=== bus_arbiter_flat ===
**src/rtl/bus_pkg.sv**
```systemverilog
// Shared types and constants for the two-port TileLink-UL bus arbiter.
package bus_pkg;

    typedef enum logic [1:0] {
        IDLE    = 2'b00,
        A_PHASE = 2'b01,
        D_WAIT  = 2'b10
    } arb_state_e;

    // Owner encodings, also visible on the owner debug port
    localparam logic [1:0] OWN_NONE = 2'b00;
    localparam logic [1:0] OWN_IF   = 2'b01;
    localparam logic [1:0] OWN_MA   = 2'b10;

    // TileLink-UL opcodes
    localparam logic [2:0] TL_GET             = 3'd4;
    localparam logic [2:0] TL_PUT_FULL_DATA   = 3'd0;
    localparam logic [2:0] TL_ACCESS_ACK      = 3'd0;
    localparam logic [2:0] TL_ACCESS_ACK_DATA = 3'd1;

endpackage

```
**src/rtl/tl_if.sv**
```systemverilog
// TileLink-UL A/D channel bundle with master and slave views.
interface tl_if #(
    parameter int AW = 64,
    parameter int DW = 64
);
    logic            a_valid;
    logic            a_ready;
    logic [2:0]      a_opcode;
    logic [AW-1:0]   a_address;
    logic [DW-1:0]   a_data;
    logic [DW/8-1:0] a_mask;
    logic            d_valid;
    logic            d_ready;
    logic [2:0]      d_opcode;
    logic [DW-1:0]   d_data;

    modport master (
        output a_valid, a_opcode, a_address, a_data, a_mask, d_ready,
        input  a_ready, d_valid, d_opcode, d_data
    );

    modport slave (
        input  a_valid, a_opcode, a_address, a_data, a_mask, d_ready,
        output a_ready, d_valid, d_opcode, d_data
    );
endinterface

```
**src/rtl/arb_pick.sv**
```systemverilog
// Winner selection between the fetch and access request lines.
// With BUS_ARB_RR_EN the port granted last loses the next tie;
// otherwise access always beats fetch.
module arb_pick
    import bus_pkg::*;
(
    input  logic       if_req,
    input  logic       ma_req,
`ifdef BUS_ARB_RR_EN
    input  logic [1:0] last_owner,
`endif
    output logic [1:0] pick
);

    // Pick the winner for the current cycle's requests
    always_comb begin
        pick = OWN_NONE;
        if (if_req && ma_req) begin
`ifdef BUS_ARB_RR_EN
            if (last_owner == OWN_IF) begin
                pick = OWN_MA;
            end else begin
                pick = OWN_IF;
            end
`else
            pick = OWN_MA;
`endif
        end else if (ma_req) begin
            pick = OWN_MA;
        end else if (if_req) begin
            pick = OWN_IF;
        end else begin
            pick = OWN_NONE;
        end
    end

endmodule

```
**src/rtl/bus_arbiter.sv**
```systemverilog
// Merges the CPU fetch (if) and access (ma) TileLink-UL ports onto one
// memory-side port with a single outstanding transaction.
// Optional macro BUS_ARB_RR_EN: round-robin tie-break instead of ma-first.
module bus_arbiter
    import bus_pkg::*;
#(
    parameter int AW = 64,
    parameter int DW = 64
) (
    input  logic       clk,
    input  logic       rst_n,
    input  logic       clear,
    input  logic       if_request,
    tl_if.slave        if_bus,
    input  logic       ma_request,
    tl_if.slave        ma_bus,
    tl_if.master       mem_bus,
    output logic [1:0] owner
);

    arb_state_e      state_r, state_nxt_s;
    logic [1:0]      owner_r, owner_nxt_s, pick_s;
    logic            drop_r, drop_nxt_s, drop_s;
    logic            own_req_s, a_hs_s, d_hs_s, if_clear_s;
    logic            a_src_valid_s, mem_a_valid_s, mem_d_ready_s;
    logic            if_a_ready_s, ma_a_ready_s, if_d_valid_s, ma_d_valid_s;
    logic [2:0]      a_opcode_s;
    logic [AW-1:0]   a_address_s;
    logic [DW-1:0]   a_data_s;
    logic [DW/8-1:0] a_mask_s;
`ifdef BUS_ARB_RR_EN
    logic [1:0]      last_owner_r;
`endif

    arb_pick u_pick (
        .if_req     (if_request),
        .ma_req     (ma_request),
`ifdef BUS_ARB_RR_EN
        .last_owner (last_owner_r),
`endif
        .pick       (pick_s)
    );

    // A-channel source mux; fields follow the owner so they stay stable under backpressure
    always_comb begin
        a_src_valid_s = 1'b0;
        a_opcode_s    = TL_GET;
        a_address_s   = {AW{1'b0}};
        a_data_s      = {DW{1'b0}};
        a_mask_s      = {(DW/8){1'b0}};
        own_req_s     = 1'b0;
        case (owner_r)
            OWN_IF: begin
                a_src_valid_s = if_bus.a_valid;
                a_opcode_s    = if_bus.a_opcode;
                a_address_s   = if_bus.a_address;
                a_data_s      = if_bus.a_data;
                a_mask_s      = if_bus.a_mask;
                own_req_s     = if_request;
            end
            OWN_MA: begin
                a_src_valid_s = ma_bus.a_valid;
                a_opcode_s    = ma_bus.a_opcode;
                a_address_s   = ma_bus.a_address;
                a_data_s      = ma_bus.a_data;
                a_mask_s      = ma_bus.a_mask;
                own_req_s     = ma_request;
            end
            default: begin
                a_src_valid_s = 1'b0;
                own_req_s     = 1'b0;
            end
        endcase
    end

    // A flush only matters for a fetch transaction; the D beat is then swallowed
    assign if_clear_s = clear && (owner_r == OWN_IF);
    assign drop_s     = drop_r || (if_clear_s && (state_r == D_WAIT));

    // Per-port handshake routing; non-owners always see ready/valid low
    always_comb begin
        if_a_ready_s  = 1'b0;
        ma_a_ready_s  = 1'b0;
        if_d_valid_s  = 1'b0;
        ma_d_valid_s  = 1'b0;
        mem_d_ready_s = 1'b0;
        if (state_r == A_PHASE) begin
            if_a_ready_s = (owner_r == OWN_IF) && mem_bus.a_ready;
            ma_a_ready_s = (owner_r == OWN_MA) && mem_bus.a_ready;
        end else if (state_r == D_WAIT) begin
            if (owner_r == OWN_IF) begin
                if_d_valid_s  = mem_bus.d_valid && !drop_s;
                mem_d_ready_s = drop_s || if_bus.d_ready;
            end else if (owner_r == OWN_MA) begin
                ma_d_valid_s  = mem_bus.d_valid;
                mem_d_ready_s = ma_bus.d_ready;
            end else begin
                mem_d_ready_s = 1'b0;
            end
        end else begin
            mem_d_ready_s = 1'b0;
        end
    end

    assign mem_a_valid_s = (state_r == A_PHASE) && a_src_valid_s;
    assign a_hs_s        = mem_a_valid_s && mem_bus.a_ready;
    assign d_hs_s        = (state_r == D_WAIT) && mem_bus.d_valid && mem_d_ready_s;

    assign mem_bus.a_valid   = mem_a_valid_s;
    assign mem_bus.a_opcode  = a_opcode_s;
    assign mem_bus.a_address = a_address_s;
    assign mem_bus.a_data    = a_data_s;
    assign mem_bus.a_mask    = a_mask_s;
    assign mem_bus.d_ready   = mem_d_ready_s;
    assign if_bus.a_ready    = if_a_ready_s;
    assign ma_bus.a_ready    = ma_a_ready_s;
    assign if_bus.d_valid    = if_d_valid_s;
    assign ma_bus.d_valid    = ma_d_valid_s;
    assign if_bus.d_opcode   = mem_bus.d_opcode;
    assign ma_bus.d_opcode   = mem_bus.d_opcode;
    assign if_bus.d_data     = mem_bus.d_data;
    assign ma_bus.d_data     = mem_bus.d_data;
    assign owner             = owner_r;

    // Next state, owner and drop flag; D beats outside D_WAIT are ignored
    always_comb begin
        state_nxt_s = state_r;
        owner_nxt_s = owner_r;
        drop_nxt_s  = drop_r;
        case (state_r)
            IDLE: begin
                drop_nxt_s = 1'b0;
                if (pick_s != OWN_NONE) begin
                    owner_nxt_s = pick_s;
                    state_nxt_s = A_PHASE;
                end else begin
                    owner_nxt_s = OWN_NONE;
                end
            end
            A_PHASE: begin
                if (a_hs_s) begin
                    state_nxt_s = D_WAIT;
                    drop_nxt_s  = if_clear_s;
                end else if (!own_req_s || if_clear_s) begin
                    state_nxt_s = IDLE;
                    owner_nxt_s = OWN_NONE;
                end else begin
                    state_nxt_s = A_PHASE;
                end
            end
            D_WAIT: begin
                if (d_hs_s) begin
                    state_nxt_s = IDLE;
                    owner_nxt_s = OWN_NONE;
                    drop_nxt_s  = 1'b0;
                end else begin
                    drop_nxt_s  = drop_s;
                end
            end
            default: begin
                state_nxt_s = IDLE;
                owner_nxt_s = OWN_NONE;
                drop_nxt_s  = 1'b0;
            end
        endcase
    end

    // Arbiter state registers
    always_ff @(posedge clk or negedge rst_n) begin
        if (!rst_n) begin
            state_r <= IDLE;
            owner_r <= OWN_NONE;
            drop_r  <= 1'b0;
        end else begin
            state_r <= state_nxt_s;
            owner_r <= owner_nxt_s;
            drop_r  <= drop_nxt_s;
        end
    end

`ifdef BUS_ARB_RR_EN
    // Remember the last grant; starts at ma so fetch wins the first tie
    always_ff @(posedge clk or negedge rst_n) begin
        if (!rst_n) begin
            last_owner_r <= OWN_MA;
        end else if ((state_r == IDLE) && (pick_s != OWN_NONE)) begin
            last_owner_r <= pick_s;
        end else begin
            last_owner_r <= last_owner_r;
        end
    end
`endif

endmodule

```
**src/flat_wrapper.sv**
```systemverilog
// flat-port wrapper written by rule: the top's interface ports become plain ports
module bus_arbiter_flat import bus_pkg::*;
#(
    parameter int AW = 64,
    parameter int DW = 64
)
  (clk, rst_n, clear, if_request, ma_request, owner, if_bus_a_valid, if_bus_a_opcode, if_bus_a_address, if_bus_a_data, if_bus_a_mask, if_bus_d_ready, if_bus_a_ready, if_bus_d_valid, if_bus_d_opcode, if_bus_d_data, ma_bus_a_valid, ma_bus_a_opcode, ma_bus_a_address, ma_bus_a_data, ma_bus_a_mask, ma_bus_d_ready, ma_bus_a_ready, ma_bus_d_valid, ma_bus_d_opcode, ma_bus_d_data, mem_bus_a_valid, mem_bus_a_opcode, mem_bus_a_address, mem_bus_a_data, mem_bus_a_mask, mem_bus_d_ready, mem_bus_a_ready, mem_bus_d_valid, mem_bus_d_opcode, mem_bus_d_data);
  tl_if #(.AW(AW), .DW(DW)) if_bus_i ();
  tl_if #(.AW(AW), .DW(DW)) ma_bus_i ();
  tl_if #(.AW(AW), .DW(DW)) mem_bus_i ();
  input  logic clk;
  input  logic rst_n;
  input  logic clear;
  input  logic if_request;
  input  logic ma_request;
  output logic [1:0] owner;
  input wire logic [$bits(if_bus_i.a_valid)-1:0] if_bus_a_valid;
  input wire logic [$bits(if_bus_i.a_opcode)-1:0] if_bus_a_opcode;
  input wire logic [$bits(if_bus_i.a_address)-1:0] if_bus_a_address;
  input wire logic [$bits(if_bus_i.a_data)-1:0] if_bus_a_data;
  input wire logic [$bits(if_bus_i.a_mask)-1:0] if_bus_a_mask;
  input wire logic [$bits(if_bus_i.d_ready)-1:0] if_bus_d_ready;
  output wire logic [$bits(if_bus_i.a_ready)-1:0] if_bus_a_ready;
  output wire logic [$bits(if_bus_i.d_valid)-1:0] if_bus_d_valid;
  output wire logic [$bits(if_bus_i.d_opcode)-1:0] if_bus_d_opcode;
  output wire logic [$bits(if_bus_i.d_data)-1:0] if_bus_d_data;
  input wire logic [$bits(ma_bus_i.a_valid)-1:0] ma_bus_a_valid;
  input wire logic [$bits(ma_bus_i.a_opcode)-1:0] ma_bus_a_opcode;
  input wire logic [$bits(ma_bus_i.a_address)-1:0] ma_bus_a_address;
  input wire logic [$bits(ma_bus_i.a_data)-1:0] ma_bus_a_data;
  input wire logic [$bits(ma_bus_i.a_mask)-1:0] ma_bus_a_mask;
  input wire logic [$bits(ma_bus_i.d_ready)-1:0] ma_bus_d_ready;
  output wire logic [$bits(ma_bus_i.a_ready)-1:0] ma_bus_a_ready;
  output wire logic [$bits(ma_bus_i.d_valid)-1:0] ma_bus_d_valid;
  output wire logic [$bits(ma_bus_i.d_opcode)-1:0] ma_bus_d_opcode;
  output wire logic [$bits(ma_bus_i.d_data)-1:0] ma_bus_d_data;
  output wire logic [$bits(mem_bus_i.a_valid)-1:0] mem_bus_a_valid;
  output wire logic [$bits(mem_bus_i.a_opcode)-1:0] mem_bus_a_opcode;
  output wire logic [$bits(mem_bus_i.a_address)-1:0] mem_bus_a_address;
  output wire logic [$bits(mem_bus_i.a_data)-1:0] mem_bus_a_data;
  output wire logic [$bits(mem_bus_i.a_mask)-1:0] mem_bus_a_mask;
  output wire logic [$bits(mem_bus_i.d_ready)-1:0] mem_bus_d_ready;
  input wire logic [$bits(mem_bus_i.a_ready)-1:0] mem_bus_a_ready;
  input wire logic [$bits(mem_bus_i.d_valid)-1:0] mem_bus_d_valid;
  input wire logic [$bits(mem_bus_i.d_opcode)-1:0] mem_bus_d_opcode;
  input wire logic [$bits(mem_bus_i.d_data)-1:0] mem_bus_d_data;
  assign if_bus_i.a_valid = if_bus_a_valid;
  assign if_bus_i.a_opcode = if_bus_a_opcode;
  assign if_bus_i.a_address = if_bus_a_address;
  assign if_bus_i.a_data = if_bus_a_data;
  assign if_bus_i.a_mask = if_bus_a_mask;
  assign if_bus_i.d_ready = if_bus_d_ready;
  assign if_bus_a_ready = if_bus_i.a_ready;
  assign if_bus_d_valid = if_bus_i.d_valid;
  assign if_bus_d_opcode = if_bus_i.d_opcode;
  assign if_bus_d_data = if_bus_i.d_data;
  assign ma_bus_i.a_valid = ma_bus_a_valid;
  assign ma_bus_i.a_opcode = ma_bus_a_opcode;
  assign ma_bus_i.a_address = ma_bus_a_address;
  assign ma_bus_i.a_data = ma_bus_a_data;
  assign ma_bus_i.a_mask = ma_bus_a_mask;
  assign ma_bus_i.d_ready = ma_bus_d_ready;
  assign ma_bus_a_ready = ma_bus_i.a_ready;
  assign ma_bus_d_valid = ma_bus_i.d_valid;
  assign ma_bus_d_opcode = ma_bus_i.d_opcode;
  assign ma_bus_d_data = ma_bus_i.d_data;
  assign mem_bus_a_valid = mem_bus_i.a_valid;
  assign mem_bus_a_opcode = mem_bus_i.a_opcode;
  assign mem_bus_a_address = mem_bus_i.a_address;
  assign mem_bus_a_data = mem_bus_i.a_data;
  assign mem_bus_a_mask = mem_bus_i.a_mask;
  assign mem_bus_d_ready = mem_bus_i.d_ready;
  assign mem_bus_i.a_ready = mem_bus_a_ready;
  assign mem_bus_i.d_valid = mem_bus_d_valid;
  assign mem_bus_i.d_opcode = mem_bus_d_opcode;
  assign mem_bus_i.d_data = mem_bus_d_data;
  bus_arbiter #(.AW(AW), .DW(DW)) u_core (.clk(clk), .rst_n(rst_n), .clear(clear), .if_request(if_request), .if_bus(if_bus_i), .ma_request(ma_request), .ma_bus(ma_bus_i), .mem_bus(mem_bus_i), .owner(owner));
endmodule
```
**config.mk**
```make
export PLATFORM = sky130hd
export DESIGN_NAME = bus_arbiter_flat
export DESIGN_NICKNAME = d
export VERILOG_FILES = /design/src/rtl/bus_pkg.sv /design/src/rtl/tl_if.sv /design/src/rtl/arb_pick.sv /design/src/rtl/bus_arbiter.sv /design/src/flat_wrapper.sv
export SDC_FILE = /design/constraint.sdc
export NUM_CORES = 1
export LEC_CHECK = 0
export ABC_AREA = 0
export CORE_AREA = 2 2 246 248
export DETAILED_ROUTE_END_ITERATION = 8
export DIE_AREA = 0 0 248 250
export PLACE_DENSITY_LB_ADDON = 0.08
export SLEW_MARGIN = 20
export SYNTH_ARGS = -nofsm -noshare
export SYNTH_HDL_FRONTEND = slang
export SYNTH_SLANG_ARGS = --single-unit
```
**constraint.sdc**
```tcl
create_clock -name clk -period 1.9 [get_ports clk]
set_clock_uncertainty 0.05 [all_clocks]
set_input_delay 0.19 -clock clk [delete_from_list [all_inputs] [get_ports clk]]
set_output_delay 0.19 -clock clk [all_outputs]
set_load 0.05 [all_outputs]
```
bus_arbiter_flat/sizing.png
Scale: 1.5 px per um.
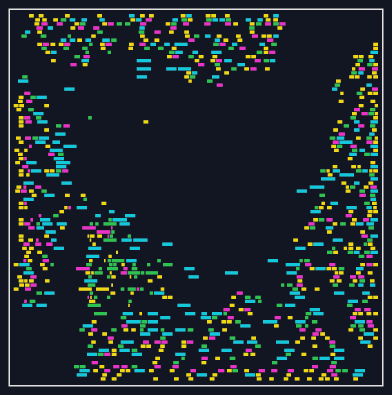
[x6 and larger] cyan | cells: 194 | share: 23% | most used: buf_12
[x2] magenta | cells: 140 | share: 16% | most used: a22oi_2
[x3 and x4] green | cells: 187 | share: 22% | most used: nor2_4
[x1 and smaller] yellow | cells: 332 | share: 39% | most used: clkdlybuf4s50_1

==> GITHUB_STEP_SUMMARY <==
### Metrics collected by this job

| Metric | Value |
|---|---|
| Status | complete, but fails checks |
| Violated checks | negative setup slack |
| Initial antenna violation count | 4 |
| DRT Pass-1 Iters | 4 |
| Worst setup SP type | flip-flop |
| Port bufs | 435 |
| Post-Route WL | 28.5 mm |
| H-tree Lvls | 1 |
| DR WL/cell | 17.4 um |
| Worst R2R Path Depth | 8 |
| Overall Global Routing Usage | 0.0781 |
| Vias per cell | 3.08 |
| CP startpoint | u_core.owner[1]$_DFFE_PN0P_ |
| Iteration-0 DRC Markers | 87 |
| Final setup margin | -0.0840 ns |
| Chip area | 0.0620 sq mm |
| Longest Clk Path Bufs | 2 |
| Flop area | 129 sq um |
| HP Class | in -> async |
| Final setup viols | 101 |
| Logic area | 0.00360 sq mm |
| Switch Pwr | 6.76 mW |
| Logic share of the area | 0.315 |
| Nets | 1215 |
## Yosys cell counts (2+ instances only)
master,n,share of area
mux2i_1,3,0.0092
a21oi_1,2,0.0031
buf_1,4,0.0046
dfrtp_1,5,0.039
nor3b_1,2,0.0046
and3_1,3,0.0058
clkbuf_1,31,0.036
nor4b_1,2,0.0054
nand3b_1,2,0.0046
buf_2,13,0.020
buf_4,134,0.31
nand2_1,2,0.0023
a22oi_1,140,0.32
ha_1,5,0.019
inv_1,6,0.0069
nor2_1,139,0.16
## routing by layer
layer  vias to the layer above  track usage  wire length, um
met4                         6      0.00701              165
met1                      2336       0.0790            10000
met5                         -            0               38
met2                       297        0.150            15200
li1                       2367            -                -
met3                        27       0.0341             3040
## stage by stage
stage               cell area [sq um]  instances  setup WS [ns]  total power, mW  TNS, ns
floorplan                        4580        507         -0.104             7.24    -2.68
global placement                 9680       1592        -0.0627             10.4  -0.0627
detailed placement               9680       1592        -0.0635             10.4  -0.0635
CTS                             10500       1610         -0.108             11.6    -7.49
global route                    11400       1635         -0.159             13.4   -12.18
finish                          11400       1636        -0.0840             12.7    -2.65
## sequential cells by signal, indices dropped and copies added (netlist names)
name            flops
u_core.drop_r       1
u_core.owner        2
u_core.state_r      2

=== key_matrix_scanner ===
$ cat config.mk
export PLATFORM = sky130hd
export DESIGN_NAME = key_matrix_scanner
export DESIGN_NICKNAME = d
export VERILOG_FILES = /design/src/rtl/key_matrix_pkg.sv /design/src/rtl/key_row_sequencer.sv /design/src/rtl/key_matrix_scanner.sv
export SDC_FILE = /design/constraint.sdc
export NUM_CORES = 1
export LEC_CHECK = 0
export CAP_MARGIN = 0
export CORE_MARGIN = 2
export CORE_UTILIZATION = 57
export DETAILED_ROUTE_END_ITERATION = 7
export GPL_TIMING_DRIVEN = 0
export PLACE_DENSITY = 0.79
export SLEW_MARGIN = 20
export SYNTH_ARGS = -nofsm -noshare
export SYNTH_HDL_FRONTEND = slang
export SYNTH_HIERARCHICAL = 1
export SYNTH_SLANG_ARGS = --single-unit
$ cat constraint.sdc
create_clock -name clk -period 2.4 [get_ports clk]
set_input_delay 0.36 -clock clk [delete_from_list [all_inputs] [get_ports clk]]
set_output_delay 0.36 -clock clk [all_outputs]
set_load 0.05 [all_outputs]
$ cat src/rtl/key_matrix_pkg.sv
// Shared types for the key matrix scanner: FSM states, per-frame scan result,
// and the key-code width helper.
package key_matrix_pkg;

    typedef enum logic [1:0] {SCAN, DEB, PRESSED, REL} scan_state_t;

    typedef enum logic [1:0] {FR_NONE, FR_SINGLE, FR_MULTI} frame_res_t;

    function automatic int code_width(input int rows, input int cols);
        return (rows * cols > 2) ? $clog2(rows * cols) : 1;
    endfunction

endpackage

$ cat src/rtl/key_row_sequencer.sv
// Row strobe generator: holds each row low for SCAN_DIV clocks, rotates one-hot
// active-low, and flags the last clock of each row dwell and of each frame.
module key_row_sequencer #(
    parameter  int ROWS     = 4,
    parameter  int SCAN_DIV = 1024,
    localparam int RW       = $clog2(ROWS),
    localparam int DW       = $clog2(SCAN_DIV)
) (
    input  logic            clk,
    input  logic            rst,
    output logic [ROWS-1:0] row_n,
    output logic [RW-1:0]   row_idx,
    output logic            row_tick,
    output logic            frame_tick
);

    logic [DW-1:0] div_cnt;

    assign row_tick   = (div_cnt == DW'(SCAN_DIV - 1));
    assign frame_tick = row_tick && (row_idx == RW'(ROWS - 1));

    always_ff @(posedge clk or posedge rst) begin
        if (rst) begin
            div_cnt <= '0;
            row_idx <= '0;
            row_n   <= ~ROWS'(1);
        end else if (row_tick) begin
            div_cnt <= '0;
            row_idx <= frame_tick ? '0 : row_idx + RW'(1);
            row_n   <= {row_n[ROWS-2:0], row_n[ROWS-1]};
        end else begin
            div_cnt <= div_cnt + DW'(1);
        end
    end

endmodule

$ cat src/rtl/key_matrix_scanner.sv
// Row/column key matrix scanner with frame-level press/release debounce.
// Optional auto-repeat of key_valid while held: define KEY_MATRIX_AUTO_REPEAT_EN.
module key_matrix_scanner
    import key_matrix_pkg::*;
#(
    parameter  int ROWS            = 4,
    parameter  int COLS            = 4,
    parameter  int SCAN_DIV        = 1024,
    parameter  int DEBOUNCE_FRAMES = 4,
    parameter  int REPEAT_FRAMES   = 64,
    localparam int KW              = code_width(ROWS, COLS)
) (
    input  logic            clk,
    input  logic            rst,
    input  logic [COLS-1:0] col_n,
    output logic [ROWS-1:0] row_n,
    output logic [KW-1:0]   key_code,
    output logic            key_valid,
    output logic            key_held
);

    localparam int RW  = $clog2(ROWS);
    localparam int CW  = $clog2(COLS);
    localparam int DCW = $clog2(DEBOUNCE_FRAMES + 1);

    if (ROWS < 2 || COLS < 2 || SCAN_DIV < 2 || DEBOUNCE_FRAMES < 1 || REPEAT_FRAMES < 1) begin : g_bad_param
        $error("key_matrix_scanner: illegal parameter set");
    end

    logic [RW-1:0] row_idx;
    logic          row_tick, frame_tick;

    key_row_sequencer #(.ROWS(ROWS), .SCAN_DIV(SCAN_DIV)) u_seq (
        .clk        (clk),
        .rst        (rst),
        .row_n      (row_n),
        .row_idx    (row_idx),
        .row_tick   (row_tick),
        .frame_tick (frame_tick)
    );

    logic [COLS-1:0] col_meta, col_s;

    always_ff @(posedge clk or posedge rst) begin
        if (rst) begin
            col_meta <= '1;
            col_s    <= '1;
        end else begin
            col_meta <= col_n;
            col_s    <= col_meta;
        end
    end

    logic [COLS-1:0] hit;
    logic            row_any, row_multi;
    logic [CW-1:0]   row_col;
    logic [KW-1:0]   row_code;

    assign hit       = ~col_s;
    assign row_any   = |hit;
    // Clearing the lowest set bit leaves something only if two or more keys share the row.
    assign row_multi = |(hit & (hit - COLS'(1)));
    assign row_code  = KW'(row_idx) * KW'(COLS) + KW'(row_col);

    always_comb begin
        row_col = '0;
        for (int c = COLS - 1; c >= 0; c--)
            if (hit[c]) row_col = CW'(c);
    end

    logic          acc_any, acc_multi;
    logic [KW-1:0] acc_code;
    logic          f_any, f_multi;
    logic [KW-1:0] f_code;
    frame_res_t    f_res;

    // Frame view including the row being sampled this cycle.
    assign f_any   = acc_any | row_any;
    assign f_multi = acc_multi | row_multi | (acc_any & row_any);
    assign f_code  = acc_any ? acc_code : row_code;
    assign f_res   = f_multi ? FR_MULTI : (f_any ? FR_SINGLE : FR_NONE);

    always_ff @(posedge clk or posedge rst) begin
        if (rst) begin
            acc_any   <= 1'b0;
            acc_multi <= 1'b0;
            acc_code  <= '0;
        end else if (frame_tick) begin
            acc_any   <= 1'b0;
            acc_multi <= 1'b0;
            acc_code  <= '0;
        end else if (row_tick) begin
            acc_any   <= f_any;
            acc_multi <= f_multi;
            acc_code  <= f_code;
        end
    end

    scan_state_t    state;
    logic [DCW-1:0] cnt;
    logic [KW-1:0]  cand;
`ifdef KEY_MATRIX_AUTO_REPEAT_EN
    localparam int RPW = $clog2(REPEAT_FRAMES + 1);
    logic [RPW-1:0] rep_cnt;
`endif

    always_ff @(posedge clk or posedge rst) begin
        if (rst) begin
            state     <= SCAN;
            cnt       <= '0;
            cand      <= '0;
            key_code  <= '0;
            key_valid <= 1'b0;
            key_held  <= 1'b0;
`ifdef KEY_MATRIX_AUTO_REPEAT_EN
            rep_cnt   <= '0;
`endif
        end else begin
            key_valid <= 1'b0;
`ifdef KEY_MATRIX_AUTO_REPEAT_EN
            // Held at zero outside PRESSED, so every entry starts a fresh repeat period.
            if (state != PRESSED) rep_cnt <= '0;
`endif
            if (frame_tick) begin
                case (state)
                    SCAN: if (f_res == FR_SINGLE) begin
                        cand <= f_code;
                        if (DEBOUNCE_FRAMES == 1) begin
                            state     <= PRESSED;
                            key_code  <= f_code;
                            key_valid <= 1'b1;
                            key_held  <= 1'b1;
                            cnt       <= '0;
                        end else begin
                            state <= DEB;
                            cnt   <= DCW'(1);
                        end
                    end
                    DEB: if (f_res == FR_SINGLE && f_code == cand) begin
                        if (cnt + DCW'(1) == DCW'(DEBOUNCE_FRAMES)) begin
                            state     <= PRESSED;
                            key_code  <= cand;
                            key_valid <= 1'b1;
                            key_held  <= 1'b1;
                            cnt       <= '0;
                        end else begin
                            cnt <= cnt + DCW'(1);
                        end
                    end else begin
                        state <= SCAN;
                        cnt   <= '0;
                    end
                    PRESSED: if (f_res == FR_NONE) begin
                        if (DEBOUNCE_FRAMES == 1) begin
                            state    <= SCAN;
                            key_held <= 1'b0;
                        end else begin
                            state <= REL;
                            cnt   <= DCW'(1);
                        end
                    end
`ifdef KEY_MATRIX_AUTO_REPEAT_EN
                    else if (rep_cnt == RPW'(REPEAT_FRAMES - 1)) begin
                        rep_cnt   <= '0;
                        key_valid <= 1'b1;
                    end else begin
                        rep_cnt <= rep_cnt + RPW'(1);
                    end
`endif
                    REL: if (f_res == FR_NONE) begin
                        if (cnt + DCW'(1) == DCW'(DEBOUNCE_FRAMES)) begin
                            state    <= SCAN;
                            key_held <= 1'b0;
                            cnt      <= '0;
                        end else begin
                            cnt <= cnt + DCW'(1);
                        end
                    end else begin
                        state <= PRESSED;
                        cnt   <= '0;
                    end
                    default: state <= SCAN;
                endcase
            end
        end
    end

endmodule

==> GITHUB_STEP_SUMMARY <==
### Metrics collected by this job

| Metric | Value |
|---|---|
| Place WS | -0.0689 ns |
| Total Power | 1.38 mW |
| Most frequent cells in the layout | 34 x dfrtp_1, 15 x clkdlybuf4s50_1, 14 x nand2_1 |
| Worst setup SP type | flip-flop |
| R2R Setup Slk | 0.12 ns |
| Post-synth area hogs | dfrtp_1 40%, dfstp_2 13%, mux2_2 5.2% |
| Period minus WS final | 2.28 ns |
| Slowest stage cell, crit path | dfrtp_1 |
| CP delay by family, top | simple AND/OR/NAND/NOR gates |
| Hold Startpoint | col_meta[1]$_DFF_PP1_ |
| Met3 global-route usage | 0.0479 |
| Clk sinks | 45 |
| Status | finished, final reports clean |
| Synth flops | 45 |
| Core area | 0.00363 sq mm |
| Internal power | 1.10 mW |
| Syn avg cell area | 12.2 sq um |
| Top cell excl fill/tap | dfrtp_1 |
| Logic share of the area | 0.393 |
| Fmax achieved | 439 MHz |
| Synth area leader | dfrtp_1 |
==> layer usage <==
| metal | routed length, um | vias to the layer above |
|---|---|---|
| met5 | 0 | - |
| met4 | 63 | 0 |
| met3 | 114 | 10 |
| met2 | 2210 | 23 |
| met1 | 1570 | 733 |
| li1 | - | 678 |
==> power by group through the flow <==
stage / Sequential (mW) / Clock, mW / Combinational (mW)
floorplan: 0.789 / 0 / 0.0375
global placement: 0.790 / 0 / 0.0523
detailed placement: 0.791 / 0 / 0.0553
CTS: 0.776 / 0.568 / 0.0562
global route: 0.778 / 0.594 / 0.0608
finish: 0.777 / 0.548 / 0.0552
==> flip-flops by register name, indices dropped and copies added (netlist names) <==
name           cells
state              2
u_seq/div_cnt     10
key_held           1
col_meta           4
col_s              4
cnt                3
u_seq/row_idx      2
key_valid          1
u_seq/row_n        4
key_code           4
acc_any            1
acc_code           4
cand               4
acc_multi          1
==> cells by family after synthesis <==
kind of cell	synth area share
AND-OR/OR-AND	0.104
XOR/XNOR	0.0407
adder cells (fa/ha/maj)	0.0291
buffers and inverters	0.0163
flip-flops	0.530
multiplexers	0.115
AND/OR/NAND/NOR	0.165
key_matrix_scanner/ff_map.png
Scale: 4 px per um.
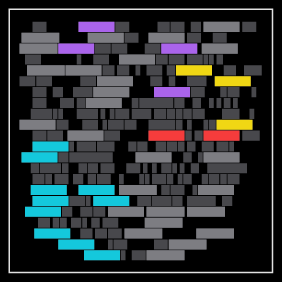
[key_code] purple | placed flops: 4 | where: top middle
[u_seq/div_cnt] cyan | placed flops: 10
[state] red | placed flops: 2
[cnt] yellow | placed flops: 3
not coloured: 26
Seq power: 777 uW
final core utilization: 0.690
flop share of the area: 0.454
Flop area: 0.00114 sq mm

key_matrix_scanner/layers.png
Scale: 6 px per um.
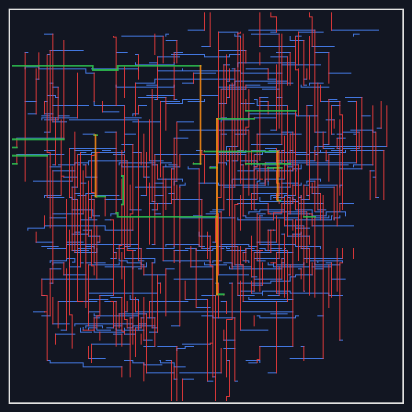
[M3] green | wire length: 115 um
[M4] orange | wire length: 63.9 um
[M1] blue | wire length: 1570 um
[M2] red | wire length: 2210 um

key_matrix_scanner/gates.png
Scale: 6 px per um.
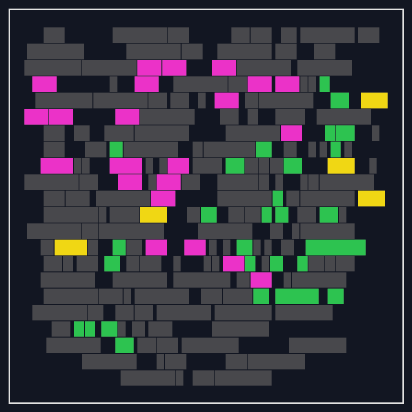
[fa/ha/maj cells] yellow | cells: 5
[aoi and oai cells] green | cells: 28
[mux cells] magenta | cells: 22


=== acc_block_param ===
acc_block_param/gates.png
Scale: 4 px per um.
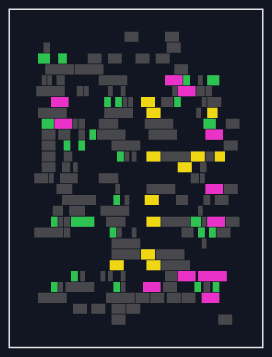
acc_block_param/layers.png
Scale: 4 px per um.
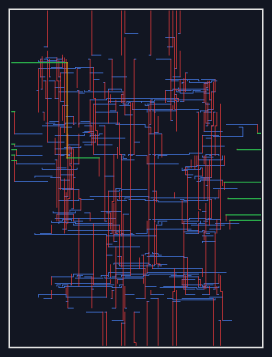
--- src/rtl/acc_pkg.sv ---
// Shared types and default sizing for the block accumulator.
package acc_pkg;

    typedef enum logic {
        ACC  = 1'b0,
        HOLD = 1'b1
    } acc_state_t;

    localparam int DEF_WIDTH     = 8;
    localparam int DEF_BLOCK_LEN = 4;
    localparam int DEF_SATURATE  = 0;

endpackage

--- src/rtl/acc_add_sat.sv ---
// Unsigned adder with carry-out and optional clamp to all-ones.
// Latency: combinational, zero cycles.
// Backpressure: none; pure function of its inputs.
module acc_add_sat import acc_pkg::*; #(
    parameter int WIDTH    = DEF_WIDTH,
    parameter int SATURATE = DEF_SATURATE
) (
    input  logic [WIDTH-1:0] a,
    input  logic [WIDTH-1:0] b,
    output logic [WIDTH-1:0] sum,
    output logic             carry
);

    logic [WIDTH:0] sum_full;

    always_comb begin
        sum_full = {1'b0, a} + {1'b0, b};
        carry    = sum_full[WIDTH];
        if ((SATURATE != 0) && sum_full[WIDTH]) begin
            sum = '1;
        end else begin
            sum = sum_full[WIDTH-1:0];
        end
    end

endmodule

--- src/rtl/acc_block_param.sv ---
// Sums BLOCK_LEN accepted samples and presents the block sum with a sticky overflow flag.
// Latency: out_valid rises the cycle after the last sample of a block is accepted.
// Backpressure: in_ready is low while a result waits in HOLD; clear is ignored there.
module acc_block_param import acc_pkg::*; #(
    parameter int WIDTH     = DEF_WIDTH,
    parameter int BLOCK_LEN = DEF_BLOCK_LEN,
    parameter int SATURATE  = DEF_SATURATE
) (
    input  logic             clk,
    input  logic             reset,
    input  logic [WIDTH-1:0] in_data,
    input  logic             in_valid,
    output logic             in_ready,
    input  logic             clear,
    output logic [WIDTH-1:0] run_sum,
    output logic [WIDTH-1:0] out_data,
    output logic             out_ovf,
    output logic             out_valid,
    input  logic             out_ready
);

    localparam int CW = $clog2(BLOCK_LEN) + 1;

    acc_state_t       state;
    logic [WIDTH-1:0] acc;
    logic [CW-1:0]    cnt;
    logic             ovf;
    logic [WIDTH-1:0] add_sum;
    logic             add_carry;
    logic             last;

    acc_add_sat #(
        .WIDTH    (WIDTH),
        .SATURATE (SATURATE)
    ) u_add (
        .a     (acc),
        .b     (in_data),
        .sum   (add_sum),
        .carry (add_carry)
    );

    assign last      = (cnt == CW'(BLOCK_LEN - 1));
    assign in_ready  = (state == ACC);
    assign out_valid = (state == HOLD);
    assign run_sum   = acc;

    always_ff @(posedge clk) begin
        if (reset) begin
            state    <= ACC;
            acc      <= '0;
            cnt      <= '0;
            ovf      <= 1'b0;
            out_data <= '0;
            out_ovf  <= 1'b0;
        end else begin
            case (state)
                ACC: begin
                    if (clear) begin
                        acc <= '0;
                        cnt <= '0;
                        ovf <= 1'b0;
                    end else if (in_valid) begin
                        acc <= add_sum;
                        ovf <= ovf | add_carry;
                        // acc keeps the final sum so run_sum shows it during HOLD
                        if (last) begin
                            out_data <= add_sum;
                            out_ovf  <= ovf | add_carry;
                            state    <= HOLD;
                        end else begin
                            cnt <= cnt + CW'(1);
                        end
                    end
                end
                HOLD: begin
                    if (out_ready) begin
                        acc   <= '0;
                        cnt   <= '0;
                        ovf   <= 1'b0;
                        state <= ACC;
                    end
                end
                default: state <= ACC;
            endcase
        end
    end

endmodule
--- config.mk ---
export PLATFORM = sky130hd
export DESIGN_NAME = acc_block_param
export DESIGN_NICKNAME = d
export VERILOG_FILES = /design/src/rtl/acc_pkg.sv /design/src/rtl/acc_add_sat.sv /design/src/rtl/acc_block_param.sv
export SDC_FILE = /design/constraint.sdc
export NUM_CORES = 1
export LEC_CHECK = 0
export ABC_CLOCK_PERIOD_IN_PS = 3750
export CAP_MARGIN = 20
export CELL_PAD_IN_SITES_DETAIL_PLACEMENT = 0
export CELL_PAD_IN_SITES_GLOBAL_PLACEMENT = 2
export CORE_ASPECT_RATIO = 1.4
export CORE_MARGIN = 5
export CORE_UTILIZATION = 30
export DETAILED_ROUTE_END_ITERATION = 12
export GPL_TIMING_DRIVEN = 0
export PLACE_DENSITY_LB_ADDON = 0.05
export SLEW_MARGIN = 15
export SYNTH_ARGS = -nofsm -noshare
export SYNTH_HDL_FRONTEND = slang
export SYNTH_HIERARCHICAL = 1
export SYNTH_SLANG_ARGS = --single-unit
--- constraint.sdc ---
create_clock -name clk -period 3.75 [get_ports clk]
set_input_delay 0.375 -clock clk [delete_from_list [all_inputs] [get_ports clk]]
set_output_delay 0.375 -clock clk [all_outputs]
set_load 0.005 [all_outputs]
==> GITHUB_STEP_SUMMARY <==
### Metrics collected by this job

| Metric | Value |
|---|---|
| Die Wd | 63 um |
| Most Crowded Layer GR | met2 |
| Cts hold-fix bufs | 0 |
| Combinational Power Share | 0.181 |
| Netlist Area Pre-Place | 0.00118 sq mm |
| Dominant comb cell | AND-OR/OR-AND gates |
| Critical Path RT | 3.89 ns |
| CTS buffer count | 3 |
| Met1 WL | 1.23 mm |
| Port bufs | 30 |
| Register area share after synthesis | 0.373 |
| Worst hold path stage count | 2 |
| Largest fanout on the critical path | 2 |
| Setup TNS | 0 ns |
| Setup Crit Path Kind | in -> reg |
| Post-synth area hogs | dfxtp_1 37%, ha_1 11%, a21oi_1 6.8% |
| Syn Inst Count | 128 |
| Place WS | 1.28 ns |
| Syn nets | 152 |
| Placed insts | 201 |
| Rows | 27 |
| Worst R2R Path Depth | 8 |
| HP Class | in -> reg |
| Most used flip-flop cell | dfxtp_1 |
| CP startpoint | in_data[0] |
| Core Util at FP | 0.304 |
| Power per cell area | 296 mW/mm^2 |
| Status | finished, final reports clean |
| Tool warnings | 26 |
| RSZ-0062 raised after global routing | false |
| Slew HR | 0.625 |
| Layout cells sized above 1 | 0.124 |
| Met1 GRT Util | 0.138 |
About acc_block_param/gates.png:
[non-inverting ao/oa cells] yellow | cells: 12
[fa/ha/maj cells] magenta | cells: 11
[aoi and oai cells] green | cells: 25 | where: widely spread
non-filler cells, final: 204
logic share of the area: 0.441
Top cell excl fill/tap: clkdlybuf4s50_1

About acc_block_param/layers.png:
[M4] orange | wire length: 23.8 um
[M1] blue | wire length: 1230 um
[M3] green | wire length: 66.0 um
[M2] red | wire length: 1480 um
Overall Global Routing Usage: 0.113
DR WL/cell: 13.7 um
Vias: 984

==> area by class of cell <==
class                      count  area [sq um]
buffer                         4          18.8
clock buffer                   3          41.3
fill                         396          2310
inverter                       7          26.3
multi-input combinational     95           694
sequential                    22           440
tap                           43          53.8
timing repair buffer          30           300
==> critical path: stages <==
cell and delay [ns]:
clkdlybuf4s50_1 0.40, ha_1 0.22, fa_1 0.41, a21oi_1 0.24
nor2_1 0.08, nor2_1 0.16, o21ai_0 0.19, nor3_1 0.22
nor3_1 0.06
==> Yosys cell counts (2+ instances only) <==
cell,count
dfxtp_1,22
nand2_1,19
a21oi_1,16
ha_1,10
a22o_2,8
inv_1,6
nor2_1,4
nor3_1,4
buf_2,3
nand3_1,3
nor2b_1,3
a21o_1,2
a311o_1,2
nand2b_1,2
o21ai_0,2
o32ai_1,2
xnor2_1,2
xor2_1,2
==> registers in the layout, indices dropped and copies added, names as in the netlist <==
signal / flops
run_sum: 8
cnt: 3
out_data: 8
ovf: 1
out_valid: 1
out_ovf: 1
==> cell families after synthesis <==
family	Yosys count
flops	22
simple gates	42
compound gates	37
xor+xnor	4
mux	1
fa+ha+maj	11
buf+inv	11

=== risk_tile_seq ===
## src/rtl/risk_pkg.sv

```systemverilog
// Shared types and constants for the RISK tile-copy sequencer.
package risk_pkg;

  localparam int ADDR_W   = 17;
  localparam int STRIDE_W = 16;
  localparam int BLK_W    = 8;

  localparam logic [2:0] RISK_LOAD  = 3'b000;
  localparam logic [2:0] RISK_STORE = 3'b001;
  localparam logic [2:0] RISK_NOP   = 3'b111;

  typedef enum logic [2:0] {
    S_IDLE,
    S_LD_ADDR,
    S_LD_FIRE,
    S_ST,
    S_ST_GAP,
    S_DONE
  } state_e;

  // Address offset of one 4x4 block along a stride: 4*stride, wrapped to the address width.
  function automatic logic [ADDR_W-1:0] blk_stride(input logic [STRIDE_W-1:0] s);
    logic [STRIDE_W+1:0] w;
    w = {s, 2'b00};
    return w[ADDR_W-1:0];
  endfunction

endpackage

```

## src/rtl/risk_tile_addr_gen.sv

```systemverilog
// Incremental source/destination block address generator (row base + column pointer).
module risk_tile_addr_gen
  import risk_pkg::*;
(
  input  logic                clk,
  input  logic                resetn,
  input  logic                init,
  input  logic                step_x,
  input  logic                next_row,
  input  logic [ADDR_W-1:0]   src_base,
  input  logic [ADDR_W-1:0]   dst_base,
  input  logic [STRIDE_W-1:0] stride_x,
  input  logic [STRIDE_W-1:0] stride_y,
  input  logic [BLK_W-1:0]    bx,
  input  logic [BLK_W-1:0]    by,
  output logic [ADDR_W-1:0]   src_addr,
  output logic [ADDR_W-1:0]   dst_addr,
  output logic                row_end,
  output logic                last
);

  logic [ADDR_W-1:0] src_row_q, src_row_d, src_ptr_q, src_ptr_d;
  logic [ADDR_W-1:0] dst_row_q, dst_row_d, dst_ptr_q, dst_ptr_d;
  logic [BLK_W-1:0]  x_q, x_d, y_q, y_d, bx_q, bx_d, by_q, by_d;

  assign src_addr = src_ptr_q;
  assign dst_addr = dst_ptr_q;
  assign row_end  = (x_q == bx_q - 8'd1);
  assign last     = row_end && (y_q == by_q - 8'd1);

  // Next pointer values: load bases, advance one block in x, or start the next row.
  always_comb begin
    // NOTE: every always_comb output gets a default first so no path can infer a latch.
    src_row_d = src_row_q;
    src_ptr_d = src_ptr_q;
    dst_row_d = dst_row_q;
    dst_ptr_d = dst_ptr_q;
    x_d       = x_q;
    y_d       = y_q;
    bx_d      = bx_q;
    by_d      = by_q;
    if (init) begin
      src_row_d = src_base;
      src_ptr_d = src_base;
      dst_row_d = dst_base;
      dst_ptr_d = dst_base;
      x_d       = '0;
      y_d       = '0;
      bx_d      = bx;
      by_d      = by;
    end else if (next_row) begin
      src_row_d = src_row_q + blk_stride(stride_y);
      src_ptr_d = src_row_q + blk_stride(stride_y);
      dst_row_d = dst_row_q + blk_stride(stride_y);
      dst_ptr_d = dst_row_q + blk_stride(stride_y);
      x_d       = '0;
      y_d       = y_q + 8'd1;
    end else if (step_x) begin
      src_ptr_d = src_ptr_q + blk_stride(stride_x);
      dst_ptr_d = dst_ptr_q + blk_stride(stride_x);
      x_d       = x_q + 8'd1;
    end
  end

  // Pointer registers with synchronous active-low reset.
  always_ff @(posedge clk) begin
    // NOTE: sequential state uses non-blocking assignments only, avoiding simulation races.
    if (!resetn) begin
      src_row_q <= '0;
      src_ptr_q <= '0;
      dst_row_q <= '0;
      dst_ptr_q <= '0;
      x_q       <= '0;
      y_q       <= '0;
      bx_q      <= '0;
      by_q      <= '0;
    end else begin
      src_row_q <= src_row_d;
      src_ptr_q <= src_ptr_d;
      dst_row_q <= dst_row_d;
      dst_ptr_q <= dst_ptr_d;
      x_q       <= x_d;
      y_q       <= y_d;
      bx_q      <= bx_d;
      by_q      <= by_d;
    end
  end

endmodule

```

## src/rtl/risk_tile_seq.sv

```systemverilog
// Tile-copy command initiator: LOADs each 4x4 block into a staging register and STOREs it out.
module risk_tile_seq
  import risk_pkg::*;
#(
  parameter int unsigned LOAD_LAT = 2,
  parameter logic [4:0]  REG      = 5'd0
) (
  input  logic                clk,
  input  logic                resetn,
  input  logic                cmd_valid,
  output logic                cmd_ready,
  input  logic [ADDR_W-1:0]   cmd_src,
  input  logic [ADDR_W-1:0]   cmd_dst,
  input  logic [STRIDE_W-1:0] cmd_stride_x,
  input  logic [STRIDE_W-1:0] cmd_stride_y,
  input  logic [BLK_W-1:0]    cmd_bx,
  input  logic [BLK_W-1:0]    cmd_by,
  input  logic                abort,
  output logic [2:0]          risk_func,
  output logic [4:0]          risk_reg,
  output logic [ADDR_W-1:0]   risk_addr,
  output logic [STRIDE_W-1:0] risk_stride_x,
  output logic [STRIDE_W-1:0] risk_stride_y,
  output logic                busy,
  output logic                done,
  output logic                aborted,
  output logic [15:0]         blocks_done
);

  localparam logic [7:0] LAT_LAST = 8'(LOAD_LAT - 1);

  state_e             state_q, state_d;
  logic [7:0]         lat_cnt_q, lat_cnt_d;
  logic [2:0]         func_q, func_d;
  logic [ADDR_W-1:0]  addr_q, addr_d;
  logic [STRIDE_W-1:0] sx_q, sx_d, sy_q, sy_d;
  logic               done_q, done_d, aborted_q, aborted_d;
  logic               abort_flag_q, abort_flag_d, last_q, last_d;
  logic [15:0]        blocks_done_q, blocks_done_d;

  logic               gen_init, gen_step_x, gen_next_row;
  logic [ADDR_W-1:0]  gen_src, gen_dst;
  logic               gen_row_end, gen_last;

  assign cmd_ready     = (state_q == S_IDLE) && resetn;
  assign risk_func     = func_q;
  assign risk_reg      = REG;
  assign risk_addr     = addr_q;
  assign risk_stride_x = sx_q;
  assign risk_stride_y = sy_q;
  assign busy          = (state_q != S_IDLE);
  assign done          = done_q;
  assign aborted       = aborted_q;
  assign blocks_done   = blocks_done_q;

  risk_tile_addr_gen u_addr_gen (
    .clk      (clk),
    .resetn   (resetn),
    .init     (gen_init),
    .step_x   (gen_step_x),
    .next_row (gen_next_row),
    .src_base (cmd_src),
    .dst_base (cmd_dst),
    .stride_x (sx_q),
    .stride_y (sy_q),
    .bx       (cmd_bx),
    .by       (cmd_by),
    .src_addr (gen_src),
    .dst_addr (gen_dst),
    .row_end  (gen_row_end),
    .last     (gen_last)
  );

  // Next state and next registered outputs; outputs are set on entry to each state.
  always_comb begin
    state_d       = state_q;
    lat_cnt_d     = lat_cnt_q;
    func_d        = func_q;
    addr_d        = addr_q;
    sx_d          = sx_q;
    sy_d          = sy_q;
    done_d        = 1'b0;
    aborted_d     = aborted_q;
    abort_flag_d  = abort_flag_q;
    last_d        = last_q;
    blocks_done_d = blocks_done_q;
    gen_init      = 1'b0;
    gen_step_x    = 1'b0;
    gen_next_row  = 1'b0;

    if (abort && state_q != S_IDLE && state_q != S_DONE) abort_flag_d = 1'b1;

    unique case (state_q)
      S_IDLE: begin
        func_d = RISK_NOP;
        if (cmd_valid) begin
          sx_d          = cmd_stride_x;
          sy_d          = cmd_stride_y;
          blocks_done_d = '0;
          abort_flag_d  = 1'b0;
          aborted_d     = 1'b0;
          if (cmd_bx == '0 || cmd_by == '0) begin
            state_d = S_DONE;
            done_d  = 1'b1;
          end else begin
            state_d   = S_LD_ADDR;
            lat_cnt_d = '0;
            addr_d    = cmd_src;
            gen_init  = 1'b1;
          end
        end
      end
      S_LD_ADDR: begin
        if (lat_cnt_q == LAT_LAST) begin
          state_d = S_LD_FIRE;
          func_d  = RISK_LOAD;
        end else begin
          lat_cnt_d = lat_cnt_q + 8'd1;
        end
      end
      S_LD_FIRE: begin
        state_d = S_ST;
        func_d  = RISK_STORE;
        addr_d  = gen_dst;
      end
      S_ST: begin
        // The block's addresses are consumed; advance the generator during the gap cycle.
        state_d      = S_ST_GAP;
        func_d       = RISK_NOP;
        last_d       = gen_last;
        gen_next_row = !gen_last && gen_row_end;
        gen_step_x   = !gen_last && !gen_row_end;
      end
      S_ST_GAP: begin
        blocks_done_d = blocks_done_q + 16'd1;
        if (last_q || abort_flag_q || abort) begin
          state_d   = S_DONE;
          done_d    = 1'b1;
          aborted_d = abort_flag_q || abort;
        end else begin
          state_d   = S_LD_ADDR;
          lat_cnt_d = '0;
          addr_d    = gen_src;
        end
      end
      S_DONE: begin
        state_d = S_IDLE;
      end
      default: state_d = S_IDLE;
    endcase
  end

  // State and output registers with synchronous active-low reset.
  always_ff @(posedge clk) begin
    if (!resetn) begin
      state_q       <= S_IDLE;
      lat_cnt_q     <= '0;
      func_q        <= RISK_NOP;
      addr_q        <= '0;
      sx_q          <= '0;
      sy_q          <= '0;
      done_q        <= 1'b0;
      aborted_q     <= 1'b0;
      abort_flag_q  <= 1'b0;
      last_q        <= 1'b0;
      blocks_done_q <= '0;
    end else begin
      state_q       <= state_d;
      lat_cnt_q     <= lat_cnt_d;
      func_q        <= func_d;
      addr_q        <= addr_d;
      sx_q          <= sx_d;
      sy_q          <= sy_d;
      done_q        <= done_d;
      aborted_q     <= aborted_d;
      abort_flag_q  <= abort_flag_d;
      last_q        <= last_d;
      blocks_done_q <= blocks_done_d;
    end
  end

endmodule

```

## config.mk

```make
export PLATFORM = sky130hd
export DESIGN_NAME = risk_tile_seq
export DESIGN_NICKNAME = d
export VERILOG_FILES = /design/src/rtl/risk_pkg.sv /design/src/rtl/risk_tile_addr_gen.sv /design/src/rtl/risk_tile_seq.sv
export SDC_FILE = /design/constraint.sdc
export NUM_CORES = 1
export LEC_CHECK = 0
export ABC_AREA = 1
export ABC_CLOCK_PERIOD_IN_PS = 6100
export CORE_MARGIN = 2
export CORE_UTILIZATION = 60
export CTS_CLUSTER_DIAMETER = 50
export CTS_CLUSTER_SIZE = 40
export DETAILED_ROUTE_END_ITERATION = 8
export PLACE_DENSITY_LB_ADDON = 0.05
export SLEW_MARGIN = 20
export SYNTH_ARGS = -nofsm -noshare
export SYNTH_HDL_FRONTEND = slang
export SYNTH_SLANG_ARGS = --single-unit
```

## constraint.sdc

```tcl
create_clock -name clk -period 6.1 [get_ports clk]
set_input_delay 1.22 -clock clk [delete_from_list [all_inputs] [get_ports clk]]
set_output_delay 1.22 -clock clk [all_outputs]
set_load 0.1 [all_outputs]
```

risk_tile_seq/gates.png
Scale: 2 px per um.
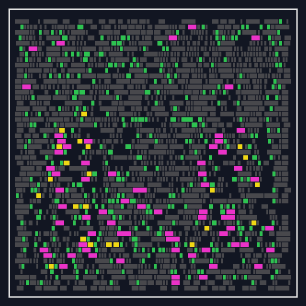
[non-inverting ao/oa cells] yellow | cells: 23
[aoi and oai cells] green | cells: 321 | where: widely spread
[fa/ha/maj cells] magenta | cells: 67
Top cell excl fill/tap: nand2_1
logic share of the area: 0.513
non-filler cells, final: 2130

==> GITHUB_STEP_SUMMARY <==
### Metrics collected by this job

| Metric | Value |
|---|---|
| Gpl congestion | 1.02 |
| Syn avg cell area | 6.66 sq um |
| Most frequent cells in the layout | 436 x nand2_1, 234 x nor2_1, 182 x dfxtp_1 |
| Grt ovf | 0 |
| H-tree Lvls | 4 |
| Yosys chip area | 0.0116 sq mm |
| WHS | 0.464 ns |
| Largest fanout on the critical path | 45 |
| Clock share of power | 0.309 |
| DR WL/cell | 17.4 um |
| Met1 GRT Util | 0.473 |
| Sw frac | 0.402 |
| Register area share after synthesis | 0.314 |
| Clk sinks | 182 |
| Overall Global Routing Usage | 0.365 |
| Area after DPL | 0.0132 sq mm |
| Post-synth area hogs | dfxtp_1 31%, nand2_1 14%, nor2_1 7.6% |
| Tool warnings | 27 |
| Initial antenna violation count | 0 |
| Clock latency on the worst-skew pair | 0.45 ns |
| Status | finished, final reports clean |
| Top-area cell share | 0.314 |
| Top cells by count, synth | 436 x nand2_1, 234 x nor2_1, 182 x dfxtp_1 |
| Sequential Power Share | 0.369 |
| Power per cell area | 272 mW/mm^2 |
| P_clk | 1.16 mW |
| Placed insts | 2098 |
| Port bufs | 157 |
| Vias | 12200 |
| Total Power | 3.75 mW |
| Ant. Diodes | 0 |
| Yosys adder share | 0.0748 |
| Met3 global-route usage | 0.0657 |
| CTS tree | built |
| Vias in the first global route | 11600 |
| Fmax achieved | 226 MHz |
[state kept, by name (all words and copies together), names as in the netlist]
register	flops
u_addr_gen.src_addr	17
u_addr_gen.y_q	8
done	1
risk_func	2
u_addr_gen.dst_row_q	17
aborted	1
risk_stride_x	16
lat_cnt_q	8
u_addr_gen.by_q	8
state_q	3
u_addr_gen.x_q	8
blocks_done	16
risk_stride_y	16
abort_flag_q	1
u_addr_gen.src_row_q	17
u_addr_gen.bx_q	8
u_addr_gen.dst_addr	17
last_q	1
risk_addr	17
[layout make-up]
| cell class | count | area [sq um] |
|---|---|---|
| multi-input cells | 1352 | 7080 |
| fillers | 1617 | 5040 |
| flip-flops and latches | 182 | 3640 |
| repair buffers | 160 | 1590 |
| inverters | 144 | 546 |
| clock buffers | 17 | 425 |
| well taps | 260 | 325 |
| clock inverters | 15 | 185 |
[critical path, cell delays in order]
cell and delay (ns):
clkdlybuf4s50_1 0.50, inv_1 0.10, nor2_8 0.45, inv_4 0.37, nor2_8 0.61, inv_2 0.41
nand2_1 0.70, nand2_1 0.21, nand3_1 0.12, nand2_1 0.06, inv_1 0.05

=== free_list ===
free_list/ff_map.png
Scale: 1.5 px per um.
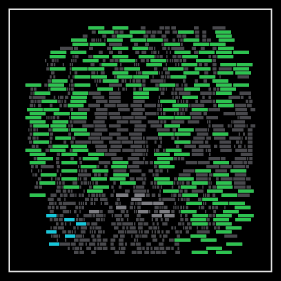
free_list/gates.png
Scale: 2 px per um.
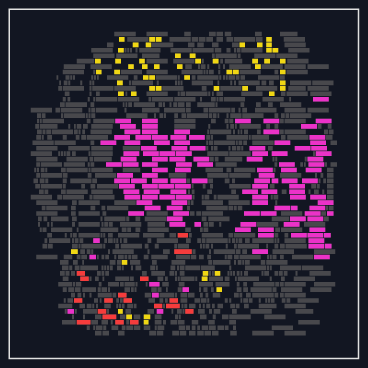
**config.mk**
```make
export PLATFORM = sky130hd
export DESIGN_NAME = free_list
export DESIGN_NICKNAME = d
export VERILOG_FILES = /design/src/rtl/free_list.sv
export SDC_FILE = /design/constraint.sdc
export NUM_CORES = 1
export LEC_CHECK = 0
export CORE_MARGIN = 10
export CORE_UTILIZATION = 55
export DETAILED_ROUTE_END_ITERATION = 16
export PLACE_DENSITY = 0.7
export SYNTH_ARGS = -nofsm -noshare
export SYNTH_HDL_FRONTEND = slang
export SYNTH_SLANG_ARGS = --single-unit
```
**constraint.sdc**
```tcl
create_clock -name clock -period 9 [get_ports clock]
set_input_delay 0.9 -clock clock [delete_from_list [all_inputs] [get_ports clock]]
set_output_delay 0.9 -clock clock [all_outputs]
set_load 0.05 [all_outputs]
```
**src/rtl/free_list.sv**
```systemverilog
// Free list of physical register tags for the 2-wide rename stage.
// Tags are allocated at dispatch, reclaimed at retire, and the head is restored on rollback.
module free_list #(
  parameter int NUM_SUPER = 2,
  parameter int NUM_PR    = 64,
  parameter int NUM_ARCH  = 32,
  parameter int ZERO_REG  = 31,
  parameter int ZERO_PR   = 31
) (
  input  logic                   clock,
  input  logic                   reset,
  input  logic                   en,
  input  logic                   dispatch_en,
  input  logic [NUM_SUPER*5-1:0] dest_idx,
  input  logic [NUM_SUPER-1:0]   retire_en,
  input  logic [NUM_SUPER*5-1:0] retire_dest_idx,
  input  logic [NUM_SUPER*6-1:0] Told_idx,
  input  logic                   rollback_en,
  input  logic [5:0]             FL_rollback_idx,
  output logic                   FL_valid,
  output logic [NUM_SUPER*6-1:0] T_idx,
  output logic [NUM_SUPER*6-1:0] FL_idx,
  output logic [5:0]             free_count
);

  localparam int FL_SIZE = NUM_PR - NUM_ARCH;
  localparam int AREG_W  = 5;
  localparam int TAG_W   = 6;
  localparam int IDX_W   = 5;
  localparam int PTR_W   = IDX_W + 1;

  localparam logic [AREG_W-1:0] ZERO_AREG = AREG_W'(ZERO_REG);
  localparam logic [TAG_W-1:0]  ZERO_TAG  = TAG_W'(ZERO_PR);

  logic [TAG_W-1:0] entry_reg [FL_SIZE];
  logic [PTR_W-1:0] head_reg;
  logic [PTR_W-1:0] tail_reg;

  logic [NUM_SUPER-1:0] need;
  logic [NUM_SUPER-1:0] free;
  logic [PTR_W-1:0]     need_pre [NUM_SUPER+1];
  logic [PTR_W-1:0]     free_pre [NUM_SUPER+1];
  logic [PTR_W-1:0]     wr_ptr   [NUM_SUPER];
  logic [PTR_W-1:0]     need_cnt;
  logic [PTR_W-1:0]     free_cnt;

  // Prefix counts compact the active slots: each slot's offset is the number of active slots before it.
  always_comb begin
    need_pre[0] = '0;
    free_pre[0] = '0;
    for (int i = 0; i < NUM_SUPER; i++) begin
      need_pre[i+1] = need_pre[i] + {{(PTR_W-1){1'b0}}, need[i]};
      free_pre[i+1] = free_pre[i] + {{(PTR_W-1){1'b0}}, free[i]};
      wr_ptr[i]     = tail_reg + free_pre[i];
    end
  end

  assign need_cnt   = need_pre[NUM_SUPER];
  assign free_cnt   = free_pre[NUM_SUPER];
  assign free_count = tail_reg - head_reg;
  assign FL_valid   = (free_count >= need_cnt) && !rollback_en;

  genvar gi;
  generate
    for (gi = 0; gi < NUM_SUPER; gi++) begin : g_slot
      logic [PTR_W-1:0] rd_ptr;

      assign need[gi] = dest_idx[gi*AREG_W +: AREG_W] != ZERO_AREG;
      assign free[gi] = retire_en[gi] && (retire_dest_idx[gi*AREG_W +: AREG_W] != ZERO_AREG);
      assign rd_ptr   = head_reg + need_pre[gi];

      assign T_idx[gi*TAG_W +: TAG_W]  = need[gi] ? entry_reg[rd_ptr[IDX_W-1:0]] : ZERO_TAG;
      assign FL_idx[gi*PTR_W +: PTR_W] = head_reg + need_pre[gi+1];
    end
  endgenerate

  always_ff @(posedge clock) begin
    if (reset) begin
      for (int i = 0; i < FL_SIZE; i++) begin
        entry_reg[i] <= TAG_W'(NUM_ARCH + i);
      end
      head_reg <= '0;
      tail_reg <= PTR_W'(FL_SIZE);
    end else if (en) begin
      if (rollback_en) begin
        head_reg <= FL_rollback_idx;
      end else if (dispatch_en && FL_valid) begin
        head_reg <= head_reg + need_cnt;
      end
      // Retire is independent of rollback; the tail always advances by the freed count.
      for (int i = 0; i < NUM_SUPER; i++) begin
        if (free[i]) begin
          entry_reg[wr_ptr[i][IDX_W-1:0]] <= Told_idx[i*TAG_W +: TAG_W];
        end
      end
      tail_reg <= tail_reg + free_cnt;
    end
  end

`ifndef SYNTHESIS
  a_dispatch_needs_valid: assert property (@(posedge clock) disable iff (reset)
    (en && dispatch_en && !rollback_en) |-> FL_valid);

  a_no_overflow: assert property (@(posedge clock) disable iff (reset)
    en |-> ({1'b0, free_count} + {1'b0, free_cnt} <= 7'(FL_SIZE)));
`endif

endmodule
```
==> GITHUB_STEP_SUMMARY <==
### Metrics collected by this job

| Metric | Value |
|---|---|
| Worst-margin pin slew | 1.36 ns |
| Area after DPL | 0.0139 sq mm |
| Worst hold path stage count | 2 |
| Grt ovf | 0 |
| Post-layout instance area | 0.0146 sq mm |
| Clock root buffer | clkbuf_16 |
| PostCTS Resize Cnt | 0 |
| Die span in y | 174 um |
| Synth Area in XOR/XNOR | 0.0113 |
| Clock latency on the worst-skew pair | 0.52 ns |
| Vias | 10400 |
| Syn nets | 1099 |
| Most used flip-flop cell | edfxtp_1 |
| Status | finished, final reports clean |
| Worst R2R Path Depth | 6 |
| Fmax achieved | 163 MHz |
| R2R Setup Slk | 5.79 ns |
| Crit path capture | T_idx[7] |
| Longest Clk Path Bufs | 3 |
| Combinational Power Share | 0.217 |
| Seq power | 1.11 mW |
| Dominant comb cell | multiplexers |
| DRT Pass-1 Iters | 9 |
| CTS tree | built |
| Most Crowded Layer GR | met2 |
| CP Data Arrival Time | 5.22 ns |
| P_clk | 878 uW |
| Final Hold Viols | 0 |
Notes on free_list/ff_map.png above:
[tail_reg] cyan | placed flops: 6 | where: bottom left
[entry_reg] green | placed flops: 192 | where: widely spread

Notes on free_list/gates.png above:
[fa/ha/maj cells] red | cells: 18
[non-inverting ao/oa cells] yellow | cells: 55
[mux cells] magenta | cells: 128

-- area by class of cell --
| class | instances | area (sq um) | area share |
|---|---|---|---|
| multi-input cells | 713 | 6450 | 0.442 |
| clock buffers | 28 | 594 | 0.0408 |
| well taps | 319 | 399 | 0.0274 |
| inverters | 30 | 113 | 0.00773 |
| diodes | 1 | 2.50 | 0.000172 |
| flip-flops and latches | 209 | 6110 | 0.419 |
| clock inverters | 12 | 80.1 | 0.00549 |
| repair buffers | 86 | 828 | 0.0568 |
-- synthesized netlist by cell type, types with 5 or more instances --
cell      count  share of area
a211oi_1     15         0.0087
a21oi_1      15         0.0058
a22o_1       15          0.010
a22oi_1      79          0.046
and2_1        5         0.0024
buf_2        16         0.0062
buf_4         5         0.0029
clkbuf_1     57          0.016
dfxtp_1      17          0.026
edfxtp_1    192           0.44
ha_1         15          0.014
inv_1        26         0.0075
mux2i_1      12         0.0092
mux4_2      115           0.20
nand2_1      91          0.026
nand2b_1      8         0.0038
nand3_1      19         0.0073
nor2_1       81          0.023
nor2b_1      10         0.0048
nor3_1       26          0.010
o21ai_0       5         0.0019
o22a_1       31          0.021
o22ai_1      66          0.032
or3_1        29          0.014
xnor2_1      10         0.0067
xor2_1        5         0.0034

=== exec_multi ===
exec_multi/gates.png
Scale: 1.5 px per um.
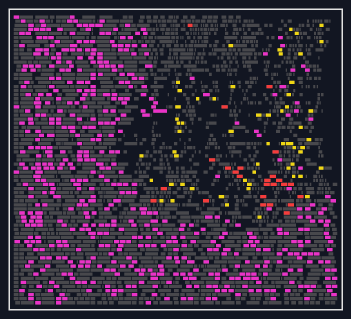
exec_multi/ff_map.png
Scale: 1 px per um.
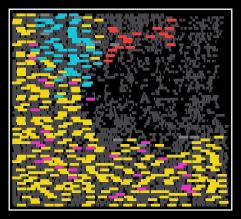
<file path="src/rtl/exec_multi.sv">
// exec_multi: multi-channel execute dispatcher.
// Routes one decoded op per cycle to a one-hot selected functional unit,
// tracks each unit with a small IDLE/RUN/HOLD machine, and drains finished
// results to register_manage through a round-robin write-back arbiter.
//
// Handshake: an op moves from inst_window to unit i only in a cycle where
// unit_order[i] and unit_accepted[i] are both high; accepted mirrors that
// transfer back to inst_window. unit_done[i] is a one-cycle pulse that is
// honoured only while unit i is RUN (or in the same cycle as its accept).
module exec_multi #(
    parameter int NUM_UNITS     = 9,
    parameter int LEN_WORD      = 32,
    parameter int LEN_PREG_ADDR = 6
) (
    input  logic                          clk,
    input  logic                          rstn,
    input  logic                          order,
    output logic                          accepted,
    input  logic [NUM_UNITS-1:0]          unit_sel,
    input  logic [LEN_PREG_ADDR-1:0]      pa_rd_in,
    output logic [NUM_UNITS-1:0]          unit_order,
    input  logic [NUM_UNITS-1:0]          unit_accepted,
    input  logic [NUM_UNITS-1:0]          unit_done,
    input  logic [NUM_UNITS*LEN_WORD-1:0] unit_rd,
    output logic                          wb_valid,
    output logic [LEN_PREG_ADDR-1:0]      wb_pa,
    output logic [LEN_WORD-1:0]           wb_data,
    output logic [NUM_UNITS-1:0]          unit_busy_out,
    output logic                          busy_out
);

    localparam int PTR_W = (NUM_UNITS > 1) ? $clog2(NUM_UNITS) : 1;

    typedef enum logic [1:0] {
        ST_IDLE = 2'd0,
        ST_RUN  = 2'd1,
        ST_HOLD = 2'd2
    } unit_state_t;

    // Per-unit machine state; kept as a named array so checkers can bind to it.
    unit_state_t                state      [NUM_UNITS];
    unit_state_t                state_next [NUM_UNITS];
    logic [LEN_PREG_ADDR-1:0]   tag        [NUM_UNITS];
    logic [LEN_WORD-1:0]        res        [NUM_UNITS];
    logic [PTR_W-1:0]           rr_ptr;

    logic [NUM_UNITS-1:0]       idle_vec;
    logic [NUM_UNITS-1:0]       hold_vec;
    logic [NUM_UNITS-1:0]       take_vec;
    logic [NUM_UNITS-1:0]       grant_oh;
    logic                       grant_valid;
    logic [PTR_W-1:0]           grant_idx;
    logic                       sel_onehot;
    logic                       legal;

    // State register: all unit machines return to IDLE on reset.
    always_ff @(posedge clk or negedge rstn) begin
        if (!rstn) begin
            for (int i = 0; i < NUM_UNITS; i++) state[i] <= ST_IDLE;
        end else begin
            for (int i = 0; i < NUM_UNITS; i++) state[i] <= state_next[i];
        end
    end

    // Next-state logic; an accept with a same-cycle done skips RUN entirely.
    always_comb begin
        for (int i = 0; i < NUM_UNITS; i++) begin
            state_next[i] = state[i];
            case (state[i])
                ST_IDLE: if (take_vec[i]) state_next[i] = unit_done[i] ? ST_HOLD : ST_RUN;
                ST_RUN:  if (unit_done[i]) state_next[i] = ST_HOLD;
                ST_HOLD: if (grant_oh[i]) state_next[i] = ST_IDLE;
                default: state_next[i] = ST_IDLE;
            endcase
        end
    end

    // Output logic: state decode into occupancy and arbiter candidates.
    always_comb begin
        for (int i = 0; i < NUM_UNITS; i++) begin
            idle_vec[i]      = (state[i] == ST_IDLE);
            hold_vec[i]      = (state[i] == ST_HOLD);
            unit_busy_out[i] = (state[i] != ST_IDLE);
        end
        busy_out = |unit_busy_out;
    end

    // Dispatch: only an exactly one-hot select onto an idle unit is ordered.
    always_comb begin
        sel_onehot = (unit_sel != '0) && ((unit_sel & (unit_sel - NUM_UNITS'(1))) == '0);
        legal      = order && sel_onehot && ((unit_sel & idle_vec) != '0);
        unit_order = legal ? unit_sel : '0;
        take_vec   = unit_order & unit_accepted;
        accepted   = |take_vec;
    end

    // Round-robin arbiter: first HOLD unit at or after rr_ptr, wrapping explicitly.
    always_comb begin
        int idx;
        idx         = 0;
        grant_valid = 1'b0;
        grant_idx   = '0;
        grant_oh    = '0;
        for (int off = 0; off < NUM_UNITS; off++) begin
            idx = int'(rr_ptr) + off;
            if (idx >= NUM_UNITS) idx = idx - NUM_UNITS;
            if (!grant_valid && hold_vec[idx]) begin
                grant_valid   = 1'b1;
                grant_idx     = PTR_W'(idx);
                grant_oh[idx] = 1'b1;
            end
        end
    end

    // Datapath: capture tags/results, advance the pointer, register write-back.
    always_ff @(posedge clk or negedge rstn) begin
        if (!rstn) begin
            for (int i = 0; i < NUM_UNITS; i++) begin
                tag[i] <= '0;
                res[i] <= '0;
            end
            rr_ptr   <= '0;
            wb_valid <= 1'b0;
            wb_pa    <= '0;
            wb_data  <= '0;
        end else begin
            for (int i = 0; i < NUM_UNITS; i++) begin
                if (take_vec[i]) tag[i] <= pa_rd_in;
                if (unit_done[i] && (take_vec[i] || state[i] == ST_RUN))
                    res[i] <= unit_rd[i*LEN_WORD +: LEN_WORD];
            end
            wb_valid <= grant_valid;
            if (grant_valid) begin
                wb_pa   <= tag[grant_idx];
                wb_data <= res[grant_idx];
                rr_ptr  <= (grant_idx == PTR_W'(NUM_UNITS - 1)) ? '0 : grant_idx + PTR_W'(1);
            end
        end
    end

endmodule
</file>
<file path="config.mk">
export PLATFORM = sky130hd
export DESIGN_NAME = exec_multi
export DESIGN_NICKNAME = d
export VERILOG_FILES = /design/src/rtl/exec_multi.sv
export SDC_FILE = /design/constraint.sdc
export NUM_CORES = 1
export LEC_CHECK = 0
export CORE_ASPECT_RATIO = 0.9
export CORE_MARGIN = 2
export CORE_UTILIZATION = 55
export DETAILED_ROUTE_END_ITERATION = 7
export PLACE_DENSITY = 0.82
export SYNTH_ARGS = -nofsm -noshare
export SYNTH_HDL_FRONTEND = slang
export SYNTH_SLANG_ARGS = --single-unit
</file>
<file path="constraint.sdc">
create_clock -name clk -period 7.15 [get_ports clk]
set_clock_uncertainty 0.1 [all_clocks]
set_input_delay 1.0725 -clock clk [delete_from_list [all_inputs] [get_ports clk]]
set_output_delay 1.0725 -clock clk [all_outputs]
set_load 0.1 [all_outputs]
</file>
==> GITHUB_STEP_SUMMARY <==
### Metrics collected by this job

| Metric | Value |
|---|---|
| WHS | 0.374 ns |
| Logic area | 0.0124 sq mm |
| Yosys adder share | 0.0133 |
| Tool warnings | 48 |
| Crit path cell chain | inv_1, buf_4, ha_1, inv_1, nor3_1, o221ai_1, a2111oi_0, or3_1, buf_4, nor2_1, a311oi_1, a311oi_1, nor4_4, buf_12, buf_12, mux2_1, a222oi_1, o211ai_1 |
| Worst setup SP type | flip-flop |
| Setup TNS | 0 ns |
| Largest fanout on the critical path | 44 |
| Max Cap Viol | 0 |
| Non-filler cells, final | 3025 |
| PostCTS Resize Cnt | 0 |
| I/O pin count | 383 |
| Vias per cell | 6.71 |
| Vias | 20300 |
| Largest net degree at the start of global routing | 193 |
| Period minus WS final | 6.07 ns |
| Area growth syn-to-layout | 26.9% |
| Distinct lib cells used | 118 |
| DR WL/cell | 30.4 um |
| Top cell excl fill/tap | dfrtp_1 |
| Crit. End Element | flip-flop |
| Die span in y | 199 um |
| Final setup viols | 0 |
| Clk sinks | 403 |
| Port bufs | 382 |
| Status | finished, final reports clean |
| Fmax achieved | 165 MHz |
| Syn nets | 2372 |
| Met2 WL | 43.0 mm |
| Yosys cell count | 2024 |
| Met3 Wirelength | 8.38 mm |
| Met1 WL | 35.1 mm |
| Gpl congestion | 1.04 |
| Cts hold-fix bufs | 0 |
| Area fraction in mux cells | 0.272 |
| HP Class | in -> async |
| Placed insts | 2934 |
| Core Util at FP | 0.558 |
| Worst-margin pin slew | 1.20 ns |
| Syn avg cell area | 11.5 sq um |
| Clock latency on the worst-skew pair | 0.61 ns |
## Picture notes: exec_multi/gates.png
[fa/ha/maj cells] red | cells: 25 | where: right middle
[mux cells] magenta | cells: 559 | where: widely spread
[non-inverting ao/oa cells] yellow | cells: 57

## Picture notes: exec_multi/ff_map.png
[wb_data] magenta | placed flops: 32
[res] yellow | placed flops: 288 | where: widely spread
[tag] cyan | placed flops: 54 | where: top left
[state] red | placed flops: 18 | where: top middle
final core utilization: 0.708
Flop area: 0.0101 sq mm
flop share of the area: 0.341

[layout make-up]
| class | instances | share of cell area |
|---|---|---|
| Antenna cell | 15 | 0.00127 |
| Clock buffer | 58 | 0.0403 |
| Clock inverter | 18 | 0.00834 |
| Inverter | 32 | 0.00406 |
| Multi-Input combinational cell | 1458 | 0.419 |
| Sequential cell | 403 | 0.341 |
| Tap cell | 547 | 0.0232 |
| Timing Repair Buffer | 494 | 0.163 |
[state kept, by name (all words and copies together), names as in the netlist]
name,count
wb_data,32
rr_ptr,4
tag,54
wb_valid,1
res,288
state,18
wb_pa,6
[worst paths after layout]
check / cells past startpoint / slack [ns] / from / endpoint
min reg2reg: 1 / 0.40 / state[9]$_DFFE_PN0P_ / state[8]$_DFFE_PN0P_
max: 18 / 1.08 / rr_ptr[1]$_DFFE_PN0P_ / wb_data[30]$_DFFE_PN0P_
min: 1 / 0.37 / rstn / res[169]$_DFFE_PN0P_
max reg2reg: 18 / 1.08 / rr_ptr[1]$_DFFE_PN0P_ / wb_data[30]$_DFFE_PN0P_
min in group clk: 1 / 0.40 / state[9]$_DFFE_PN0P_ / state[8]$_DFFE_PN0P_
max in group asynchronous: 2 / 4.96 / rstn / state[12]$_DFFE_PN0P_

=== multi_cycle_control_flat ===
multi_cycle_control_flat/gates.png
Scale: 10 px per um.
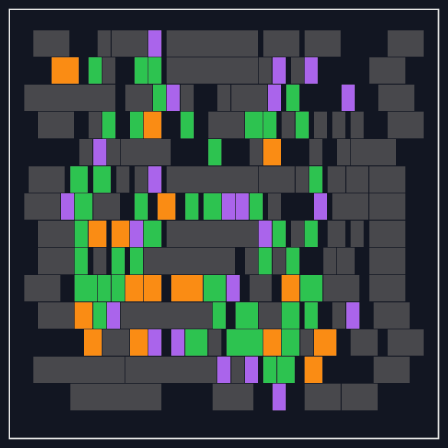
multi_cycle_control_flat/layers.png
Scale: 10 px per um.
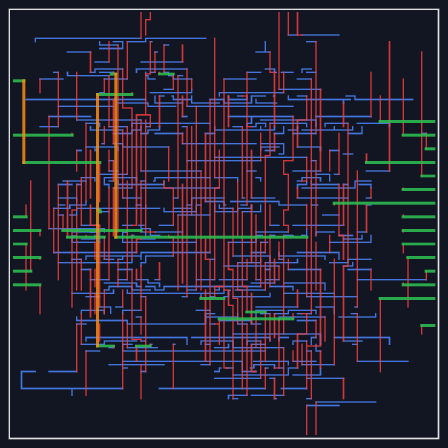
multi_cycle_control_flat/ff_map.png
Scale: 6 px per um.
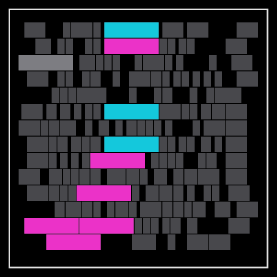
**src/rtl/multi_cycle_pkg.sv**
```systemverilog
// Shared types and constants for the multi-cycle CPU sequencing control.
// Latency: none (definitions only).
// Backpressure: none (definitions only).
package multi_cycle_pkg;

    localparam int OP_WIDTH    = 6;
    localparam int ALUOP_WIDTH = 3;

    typedef enum logic [2:0] {
        ST_IF   = 3'b000,
        ST_ID   = 3'b001,
        ST_EXE  = 3'b010,
        ST_MEM  = 3'b011,
        ST_WB   = 3'b100,
        ST_HALT = 3'b111
    } state_t;

    localparam logic [OP_WIDTH-1:0] OP_ADD  = 6'b000000;
    localparam logic [OP_WIDTH-1:0] OP_SUB  = 6'b000001;
    localparam logic [OP_WIDTH-1:0] OP_ADDI = 6'b000010;
    localparam logic [OP_WIDTH-1:0] OP_OR   = 6'b010000;
    localparam logic [OP_WIDTH-1:0] OP_AND  = 6'b010001;
    localparam logic [OP_WIDTH-1:0] OP_ORI  = 6'b010010;
    localparam logic [OP_WIDTH-1:0] OP_XOR  = 6'b010011;
    localparam logic [OP_WIDTH-1:0] OP_SW   = 6'b100110;
    localparam logic [OP_WIDTH-1:0] OP_LW   = 6'b100111;
    localparam logic [OP_WIDTH-1:0] OP_BEQ  = 6'b110000;
    localparam logic [OP_WIDTH-1:0] OP_J    = 6'b111000;
    localparam logic [OP_WIDTH-1:0] OP_HALT = 6'b111111;

    localparam logic [ALUOP_WIDTH-1:0] ALU_ADD  = 3'b000;
    localparam logic [ALUOP_WIDTH-1:0] ALU_SUB  = 3'b001;
    localparam logic [ALUOP_WIDTH-1:0] ALU_RSUB = 3'b010;
    localparam logic [ALUOP_WIDTH-1:0] ALU_OR   = 3'b011;
    localparam logic [ALUOP_WIDTH-1:0] ALU_AND  = 3'b100;
    localparam logic [ALUOP_WIDTH-1:0] ALU_ANDN = 3'b101;
    localparam logic [ALUOP_WIDTH-1:0] ALU_XOR  = 3'b110;
    localparam logic [ALUOP_WIDTH-1:0] ALU_XNOR = 3'b111;

    localparam logic [1:0] PC_SEQ    = 2'b00;
    localparam logic [1:0] PC_BRANCH = 2'b01;
    localparam logic [1:0] PC_JUMP   = 2'b10;

    // ALU-side controls; held constant from EXE through WB.
    typedef struct packed {
        logic [ALUOP_WIDTH-1:0] op;
        logic                   src_b;
        logic                   ext_sel;
    } alu_t;

    typedef struct packed {
        logic       pc_wre;
        logic       ir_wre;
        logic [1:0] pc_src;
        alu_t       alu;
        logic       reg_dst;
        logic       reg_wre;
        logic       db_data_src;
        logic       m_rd;
        logic       m_wr;
        logic       halted;
    } ctrl_t;

    function automatic logic is_legal(input logic [OP_WIDTH-1:0] op);
        case (op)
            OP_ADD, OP_SUB, OP_ADDI, OP_OR, OP_AND, OP_ORI, OP_XOR,
            OP_SW, OP_LW, OP_BEQ, OP_J, OP_HALT: return 1'b1;
            default:                             return 1'b0;
        endcase
    endfunction

    function automatic logic is_rtype(input logic [OP_WIDTH-1:0] op);
        return (op == OP_ADD) || (op == OP_SUB) || (op == OP_OR) ||
               (op == OP_AND) || (op == OP_XOR);
    endfunction

    function automatic alu_t alu_sel(input logic [OP_WIDTH-1:0] op);
        alu_t a;
        a = '0;
        case (op)
            OP_SUB:              a.op = ALU_SUB;
            OP_OR:               a.op = ALU_OR;
            OP_AND:              a.op = ALU_AND;
            OP_XOR:              a.op = ALU_XOR;
            OP_ADDI, OP_LW, OP_SW: begin
                a.src_b   = 1'b1;
                a.ext_sel = 1'b1;
            end
            OP_ORI: begin
                a.op    = ALU_OR;
                a.src_b = 1'b1;
            end
            OP_BEQ: begin
                a.op      = ALU_SUB;
                a.ext_sel = 1'b1;
            end
            default:             a.op = ALU_ADD;
        endcase
        return a;
    endfunction

endpackage

```
**src/rtl/multi_cycle_control_if.sv**
```systemverilog
// Control <-> datapath bundle: opcode, ALU flag, memory ready handshakes and all enables.
// Latency: wires only.
// Backpressure: InsReady/DataReady stall the controller; master = controller, slave = datapath.
interface multi_cycle_control_if #(
    parameter int OP_W    = 6,
    parameter int ALUOP_W = 3
);
    logic [OP_W-1:0]    Opcode;
    logic               zero;
    logic               InsReady;
    logic               DataReady;
    logic               PCWre;
    logic               IRWre;
    logic [1:0]         PCSrc;
    logic               ALUSrcB;
    logic [ALUOP_W-1:0] ALUOp;
    logic               ExtSel;
    logic               RegDst;
    logic               RegWre;
    logic               DBDataSrc;
    logic               mRD;
    logic               mWR;
    logic               Halted;
    logic               Illegal;
    logic [2:0]         State;

    modport master (
        input  Opcode, zero, InsReady, DataReady,
        output PCWre, IRWre, PCSrc, ALUSrcB, ALUOp, ExtSel, RegDst, RegWre,
               DBDataSrc, mRD, mWR, Halted, Illegal, State
    );

    modport slave (
        output Opcode, zero, InsReady, DataReady,
        input  PCWre, IRWre, PCSrc, ALUSrcB, ALUOp, ExtSel, RegDst, RegWre,
               DBDataSrc, mRD, mWR, Halted, Illegal, State
    );
endinterface

```
**src/rtl/multi_cycle_control_decode.sv**
```systemverilog
// Output decoder: (state, op_q, live opcode in ID, zero, ready flags) -> control vector.
// Latency: purely combinational.
// Backpressure: strobes stay asserted while the stalling ready flag is low.
// Ports: state/op_q from the sequencer, opcode is the IR field (only read in ID,
// before op_q has captured it), rst forces an all-zero vector.
module control_decode
    import multi_cycle_pkg::*;
(
    input  state_t              state,
    input  logic                rst,
    input  logic [OP_WIDTH-1:0] op_q,
    input  logic [OP_WIDTH-1:0] opcode,
    input  logic                zero,
    input  logic                ins_ready,
    input  logic                data_ready,
    output ctrl_t               ctrl
);

    always_comb begin
        ctrl = '0;
        if (!rst) begin
            unique case (state)
                ST_IF: ctrl.ir_wre = ins_ready;
                ST_ID: begin
                    if (opcode == OP_J) begin
                        ctrl.pc_wre = 1'b1;
                        ctrl.pc_src = PC_JUMP;
                    end
                end
                ST_EXE: begin
                    ctrl.alu = alu_sel(op_q);
                    if (op_q == OP_BEQ) begin
                        ctrl.pc_wre = 1'b1;
                        ctrl.pc_src = zero ? PC_BRANCH : PC_SEQ;
                    end
                end
                ST_MEM: begin
                    // Address computation stays on the ALU for the whole access.
                    ctrl.alu  = alu_sel(op_q);
                    ctrl.m_wr = (op_q == OP_SW);
                    ctrl.m_rd = (op_q == OP_LW);
                    // A store retires here; a load retires in WB.
                    ctrl.pc_wre = (op_q == OP_SW) && data_ready;
                end
                ST_WB: begin
                    ctrl.alu         = alu_sel(op_q);
                    ctrl.reg_wre     = 1'b1;
                    ctrl.pc_wre      = 1'b1;
                    ctrl.reg_dst     = is_rtype(op_q);
                    ctrl.db_data_src = (op_q == OP_LW);
                    ctrl.m_rd        = (op_q == OP_LW);
                end
                ST_HALT: ctrl.halted = 1'b1;
                default: ctrl = '0;
            endcase
        end
    end

endmodule

```
**src/rtl/multi_cycle_control.sv**
```systemverilog
// Multi-cycle CPU sequencer: walks IF/ID/EXE/MEM/WB and drives ALU, PC, IR, RF and memory enables.
// Latency: BEQ 3, J 2, SW 4, LW 5, R-type/immediate 4 cycles plus wait states.
// Backpressure: holds IF until InsReady, holds MEM (strobe asserted) until DataReady.
// Ports: CLK rising edge, Reset async active-high, bus = master side of multi_cycle_control_if.
module multi_cycle_control
    import multi_cycle_pkg::*;
#(
    parameter int OP_W    = OP_WIDTH,
    parameter int ALUOP_W = ALUOP_WIDTH
) (
    input  logic                  CLK,
    input  logic                  Reset,
    multi_cycle_control_if.master bus
);

    state_t          state;
    state_t          state_nxt;
    logic [OP_W-1:0] op_q;
    logic            illegal_q;
    ctrl_t           ctrl;

    always_ff @(posedge CLK or posedge Reset) begin
        if (Reset) begin
            state     <= ST_IF;
            op_q      <= '0;
            illegal_q <= 1'b0;
        end else begin
            state <= state_nxt;
            if (state == ST_ID) begin
                op_q <= bus.Opcode;
                if (!is_legal(bus.Opcode)) begin
                    illegal_q <= 1'b1;
                end
            end
        end
    end

    always_comb begin
        state_nxt = state;
        unique case (state)
            ST_IF: if (bus.InsReady) state_nxt = ST_ID;
            ST_ID: begin
                if (bus.Opcode == OP_J)
                    state_nxt = ST_IF;
                else if (bus.Opcode == OP_HALT || !is_legal(bus.Opcode))
                    state_nxt = ST_HALT;
                else
                    state_nxt = ST_EXE;
            end
            ST_EXE: begin
                if (op_q == OP_BEQ)
                    state_nxt = ST_IF;
                else if (op_q == OP_LW || op_q == OP_SW)
                    state_nxt = ST_MEM;
                else
                    state_nxt = ST_WB;
            end
            ST_MEM: if (bus.DataReady) state_nxt = (op_q == OP_SW) ? ST_IF : ST_WB;
            ST_WB:   state_nxt = ST_IF;
            ST_HALT: state_nxt = ST_HALT;
            default: state_nxt = ST_IF;
        endcase
    end

    control_decode u_decode (
        .state      (state),
        .rst        (Reset),
        .op_q       (op_q),
        .opcode     (bus.Opcode),
        .zero       (bus.zero),
        .ins_ready  (bus.InsReady),
        .data_ready (bus.DataReady),
        .ctrl       (ctrl)
    );

    assign bus.PCWre     = ctrl.pc_wre;
    assign bus.IRWre     = ctrl.ir_wre;
    assign bus.PCSrc     = ctrl.pc_src;
    assign bus.ALUSrcB   = ctrl.alu.src_b;
    assign bus.ALUOp     = ALUOP_W'(ctrl.alu.op);
    assign bus.ExtSel    = ctrl.alu.ext_sel;
    assign bus.RegDst    = ctrl.reg_dst;
    assign bus.RegWre    = ctrl.reg_wre;
    assign bus.DBDataSrc = ctrl.db_data_src;
    assign bus.mRD       = ctrl.m_rd;
    assign bus.mWR       = ctrl.m_wr;
    assign bus.Halted    = ctrl.halted;
    assign bus.Illegal   = illegal_q;
    assign bus.State     = state;

endmodule
```
**src/flat_wrapper.sv**
```systemverilog
// flat-port wrapper written by rule: the top's interface ports become plain ports
module multi_cycle_control_flat import multi_cycle_pkg::*;
#(
    parameter int OP_W    = OP_WIDTH,
    parameter int ALUOP_W = ALUOP_WIDTH
)
  (CLK, Reset, bus_Opcode, bus_zero, bus_InsReady, bus_DataReady, bus_PCWre, bus_IRWre, bus_PCSrc, bus_ALUSrcB, bus_ALUOp, bus_ExtSel, bus_RegDst, bus_RegWre, bus_DBDataSrc, bus_mRD, bus_mWR, bus_Halted, bus_Illegal, bus_State);
  multi_cycle_control_if #(.OP_W(OP_W), .ALUOP_W(ALUOP_W)) bus_i ();
  input  logic CLK;
  input  logic Reset;
  input wire logic [$bits(bus_i.Opcode)-1:0] bus_Opcode;
  input wire logic [$bits(bus_i.zero)-1:0] bus_zero;
  input wire logic [$bits(bus_i.InsReady)-1:0] bus_InsReady;
  input wire logic [$bits(bus_i.DataReady)-1:0] bus_DataReady;
  output wire logic [$bits(bus_i.PCWre)-1:0] bus_PCWre;
  output wire logic [$bits(bus_i.IRWre)-1:0] bus_IRWre;
  output wire logic [$bits(bus_i.PCSrc)-1:0] bus_PCSrc;
  output wire logic [$bits(bus_i.ALUSrcB)-1:0] bus_ALUSrcB;
  output wire logic [$bits(bus_i.ALUOp)-1:0] bus_ALUOp;
  output wire logic [$bits(bus_i.ExtSel)-1:0] bus_ExtSel;
  output wire logic [$bits(bus_i.RegDst)-1:0] bus_RegDst;
  output wire logic [$bits(bus_i.RegWre)-1:0] bus_RegWre;
  output wire logic [$bits(bus_i.DBDataSrc)-1:0] bus_DBDataSrc;
  output wire logic [$bits(bus_i.mRD)-1:0] bus_mRD;
  output wire logic [$bits(bus_i.mWR)-1:0] bus_mWR;
  output wire logic [$bits(bus_i.Halted)-1:0] bus_Halted;
  output wire logic [$bits(bus_i.Illegal)-1:0] bus_Illegal;
  output wire logic [$bits(bus_i.State)-1:0] bus_State;
  assign bus_i.Opcode = bus_Opcode;
  assign bus_i.zero = bus_zero;
  assign bus_i.InsReady = bus_InsReady;
  assign bus_i.DataReady = bus_DataReady;
  assign bus_PCWre = bus_i.PCWre;
  assign bus_IRWre = bus_i.IRWre;
  assign bus_PCSrc = bus_i.PCSrc;
  assign bus_ALUSrcB = bus_i.ALUSrcB;
  assign bus_ALUOp = bus_i.ALUOp;
  assign bus_ExtSel = bus_i.ExtSel;
  assign bus_RegDst = bus_i.RegDst;
  assign bus_RegWre = bus_i.RegWre;
  assign bus_DBDataSrc = bus_i.DBDataSrc;
  assign bus_mRD = bus_i.mRD;
  assign bus_mWR = bus_i.mWR;
  assign bus_Halted = bus_i.Halted;
  assign bus_Illegal = bus_i.Illegal;
  assign bus_State = bus_i.State;
  multi_cycle_control #(.OP_W(OP_W), .ALUOP_W(ALUOP_W)) u_core (.CLK(CLK), .Reset(Reset), .bus(bus_i));
endmodule
```
**config.mk**
```make
export PLATFORM = sky130hd
export DESIGN_NAME = multi_cycle_control_flat
export DESIGN_NICKNAME = d
export VERILOG_FILES = /design/src/rtl/multi_cycle_pkg.sv /design/src/rtl/multi_cycle_control_if.sv /design/src/rtl/multi_cycle_control_decode.sv /design/src/rtl/multi_cycle_control.sv /design/src/flat_wrapper.sv
export SDC_FILE = /design/constraint.sdc
export NUM_CORES = 1
export LEC_CHECK = 0
export ABC_AREA = 1
export CORE_UTILIZATION = 48
export CTS_BUF_LIST = sky130_fd_sc_hd__clkbuf_4 sky130_fd_sc_hd__clkbuf_8
export CTS_CLUSTER_SIZE = 10
export DETAILED_ROUTE_END_ITERATION = 7
export PLACE_DENSITY = 0.85
export RECOVER_POWER = 25
export SKIP_CTS_REPAIR_TIMING = 1
export SLEW_MARGIN = 20
export SYNTH_ARGS = -nofsm -noshare
export SYNTH_HDL_FRONTEND = slang
export SYNTH_SLANG_ARGS = --single-unit
```
**constraint.sdc**
```tcl
create_clock -name CLK -period 4.9 [get_ports CLK]
set_input_delay 1.47 -clock CLK [delete_from_list [all_inputs] [get_ports CLK]]
set_output_delay 1.47 -clock CLK [all_outputs]
set_load 0.03 [all_outputs]
```
==> GITHUB_STEP_SUMMARY <==
### Metrics collected by this job

| Metric | Value |
|---|---|
| Synth area leader | dfrtp_1 |
| Clock root buffer | clkbuf_4 |
| Clock latency on the worst-skew pair | 0.27 ns |
| Power per cell area | 476 mW/mm^2 |
| Worst R2R Path Depth | 3 |
| Worst-margin pin slew | 0.676 ns |
| Iteration-0 DRC Markers | 23 |
| Top-area cell share | 0.313 |
| Cycle use final | 0.970 |
| Worst vdd ir | 0.321 mV |
| Final Hold Viols | 0 |
| Ant. Diodes | 0 |
| Critical Path RT | 3.43 ns |
| Yosys chip area | 798 sq um |
| Crit. End Element | primary output |
| Max Cap Viol | 0 |
| Status | finished, final reports clean |
| Residual DRC | 0 |
| Rows | 14 |
Notes on multi_cycle_control_flat/gates.png above:
[nand cells] green | cells: 44
[aoi and oai cells] orange | cells: 16
[inv cells] purple | cells: 22
non-filler cells, final: 181
logic share of the area: 0.397

Notes on multi_cycle_control_flat/layers.png above:
[M4] orange | wire length: 49.6 um
[M3] green | wire length: 129 um
[M1] blue | wire length: 929 um
[M2] red | wire length: 1040 um

Notes on multi_cycle_control_flat/ff_map.png above:
[u_core.op_q] magenta | placed flops: 6
[u_core.bus.State] cyan | placed flops: 3
not coloured: 1

-- logic make-up after synthesis --
group                  share of synthesized area
buffers and inverters                      0.114
and+or+nand+nor                            0.462
AOI/OAI and AO/OA                          0.110
DFF                                        0.313
-- synthesized netlist by cell type --
library cell   n
a21oi_1        3
a31oi_1        1
and3_1         1
buf_2          1
clkbuf_1       1
dfrtp_1       10
inv_1         21
inv_2          1
nand2_1       29
nand2_2        2
nand3_1        9
nand3_2        1
nand4_1        3
nor2_1        29
nor2_4         1
nor3_1         3
nor3_2         2
nor4_1         1
o2111ai_1      1
o21ai_0        9
o21ai_1        1
o21bai_1       1
or3_1          1
-- cell type report --
class	count	area (sq um)
Multi-Input combinational cell	98	457
Clock buffer	4	36.3
Tap cell	16	20.0
Fill cell	126	374
Inverter	22	82.6
Sequential cell	10	250
Timing Repair Buffer	31	304
-- where the power goes --
part           switching, mW  internal (mW)  total [mW]
combinational          0.194          0.107       0.301
sequential            0.0528          0.119       0.172
clock                 0.0292         0.0452      0.0744
-- sequential cells by signal, indices dropped and copies added (netlist names) --
name,flops
u_core.bus.Illegal,1
u_core.bus.State,3
u_core.op_q,6

=== bus_controller ===
### src/rtl/bus_controller_pkg.sv
// Shared definitions for the Mackerel-10 bus front end: memory map,
// default timing, FSM/region encodings and the address decoder.
package bus_controller_pkg;

  localparam int unsigned DEF_ROM_WAIT     = 2;
  localparam int unsigned DEF_IO_WAIT      = 4;
  localparam int unsigned DEF_BERR_TIMEOUT = 64;
  localparam int unsigned DEF_BOOT_CYCLES  = 8;

  localparam logic [23:0] DRAM_LIMIT   = 24'h7F_FFFF;
  localparam logic [23:0] ROM_BASE     = 24'hF0_0000;
  localparam logic [23:0] ROM_LIMIT    = 24'hF7_FFFF;
  localparam logic [23:0] IO_PAGE_BASE = 24'hFF_0000;
  localparam logic [23:0] OVERLAY_SIZE = 24'h00_0800;

  localparam logic [2:0]  FC_IACK      = 3'b111;

  typedef enum logic [2:0] {
    ST_IDLE,
    ST_DECODE,
    ST_WAIT,
    ST_ACK,
    ST_FAULT
  } bus_state_e;

  typedef enum logic [2:0] {
    RG_NONE,
    RG_DRAM,
    RG_ROM,
    RG_IO,
    RG_IACK
  } region_e;

  // Interrupt acknowledge wins over the address; the boot overlay only
  // redirects reads so early writes to low memory still reach DRAM.
  function automatic region_e decode_region(input logic [23:0] addr,
                                            input logic [2:0]  fc,
                                            input logic        rw,
                                            input logic        boot);
    region_e rg;
    rg = RG_NONE;
    if (fc == FC_IACK) begin
      rg = RG_IACK;
    end else if (addr <= DRAM_LIMIT) begin
      rg = (boot && rw && (addr < OVERLAY_SIZE)) ? RG_ROM : RG_DRAM;
    end else if ((addr >= ROM_BASE) && (addr <= ROM_LIMIT)) begin
      rg = RG_ROM;
    end else if (addr >= IO_PAGE_BASE) begin
      rg = RG_IO;
    end
    return rg;
  endfunction

endpackage

### src/rtl/bus_watchdog.sv
// Bus-cycle watchdog: counts enabled clocks and flags the clock on which
// the count reaches TIMEOUT. Saturates so a stuck strobe cannot wrap it.
module bus_watchdog #(
  parameter int unsigned TIMEOUT = 64
) (
  input  logic clk_i,
  input  logic rst_ni,
  input  logic clear_i,
  input  logic enable_i,
  output logic expired_o
);

  localparam int unsigned CNT_W = $clog2(TIMEOUT + 1);

  logic [CNT_W-1:0] cnt_q, cnt_d;

  // Next count: clear dominates, otherwise count up to saturation.
  always_comb begin
    cnt_d = cnt_q;
    if (clear_i) begin
      cnt_d = '0;
    end else if (enable_i && (cnt_q != CNT_W'(TIMEOUT))) begin
      cnt_d = cnt_q + CNT_W'(1);
    end
  end

  // Counter register.
  always_ff @(posedge clk_i or negedge rst_ni) begin
    if (!rst_ni) begin
      cnt_q <= '0;
    end else begin
      cnt_q <= cnt_d;
    end
  end

  assign expired_o = !clear_i && enable_i && (cnt_q == CNT_W'(TIMEOUT - 1));

endmodule

### src/rtl/bus_controller.sv
// 68000 bus-cycle front end: region decode with boot overlay, wait-state
// insertion, DRAM DTACK merge, autovectored IACK and bus-error watchdog.
module bus_controller
  import bus_controller_pkg::*;
#(
  parameter int unsigned ROM_WAIT     = DEF_ROM_WAIT,
  parameter int unsigned IO_WAIT      = DEF_IO_WAIT,
  parameter int unsigned BERR_TIMEOUT = DEF_BERR_TIMEOUT,
  parameter int unsigned BOOT_CYCLES  = DEF_BOOT_CYCLES
) (
  input  logic        CLK,
  input  logic        RST,
  input  logic        AS,
  input  logic        UDS,
  input  logic        LDS,
  input  logic        RW,
  input  logic [2:0]  FC,
  input  logic [23:0] ADDR_IN,
  input  logic        DTACK_DRAM,
  output logic        CS_DRAM,
  output logic        CS_ROM,
  output logic        CS_IO,
  output logic        DTACK,
  output logic        VPA,
  output logic        BERR,
  output logic        BOOT
);

  localparam int unsigned BOOT_W = $clog2(BOOT_CYCLES + 1);

  bus_state_e       state_q, state_d;
  region_e          region_q, region_d;
  region_e          dec_region;
  logic [7:0]       wait_q, wait_d;
  logic             cs_dram_q, cs_dram_d;
  logic             cs_rom_q, cs_rom_d;
  logic             cs_io_q, cs_io_d;
  logic             dtack_q, dtack_d;
  logic             vpa_q, vpa_d;
  logic             berr_q, berr_d;
  logic             as_q;
  logic [BOOT_W-1:0] boot_cnt_q, boot_cnt_d;
  logic             boot;
  logic             dtack;
  logic             wd_enable;
  logic             wd_expired;
  logic             release_all;
  logic             timed_region;
  logic             unused_strobes;

  // Byte strobes play no part in decode; address-only cycles ack normally.
  assign unused_strobes = UDS ^ LDS;

  assign boot         = (boot_cnt_q != BOOT_W'(BOOT_CYCLES));
  assign dec_region   = decode_region(ADDR_IN, FC, RW, boot);
  assign timed_region = (region_q == RG_ROM) || (region_q == RG_IO);

  // While a DRAM cycle waits, the DRAM acknowledge passes straight through;
  // once registered it is held by dtack_q until the strobe ends.
  assign dtack = dtack_q &
                 (((state_q == ST_WAIT) && (region_q == RG_DRAM)) ? DTACK_DRAM : 1'b1);

  assign wd_enable = !AS && dtack && vpa_q && (state_q != ST_FAULT);

  bus_watchdog #(
    .TIMEOUT(BERR_TIMEOUT)
  ) u_watchdog (
    .clk_i    (CLK),
    .rst_ni   (RST),
    .clear_i  (AS),
    .enable_i (wd_enable),
    .expired_o(wd_expired)
  );

  // Bus-cycle FSM: next state and registered strobe outputs.
  always_comb begin
    state_d     = state_q;
    region_d    = region_q;
    wait_d      = wait_q;
    cs_dram_d   = cs_dram_q;
    cs_rom_d    = cs_rom_q;
    cs_io_d     = cs_io_q;
    dtack_d     = dtack_q;
    vpa_d       = vpa_q;
    berr_d      = berr_q;
    release_all = 1'b0;

    unique case (state_q)
      ST_IDLE: begin
        if (!AS) begin
          region_d  = dec_region;
          cs_dram_d = (dec_region != RG_DRAM);
          cs_rom_d  = (dec_region != RG_ROM);
          cs_io_d   = (dec_region != RG_IO);
          state_d   = ST_DECODE;
        end
      end
      ST_DECODE: begin
        if (AS) begin
          release_all = 1'b1;
        end else if (wd_expired && (region_q != RG_IACK)) begin
          berr_d    = 1'b0;
          cs_dram_d = 1'b1;
          cs_rom_d  = 1'b1;
          cs_io_d   = 1'b1;
          state_d   = ST_FAULT;
        end else begin
          unique case (region_q)
            RG_IACK: begin
              vpa_d   = 1'b0;
              state_d = ST_ACK;
            end
            RG_ROM: begin
              wait_d  = 8'(ROM_WAIT);
              state_d = ST_WAIT;
            end
            RG_IO: begin
              wait_d  = 8'(IO_WAIT);
              state_d = ST_WAIT;
            end
            default: state_d = ST_WAIT;
          endcase
        end
      end
      ST_WAIT: begin
        // Acknowledges are tested before the timeout so a same-clock ack wins.
        if (AS) begin
          release_all = 1'b1;
        end else if ((region_q == RG_DRAM) && !DTACK_DRAM) begin
          dtack_d = 1'b0;
          state_d = ST_ACK;
        end else if (timed_region && (wait_q <= 8'd1)) begin
          dtack_d = 1'b0;
          state_d = ST_ACK;
        end else if (wd_expired) begin
          berr_d    = 1'b0;
          cs_dram_d = 1'b1;
          cs_rom_d  = 1'b1;
          cs_io_d   = 1'b1;
          state_d   = ST_FAULT;
        end else if (timed_region) begin
          wait_d = wait_q - 8'd1;
        end
      end
      ST_ACK: begin
        if (AS) release_all = 1'b1;
      end
      ST_FAULT: begin
        if (AS) release_all = 1'b1;
      end
      default: release_all = 1'b1;
    endcase

    if (release_all) begin
      state_d   = ST_IDLE;
      cs_dram_d = 1'b1;
      cs_rom_d  = 1'b1;
      cs_io_d   = 1'b1;
      dtack_d   = 1'b1;
      vpa_d     = 1'b1;
      berr_d    = 1'b1;
    end
  end

  // Boot counter: one step per AS rising edge, saturating at BOOT_CYCLES.
  always_comb begin
    boot_cnt_d = boot_cnt_q;
    if (!as_q && AS && boot) begin
      boot_cnt_d = boot_cnt_q + BOOT_W'(1);
    end
  end

  // State, strobe and boot registers.
  always_ff @(posedge CLK or negedge RST) begin
    if (!RST) begin
      state_q    <= ST_IDLE;
      region_q   <= RG_NONE;
      wait_q     <= '0;
      cs_dram_q  <= 1'b1;
      cs_rom_q   <= 1'b1;
      cs_io_q    <= 1'b1;
      dtack_q    <= 1'b1;
      vpa_q      <= 1'b1;
      berr_q     <= 1'b1;
      as_q       <= 1'b1;
      boot_cnt_q <= '0;
    end else begin
      state_q    <= state_d;
      region_q   <= region_d;
      wait_q     <= wait_d;
      cs_dram_q  <= cs_dram_d;
      cs_rom_q   <= cs_rom_d;
      cs_io_q    <= cs_io_d;
      dtack_q    <= dtack_d;
      vpa_q      <= vpa_d;
      berr_q     <= berr_d;
      as_q       <= AS;
      boot_cnt_q <= boot_cnt_d;
    end
  end

  assign CS_DRAM = cs_dram_q;
  assign CS_ROM  = cs_rom_q;
  assign CS_IO   = cs_io_q;
  assign DTACK   = dtack;
  assign VPA     = vpa_q;
  assign BERR    = berr_q;
  assign BOOT    = boot;

endmodule

### config.mk
export PLATFORM = sky130hd
export DESIGN_NAME = bus_controller
export DESIGN_NICKNAME = d
export VERILOG_FILES = /design/src/rtl/bus_controller_pkg.sv /design/src/rtl/bus_watchdog.sv /design/src/rtl/bus_controller.sv
export SDC_FILE = /design/constraint.sdc
export NUM_CORES = 1
export LEC_CHECK = 0
export ABC_AREA = 1
export CAP_MARGIN = 10
export CORE_UTILIZATION = 46
export DETAILED_ROUTE_END_ITERATION = 6
export PLACE_DENSITY_LB_ADDON = 0.1
export REMOVE_ABC_BUFFERS = 1
export SLEW_MARGIN = 20
export SYNTH_ARGS = -nofsm -noshare
export SYNTH_HDL_FRONTEND = slang
export SYNTH_SLANG_ARGS = --single-unit
### constraint.sdc
create_clock -name CLK -period 4.7 [get_ports CLK]
set_clock_uncertainty 0.05 [all_clocks]
set_input_delay 0.705 -clock CLK [delete_from_list [all_inputs] [get_ports CLK]]
set_output_delay 0.705 -clock CLK [all_outputs]
set_load 0.02 [all_outputs]
bus_controller/ff_map.png
Scale: 4 px per um.
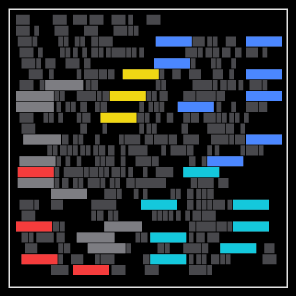
[boot_cnt_q] red | placed flops: 4 | where: bottom left
[u_watchdog.cnt_q] cyan | placed flops: 7
[region_q] yellow | placed flops: 3
[wait_q] blue | placed flops: 8
not coloured: 10
final core utilization: 0.570
Seq power: 486 uW
flop share of the area: 0.326
Flop area: 810 sq um

bus_controller/layers.png
Scale: 6 px per um.
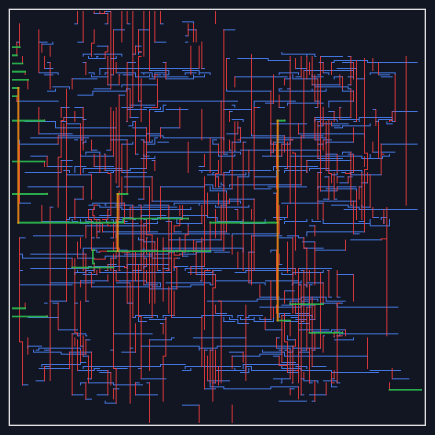
[M4] orange | wire length: 65.3 um
[M3] green | wire length: 122 um
[M2] red | wire length: 1940 um
[M1] blue | wire length: 1940 um
Post-Route WL: 4.07 mm
Vias: 1796
Overall Global Routing Usage: 0.191
DR WL/cell: 11.3 um

bus_controller/port_trees.png
Scale: 6 px per um.
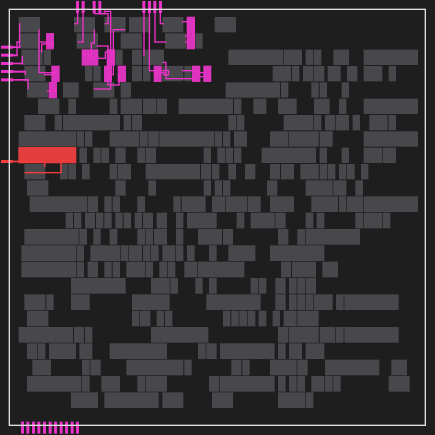
[CS_ROM] red | bits: 1 | direction: output | end cells: 1 | buffers: 1 | wire: 16.0 um
[ADDR_IN] magenta | bits: 24 | direction: input | end cells: 13 | buffers: 13 | wire: 160 um

[flip-flops by register name, indices dropped and copies added, names as in the netlist]
register / flops
CS_ROM: 1
u_watchdog.cnt_q: 7
wait_q: 8
CS_DRAM: 1
dtack_q: 1
CS_IO: 1
state_q: 3
BERR: 1
region_q: 3
as_q: 1
VPA: 1
boot_cnt_q: 4
[cell usage in the layout, fill, tap and decap left out, drive strengths merged, types with 2 or more instances in the layout]
master / Yosys / routed
nand2: 82 / 82
dfrtp: 25 / 25
clkdlybuf4s50: 0 / 27
nand3: 18 / 18
clkbuf: 1 / 6
or2: 2 / 2
nor2: 42 / 42
dfstp: 7 / 7
o21bai: 2 / 2
o31ai: 4 / 4
ha: 6 / 6
clkinv: 0 / 2
xor2: 7 / 7
a21oi: 7 / 7
nor3: 2 / 2
o21ai: 21 / 21
nand4: 11 / 11
inv: 33 / 33
[power groups by stage]
| stage | registers (mW) | clock network, mW | logic (mW) |
|---|---|---|---|
| finish | 0.486 | 0.222 | 0.630 |
| global route | 0.502 | 0.237 | 0.724 |
| CTS | 0.487 | 0.227 | 0.636 |
| floorplan | 0.499 | 0 | 0.446 |
| detailed placement | 0.491 | 0 | 0.630 |
| global placement | 0.489 | 0 | 0.622 |
==> GITHUB_STEP_SUMMARY <==
### Metrics collected by this job

| Metric | Value |
|---|---|
| Status | finished, final reports clean |
| Synth Area in Simple Gates | 0.364 |
| Yosys cell count | 273 |
| Die span in y | 69.1 um |
| Tool warnings | 41 |
| EDFF count, synth | 0 |
| Logic area | 0.00111 sq mm |
| Routing usage on met2 | 0.313 |
| Netlist Area Pre-Place | 0.00207 sq mm |
| Clk sinks | 32 |
| Clock latency on the worst-skew pair | 0.29 ns |
| Syn avg cell area | 7.59 sq um |
| Seq Cell Count | 32 |
| CTS tree | built |
| Clock transition at the registers of the reported paths | 0.06 ns |
| Most frequent CP cell | clkdlybuf4s50_1 |
| Met3 Wirelength | 121 um |
| Worst setup SP type | input pin |
| Switch Pwr | 590 uW |
| Top cells by count, synth | 77 x nand2_1, 35 x nor2_1, 25 x dfrtp_1, 25 x inv_1, 16 x nand3_1 |
| Gpl congestion | 0.797 |
| Sequential Power Share | 0.363 |
| Vias in the first global route | 1715 |
| Core area | 0.00435 sq mm |
| Max Cap Viol | 0 |
| Hold EP | BERR$_DFFE_PN1P_ |
| Final setup viols | 0 |

=== pattern_stream_tx_flat ===
pattern_stream_tx_flat/port_trees.png
Scale: 4 px per um.
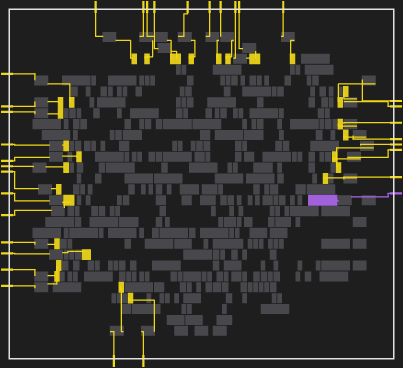
pattern_stream_tx_flat/layers.png
Scale: 4 px per um.
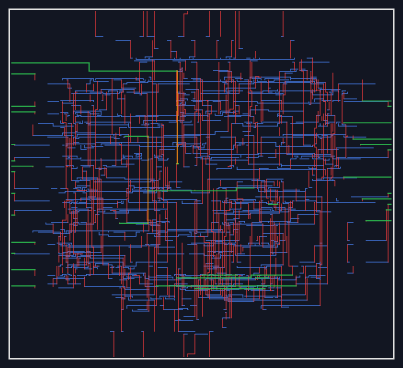
$ cat config.mk
export PLATFORM = sky130hd
export DESIGN_NAME = pattern_stream_tx_flat
export DESIGN_NICKNAME = d
export VERILOG_FILES = /design/src/rtl/pattern_stream_tx_if.sv /design/src/rtl/pattern_stream_tx.sv /design/src/flat_wrapper.sv
export SDC_FILE = /design/constraint.sdc
export NUM_CORES = 1
export LEC_CHECK = 0
export ABC_AREA = 1
export CAP_MARGIN = 20
export CORE_ASPECT_RATIO = 0.9
export CORE_MARGIN = 4
export CORE_UTILIZATION = 35
export CTS_BUF_LIST = sky130_fd_sc_hd__clkbuf_4 sky130_fd_sc_hd__clkbuf_8
export DETAILED_ROUTE_END_ITERATION = 8
export HOLD_SLACK_MARGIN = 0.15
export PLACE_DENSITY_LB_ADDON = 0.15
export SLEW_MARGIN = 5
export SYNTH_ARGS = -nofsm -noshare
export SYNTH_HDL_FRONTEND = slang
export SYNTH_SLANG_ARGS = --single-unit
$ cat constraint.sdc
create_clock -name clk -period 2.3 [get_ports clk]
set_clock_uncertainty 0.1 [all_clocks]
set_input_delay 0.345 -clock clk [delete_from_list [all_inputs] [get_ports clk]]
set_output_delay 0.345 -clock clk [all_outputs]
set_load 0.01 [all_outputs]
$ cat src/rtl/pattern_stream_tx_if.sv
// Frame-transmitter bus: parallel word in over a ready/load handshake,
// serial bit stream out with a validity flag and an end-of-frame pulse.
interface pattern_stream_tx_if #(
  parameter int DATA_W = 32
);
  // Handshake: load is taken on a rising edge only while ready is high and is
  // dropped otherwise; data_in matters only on that edge. x is meaningful only
  // while x_valid is high, and frame_done marks the final payload bit.
  logic              load;
  logic [DATA_W-1:0] data_in;
  logic              ready;
  logic              x;
  logic              x_valid;
  logic              frame_done;

  modport master (
    input  load,
    input  data_in,
    output ready,
    output x,
    output x_valid,
    output frame_done
  );

  modport slave (
    output load,
    output data_in,
    input  ready,
    input  x,
    input  x_valid,
    input  frame_done
  );
endinterface

$ cat src/rtl/pattern_stream_tx.sv
// Serial frame transmitter: sync pattern, then the captured word MSB first,
// then GAP idle cycles. All outputs come straight from flops.
module pattern_stream_tx #(
  parameter int                DATA_W   = 32,
  parameter int                SYNC_W   = 4,
  parameter logic [SYNC_W-1:0] SYNC_PAT = 4'b1011,
  parameter int                GAP      = 2
) (
  input  logic                 clk,
  input  logic                 rst_n,
  pattern_stream_tx_if.master  bus,
  output logic [1:0]           dbg_state_o
);

  typedef enum logic [1:0] {
    ST_IDLE = 2'd0,
    ST_SYNC = 2'd1,
    ST_DATA = 2'd2,
    ST_GAP  = 2'd3
  } state_e;

  localparam int FRAME_W = SYNC_W + DATA_W;
  localparam int MAX_SD  = (SYNC_W > DATA_W) ? SYNC_W : DATA_W;
  localparam int MAX_ALL = (MAX_SD > GAP) ? MAX_SD : GAP;
  localparam int CNT_W   = $clog2(MAX_ALL + 1);

  localparam logic [CNT_W-1:0] CNT_ONE   = CNT_W'(1);
  localparam logic [CNT_W-1:0] SYNC_LAST = CNT_W'(SYNC_W);
  localparam logic [CNT_W-1:0] DATA_LAST = CNT_W'(DATA_W);
  localparam logic [CNT_W-1:0] DATA_PEN  = CNT_W'(DATA_W - 1);
  localparam logic [CNT_W-1:0] GAP_LAST  = CNT_W'(GAP);

  state_e             state_q, state_d;
  logic [FRAME_W-1:0] shreg_q, shreg_d;
  logic [CNT_W-1:0]   cnt_q, cnt_d;
  logic               x_q, x_d;
  logic               x_valid_q, x_valid_d;
  logic               done_q, done_d;
  logic               ready_q, ready_d;

  always_ff @(posedge clk) begin
    if (!rst_n) begin
      state_q   <= ST_IDLE;
      shreg_q   <= '0;
      cnt_q     <= '0;
      x_q       <= 1'b0;
      x_valid_q <= 1'b0;
      done_q    <= 1'b0;
      ready_q   <= 1'b1;
    end else begin
      state_q   <= state_d;
      shreg_q   <= shreg_d;
      cnt_q     <= cnt_d;
      x_q       <= x_d;
      x_valid_q <= x_valid_d;
      done_q    <= done_d;
      ready_q   <= ready_d;
    end
  end

  // cnt_q holds how many cycles of the current state have already been shown,
  // so each state leaves when cnt_q reaches its own length.
  always_comb begin
    state_d   = state_q;
    shreg_d   = shreg_q;
    cnt_d     = cnt_q;
    x_d       = 1'b0;
    x_valid_d = 1'b0;
    done_d    = 1'b0;
    ready_d   = 1'b0;
    unique case (state_q)
      ST_IDLE: begin
        ready_d = 1'b1;
        if (bus.load) begin
          // Sync and payload share one shift register; first sync bit leaves now.
          state_d   = ST_SYNC;
          shreg_d   = {SYNC_PAT, bus.data_in} << 1;
          x_d       = SYNC_PAT[SYNC_W-1];
          x_valid_d = 1'b1;
          ready_d   = 1'b0;
          cnt_d     = CNT_ONE;
        end
      end
      ST_SYNC: begin
        x_d       = shreg_q[FRAME_W-1];
        shreg_d   = shreg_q << 1;
        x_valid_d = 1'b1;
        if (cnt_q == SYNC_LAST) begin
          state_d = ST_DATA;
          cnt_d   = CNT_ONE;
          done_d  = (DATA_W == 1);
        end else begin
          cnt_d = cnt_q + CNT_ONE;
        end
      end
      ST_DATA: begin
        if (cnt_q == DATA_LAST) begin
          if (GAP == 0) begin
            state_d = ST_IDLE;
            ready_d = 1'b1;
            cnt_d   = '0;
          end else begin
            state_d = ST_GAP;
            cnt_d   = CNT_ONE;
          end
        end else begin
          x_d       = shreg_q[FRAME_W-1];
          shreg_d   = shreg_q << 1;
          x_valid_d = 1'b1;
          done_d    = (cnt_q == DATA_PEN);
          cnt_d     = cnt_q + CNT_ONE;
        end
      end
      ST_GAP: begin
        if (cnt_q == GAP_LAST) begin
          state_d = ST_IDLE;
          ready_d = 1'b1;
          cnt_d   = '0;
        end else begin
          cnt_d = cnt_q + CNT_ONE;
        end
      end
      default: begin
        state_d = ST_IDLE;
        ready_d = 1'b1;
        cnt_d   = '0;
      end
    endcase
  end

  assign bus.ready      = ready_q;
  assign bus.x          = x_q;
  assign bus.x_valid    = x_valid_q;
  assign bus.frame_done = done_q;
  assign dbg_state_o    = state_q;

endmodule

$ cat src/flat_wrapper.sv
// flat-port wrapper written by rule: the top's interface ports become plain ports
module pattern_stream_tx_flat 
#(
  parameter int                DATA_W   = 32,
  parameter int                SYNC_W   = 4,
  parameter logic [SYNC_W-1:0] SYNC_PAT = 4'b1011,
  parameter int                GAP      = 2
)
  (clk, rst_n, dbg_state_o, bus_load, bus_data_in, bus_ready, bus_x, bus_x_valid, bus_frame_done);
  pattern_stream_tx_if #(.DATA_W(DATA_W)) bus_i ();
  input  logic clk;
  input  logic rst_n;
  output logic [1:0] dbg_state_o;
  input wire logic [$bits(bus_i.load)-1:0] bus_load;
  input wire logic [$bits(bus_i.data_in)-1:0] bus_data_in;
  output wire logic [$bits(bus_i.ready)-1:0] bus_ready;
  output wire logic [$bits(bus_i.x)-1:0] bus_x;
  output wire logic [$bits(bus_i.x_valid)-1:0] bus_x_valid;
  output wire logic [$bits(bus_i.frame_done)-1:0] bus_frame_done;
  assign bus_i.load = bus_load;
  assign bus_i.data_in = bus_data_in;
  assign bus_ready = bus_i.ready;
  assign bus_x = bus_i.x;
  assign bus_x_valid = bus_i.x_valid;
  assign bus_frame_done = bus_i.frame_done;
  pattern_stream_tx #(.DATA_W(DATA_W), .SYNC_W(SYNC_W), .SYNC_PAT(SYNC_PAT), .GAP(GAP)) u_core (.clk(clk), .rst_n(rst_n), .bus(bus_i), .dbg_state_o(dbg_state_o));
endmodule
==> GITHUB_STEP_SUMMARY <==
### Metrics collected by this job

| Metric | Value |
|---|---|
| Synth Area in XOR/XNOR | 0 |
| Logic share of the area | 0.435 |
| WHS | 0.358 ns |
| Largest fanout on the critical path | 36 |
| Distinct lib cells used | 23 |
| Period minus WS final | 1.98 ns |
| Total Power | 3.37 mW |
| Largest net degree at the start of global routing | 37 |
| Routing usage on met2 | 0.245 |
| Residual DRC | 0 |
| Asr flop ratio synth | 0 |
| Hold EP | u_core.shreg_q[32]$_SDFFE_PN0P_ |
| Status | finished, final reports clean |
| Worst R2R Path Depth | 6 |
| Register area share after synthesis | 0.388 |
| CP startpoint | u_core.dbg_state_o[0]$_SDFFE_PN0P_ |
| Gpl congestion | 0.851 |
| Vias per cell | 4.77 |
| Final Hold Viols | 0 |
| Layout cells sized above 1 | 0.0526 |
| EDFF count, synth | 0 |
| Internal power | 1.95 mW |
| Yosys adder share | 0.0412 |
Notes on pattern_stream_tx_flat/port_trees.png above:
[bus_data_in] yellow | bits: 32 | direction: input | end cells: 32 | buffers: 32 | wire: 469 um
[bus_frame_done] purple | bits: 1 | direction: output | end cells: 1 | buffers: 1 | wire: 11.9 um
I/O pin count: 41
port bufs: 40

Notes on pattern_stream_tx_flat/layers.png above:
[M1] blue | wire length: 2900 um
[M3] green | wire length: 289 um
[M2] red | wire length: 2570 um
[M4] orange | wire length: 44.9 um

==> cells in the final DEF (no fill, tap or decap), types with 3 or more instances in the layout <==
cell and instances:
nand2_1 150, dfxtp_1 47, a21oi_1 43, nand3_1 40
clkdlybuf4s50_1 40, inv_1 17, nor2_1 16, ha_1 8
buf_4 7, o21ai_0 5, clkbuf_8 5, nor2_4 3
==> flip-flops by register name, indices dropped and copies added (netlist names) <==
name	flops
u_core.shreg_q	35
u_core.cnt_q	6
u_core.dbg_state_o	2
u_core.bus.frame_done	1
u_core.bus.ready	1
u_core.bus.x	1
u_core.bus.x_valid	1
==> per-stage QoR <==
stage	setup slack [ns]	area (sq um)	utilization	std cells
6_report	0.319	2980	0.448	489
5_1_grt	0.112	2980	0.448	489
4_1_cts	0.285	2980	0.448	489
3_5_place_dp	0.302	2890	0.435	481
3_3_place_gp	0.363	2890	0.435	481
2_1_floorplan	0.566	2430	-	364
==> worst max-delay path: stages (launching register included) <==
cell,delay [ns]
dfxtp_1,0.36
inv_1,0.12
ha_1,0.28
nand4_4,0.35
nand2_4,0.45
o21ai_0,0.13
a21oi_1,0.12

=== key_toggle_bank ===
key_toggle_bank/ff_map.png
Scale: 3 px per um.
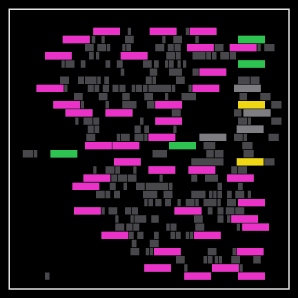
key_toggle_bank/port_trees.png
Scale: 4 px per um.
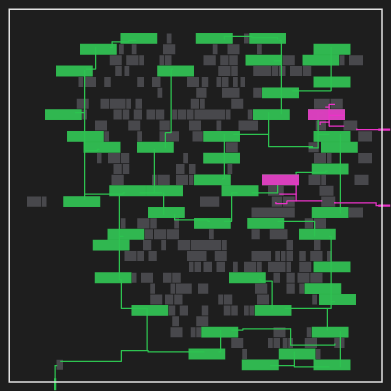
### src/rtl/key_toggle_bank_pkg.sv
// Shared constants and per-channel status type for the key toggle bank.
// Board defaults live here so every user picks up the same values.
package key_toggle_bank_pkg;

  localparam int unsigned KEY_DEBOUNCE_DEFAULT = 500000;
  localparam bit          KEY_ACTIVE_LOW_DE10  = 1'b1;

  // One channel's registered outputs plus the strobe about to be registered.
  typedef struct packed {
    logic pressed;
    logic pulse;
    logic pulse_next;
  } key_chan_t;

endpackage

### src/rtl/key_toggle_bank_debounce.sv
// One key channel: polarity normalise, 2-flop sync, debounce counter,
// debounced level and a one-cycle press strobe.
module key_debounce
  import key_toggle_bank_pkg::*;
#(
  parameter int unsigned DEBOUNCE_CYCLES = KEY_DEBOUNCE_DEFAULT,
  parameter bit          KEY_ACTIVE_LOW  = KEY_ACTIVE_LOW_DE10
) (
  input  logic      clk,
  input  logic      rst_n,
  input  logic      key_raw,
  output key_chan_t chan
);

  localparam int unsigned  CW       = $clog2(DEBOUNCE_CYCLES + 1);
  localparam logic [CW-1:0] CNT_LAST = CW'(DEBOUNCE_CYCLES - 1);

  logic          p;
  logic [1:0]    sync_q, sync_d;
  logic [CW-1:0] cnt_q, cnt_d;
  logic          pressed_q, pressed_d;
  logic          pulse_q, pulse_d;

  // Sync flops reset to 0, which after normalisation is the released level.
  assign p = key_raw ^ KEY_ACTIVE_LOW;

  always_comb begin
    sync_d    = {sync_q[0], p};
    cnt_d     = cnt_q + 1'b1;
    pressed_d = pressed_q;
    if (sync_q[1] == pressed_q) begin
      cnt_d = '0;
    end else if (cnt_q == CNT_LAST) begin
      pressed_d = sync_q[1];
      cnt_d     = '0;
    end
    pulse_d = pressed_d & ~pressed_q;
  end

  always_ff @(posedge clk or negedge rst_n) begin
    if (!rst_n) begin
      sync_q    <= '0;
      cnt_q     <= '0;
      pressed_q <= 1'b0;
      pulse_q   <= 1'b0;
    end else begin
      sync_q    <= sync_d;
      cnt_q     <= cnt_d;
      pressed_q <= pressed_d;
      pulse_q   <= pulse_d;
    end
  end

  assign chan.pressed    = pressed_q;
  assign chan.pulse      = pulse_q;
  assign chan.pulse_next = pulse_d;

endmodule

### src/rtl/key_toggle_bank.sv
// N-channel pushbutton front end: debounced key levels, press strobes and
// a per-key toggle (mode) register with synchronous clear.
module key_toggle_bank
  import key_toggle_bank_pkg::*;
#(
  parameter int unsigned        N_KEYS          = 2,
  parameter int unsigned        DEBOUNCE_CYCLES = KEY_DEBOUNCE_DEFAULT,
  parameter bit                 KEY_ACTIVE_LOW  = KEY_ACTIVE_LOW_DE10,
  parameter logic [N_KEYS-1:0]  MODE_INIT       = '0
) (
  input  logic              clk,
  input  logic              rst_n,
  input  logic [N_KEYS-1:0] key_raw,
  input  logic              clr,
  output logic [N_KEYS-1:0] mode,
  output logic [N_KEYS-1:0] key_pressed,
  output logic [N_KEYS-1:0] press_pulse
);

  key_chan_t [N_KEYS-1:0] chan;
  logic      [N_KEYS-1:0] press_next;
  logic      [N_KEYS-1:0] mode_q, mode_d;

  for (genvar i = 0; i < N_KEYS; i++) begin : g_key
    key_debounce #(
      .DEBOUNCE_CYCLES (DEBOUNCE_CYCLES),
      .KEY_ACTIVE_LOW  (KEY_ACTIVE_LOW)
    ) u_key (
      .clk     (clk),
      .rst_n   (rst_n),
      .key_raw (key_raw[i]),
      .chan    (chan[i])
    );
    assign press_next[i]  = chan[i].pulse_next;
    assign key_pressed[i] = chan[i].pressed;
    assign press_pulse[i] = chan[i].pulse;
  end

  // Toggle lands on the same edge as the strobe; clr overrides any press.
  always_comb begin
    mode_d = mode_q ^ press_next;
    if (clr) mode_d = MODE_INIT;
  end

  always_ff @(posedge clk or negedge rst_n) begin
    if (!rst_n) mode_q <= MODE_INIT;
    else        mode_q <= mode_d;
  end

  assign mode = mode_q;

endmodule

### config.mk
export PLATFORM = sky130hd
export DESIGN_NAME = key_toggle_bank
export DESIGN_NICKNAME = d
export VERILOG_FILES = /design/src/rtl/key_toggle_bank_pkg.sv /design/src/rtl/key_toggle_bank_debounce.sv /design/src/rtl/key_toggle_bank.sv
export SDC_FILE = /design/constraint.sdc
export NUM_CORES = 1
export LEC_CHECK = 0
export CAP_MARGIN = 30
export CORE_MARGIN = 2
export CORE_UTILIZATION = 30
export DETAILED_ROUTE_END_ITERATION = 16
export GPL_TIMING_DRIVEN = 1
export PLACE_DENSITY = 0.42
export SETUP_SLACK_MARGIN = 0.02
export SYNTH_ARGS = -nofsm -noshare
export SYNTH_HDL_FRONTEND = slang
export SYNTH_HIERARCHICAL = 1
export SYNTH_SLANG_ARGS = --single-unit
### constraint.sdc
create_clock -name clk -period 2.6 [get_ports clk]
set_input_delay 0.26 -clock clk [delete_from_list [all_inputs] [get_ports clk]]
set_output_delay 0.26 -clock clk [all_outputs]
set_load 0.02 [all_outputs]
==> GITHUB_STEP_SUMMARY <==
### Metrics collected by this job

| Metric | Value |
|---|---|
| Status | complete, but fails checks |
| Violated checks | negative hold slack |
| Internal power | 1.07 mW |
| Final Hold Viols | 26 |
| Die span in y | 92.8 um |
| Tool warnings | 26 |
| DRT Pass-1 Iters | 4 |
| Logic share of the area | 0.398 |
| Area after DPL | 0.00255 sq mm |
| Most Crowded Layer GR | met1 |
| DR WL/cell | 13.5 um |
| Fillers | 796 |
| Met3 global-route usage | 0.0285 |
| Top Metal Used | met4 |
| Combinational Power Share | 0.038 |
| Crit. End Element | flip-flop |
| WHS | -0.0114 ns |
| Switch Pwr | 321 uW |
| CP peak stage delay | 0.46 ns |
| Area growth syn-to-layout | 12.8% |
| Largest net degree at the start of global routing | 29 |
| Cts hold-fix bufs | 0 |
Notes on key_toggle_bank/ff_map.png above:
[g_key.u_key/pulse_q] yellow | placed flops: 2
[g_key.u_key/sync_q] green | placed flops: 4
[g_key.u_key/cnt_q] magenta | placed flops: 38 | where: widely spread
not coloured: 4
Flop area: 0.00120 sq mm
Seq power: 770 uW
final core utilization: 0.347

Notes on key_toggle_bank/port_trees.png above:
[key_pressed] magenta | bits: 2 | direction: output | end cells: 2 | buffers: 2 | wire: 57.7 um
[rst_n] green | bits: 1 | direction: input | end cells: 48 | buffers: 3 | wire: 494 um

==> how the worst max path moves through the flow <==
stage	start	end	slack (ns)	cells after the start
2_1_floorplan	g_key[0].u_key/cnt_q[0]$_DFF_PN0_	mode[0]$_DFF_PN0_	0.77	8
3_5_place_dp	g_key[0].u_key/cnt_q[0]$_DFF_PN0_	mode[0]$_DFF_PN0_	0.42	7
6_report	g_key[0].u_key/cnt_q[0]$_DFF_PN0_	mode[0]$_DFF_PN0_	0.40	7
4_1_cts	g_key[0].u_key/cnt_q[0]$_DFF_PN0_	mode[0]$_DFF_PN0_	0.39	7
5_1_grt	g_key[0].u_key/cnt_q[0]$_DFF_PN0_	mode[0]$_DFF_PN0_	0.20	7
3_3_place_gp	g_key[0].u_key/cnt_q[0]$_DFF_PN0_	mode[0]$_DFF_PN0_	0.39	7
==> sequential cells by signal, summed over array words and instances, names as in the netlist <==
register and cells:
g_key.u_key/cnt_q 38, g_key.u_key/pressed_q 2, g_key.u_key/sync_q 4, mode 2, g_key.u_key/pulse_q 2


==> gallery <==
Selected gate families.
picture 1
Scale: 1.5 px per um.
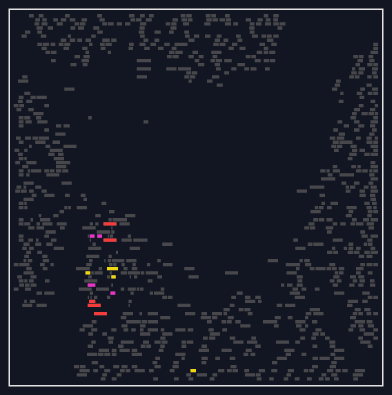
picture 2
Scale: 4 px per um.
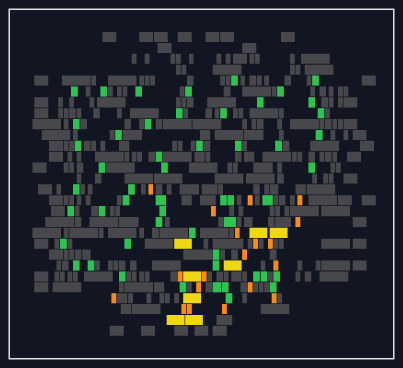
picture 3
Scale: 6 px per um.
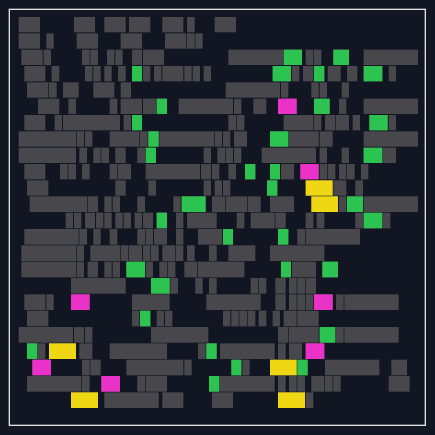
- fewest cells: picture 3
- smallest die: picture 3
For bus_controller, see picture 3.
For pattern_stream_tx_flat, see picture 2.
For bus_arbiter_flat, see picture 1.

Key to picture 1:
[non-inverting ao/oa cells] yellow | cells: 4
[mux cells] magenta | cells: 4
[fa/ha/maj cells] red | cells: 5 | where: bottom left


==> layout pictures side by side <==
Metal layers overlaid.
(a)
Scale: 2 px per um.
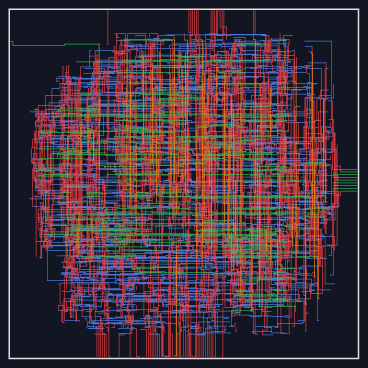
(b)
Scale: 1.5 px per um.
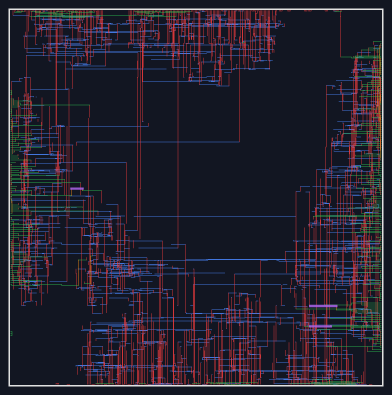
(c)
Scale: 2 px per um.
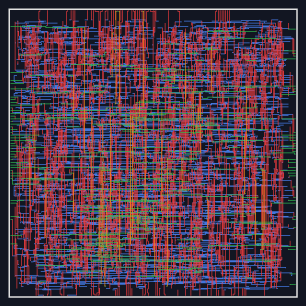
(d)
Scale: 4 px per um.
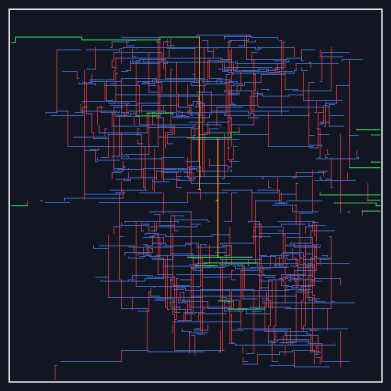
(e)
Scale: 1.5 px per um.
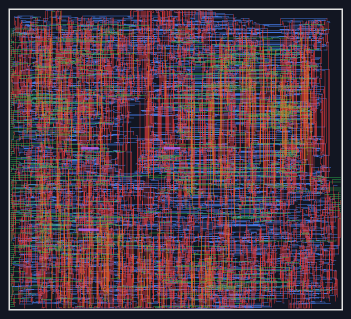
(e): exec_multi
(d): key_toggle_bank
(a): free_list
(b): bus_arbiter_flat
(c): risk_tile_seq
The one with the smallest die is (d).
The one with the least wire is (d).

Power and IR drop assume default switching activity.
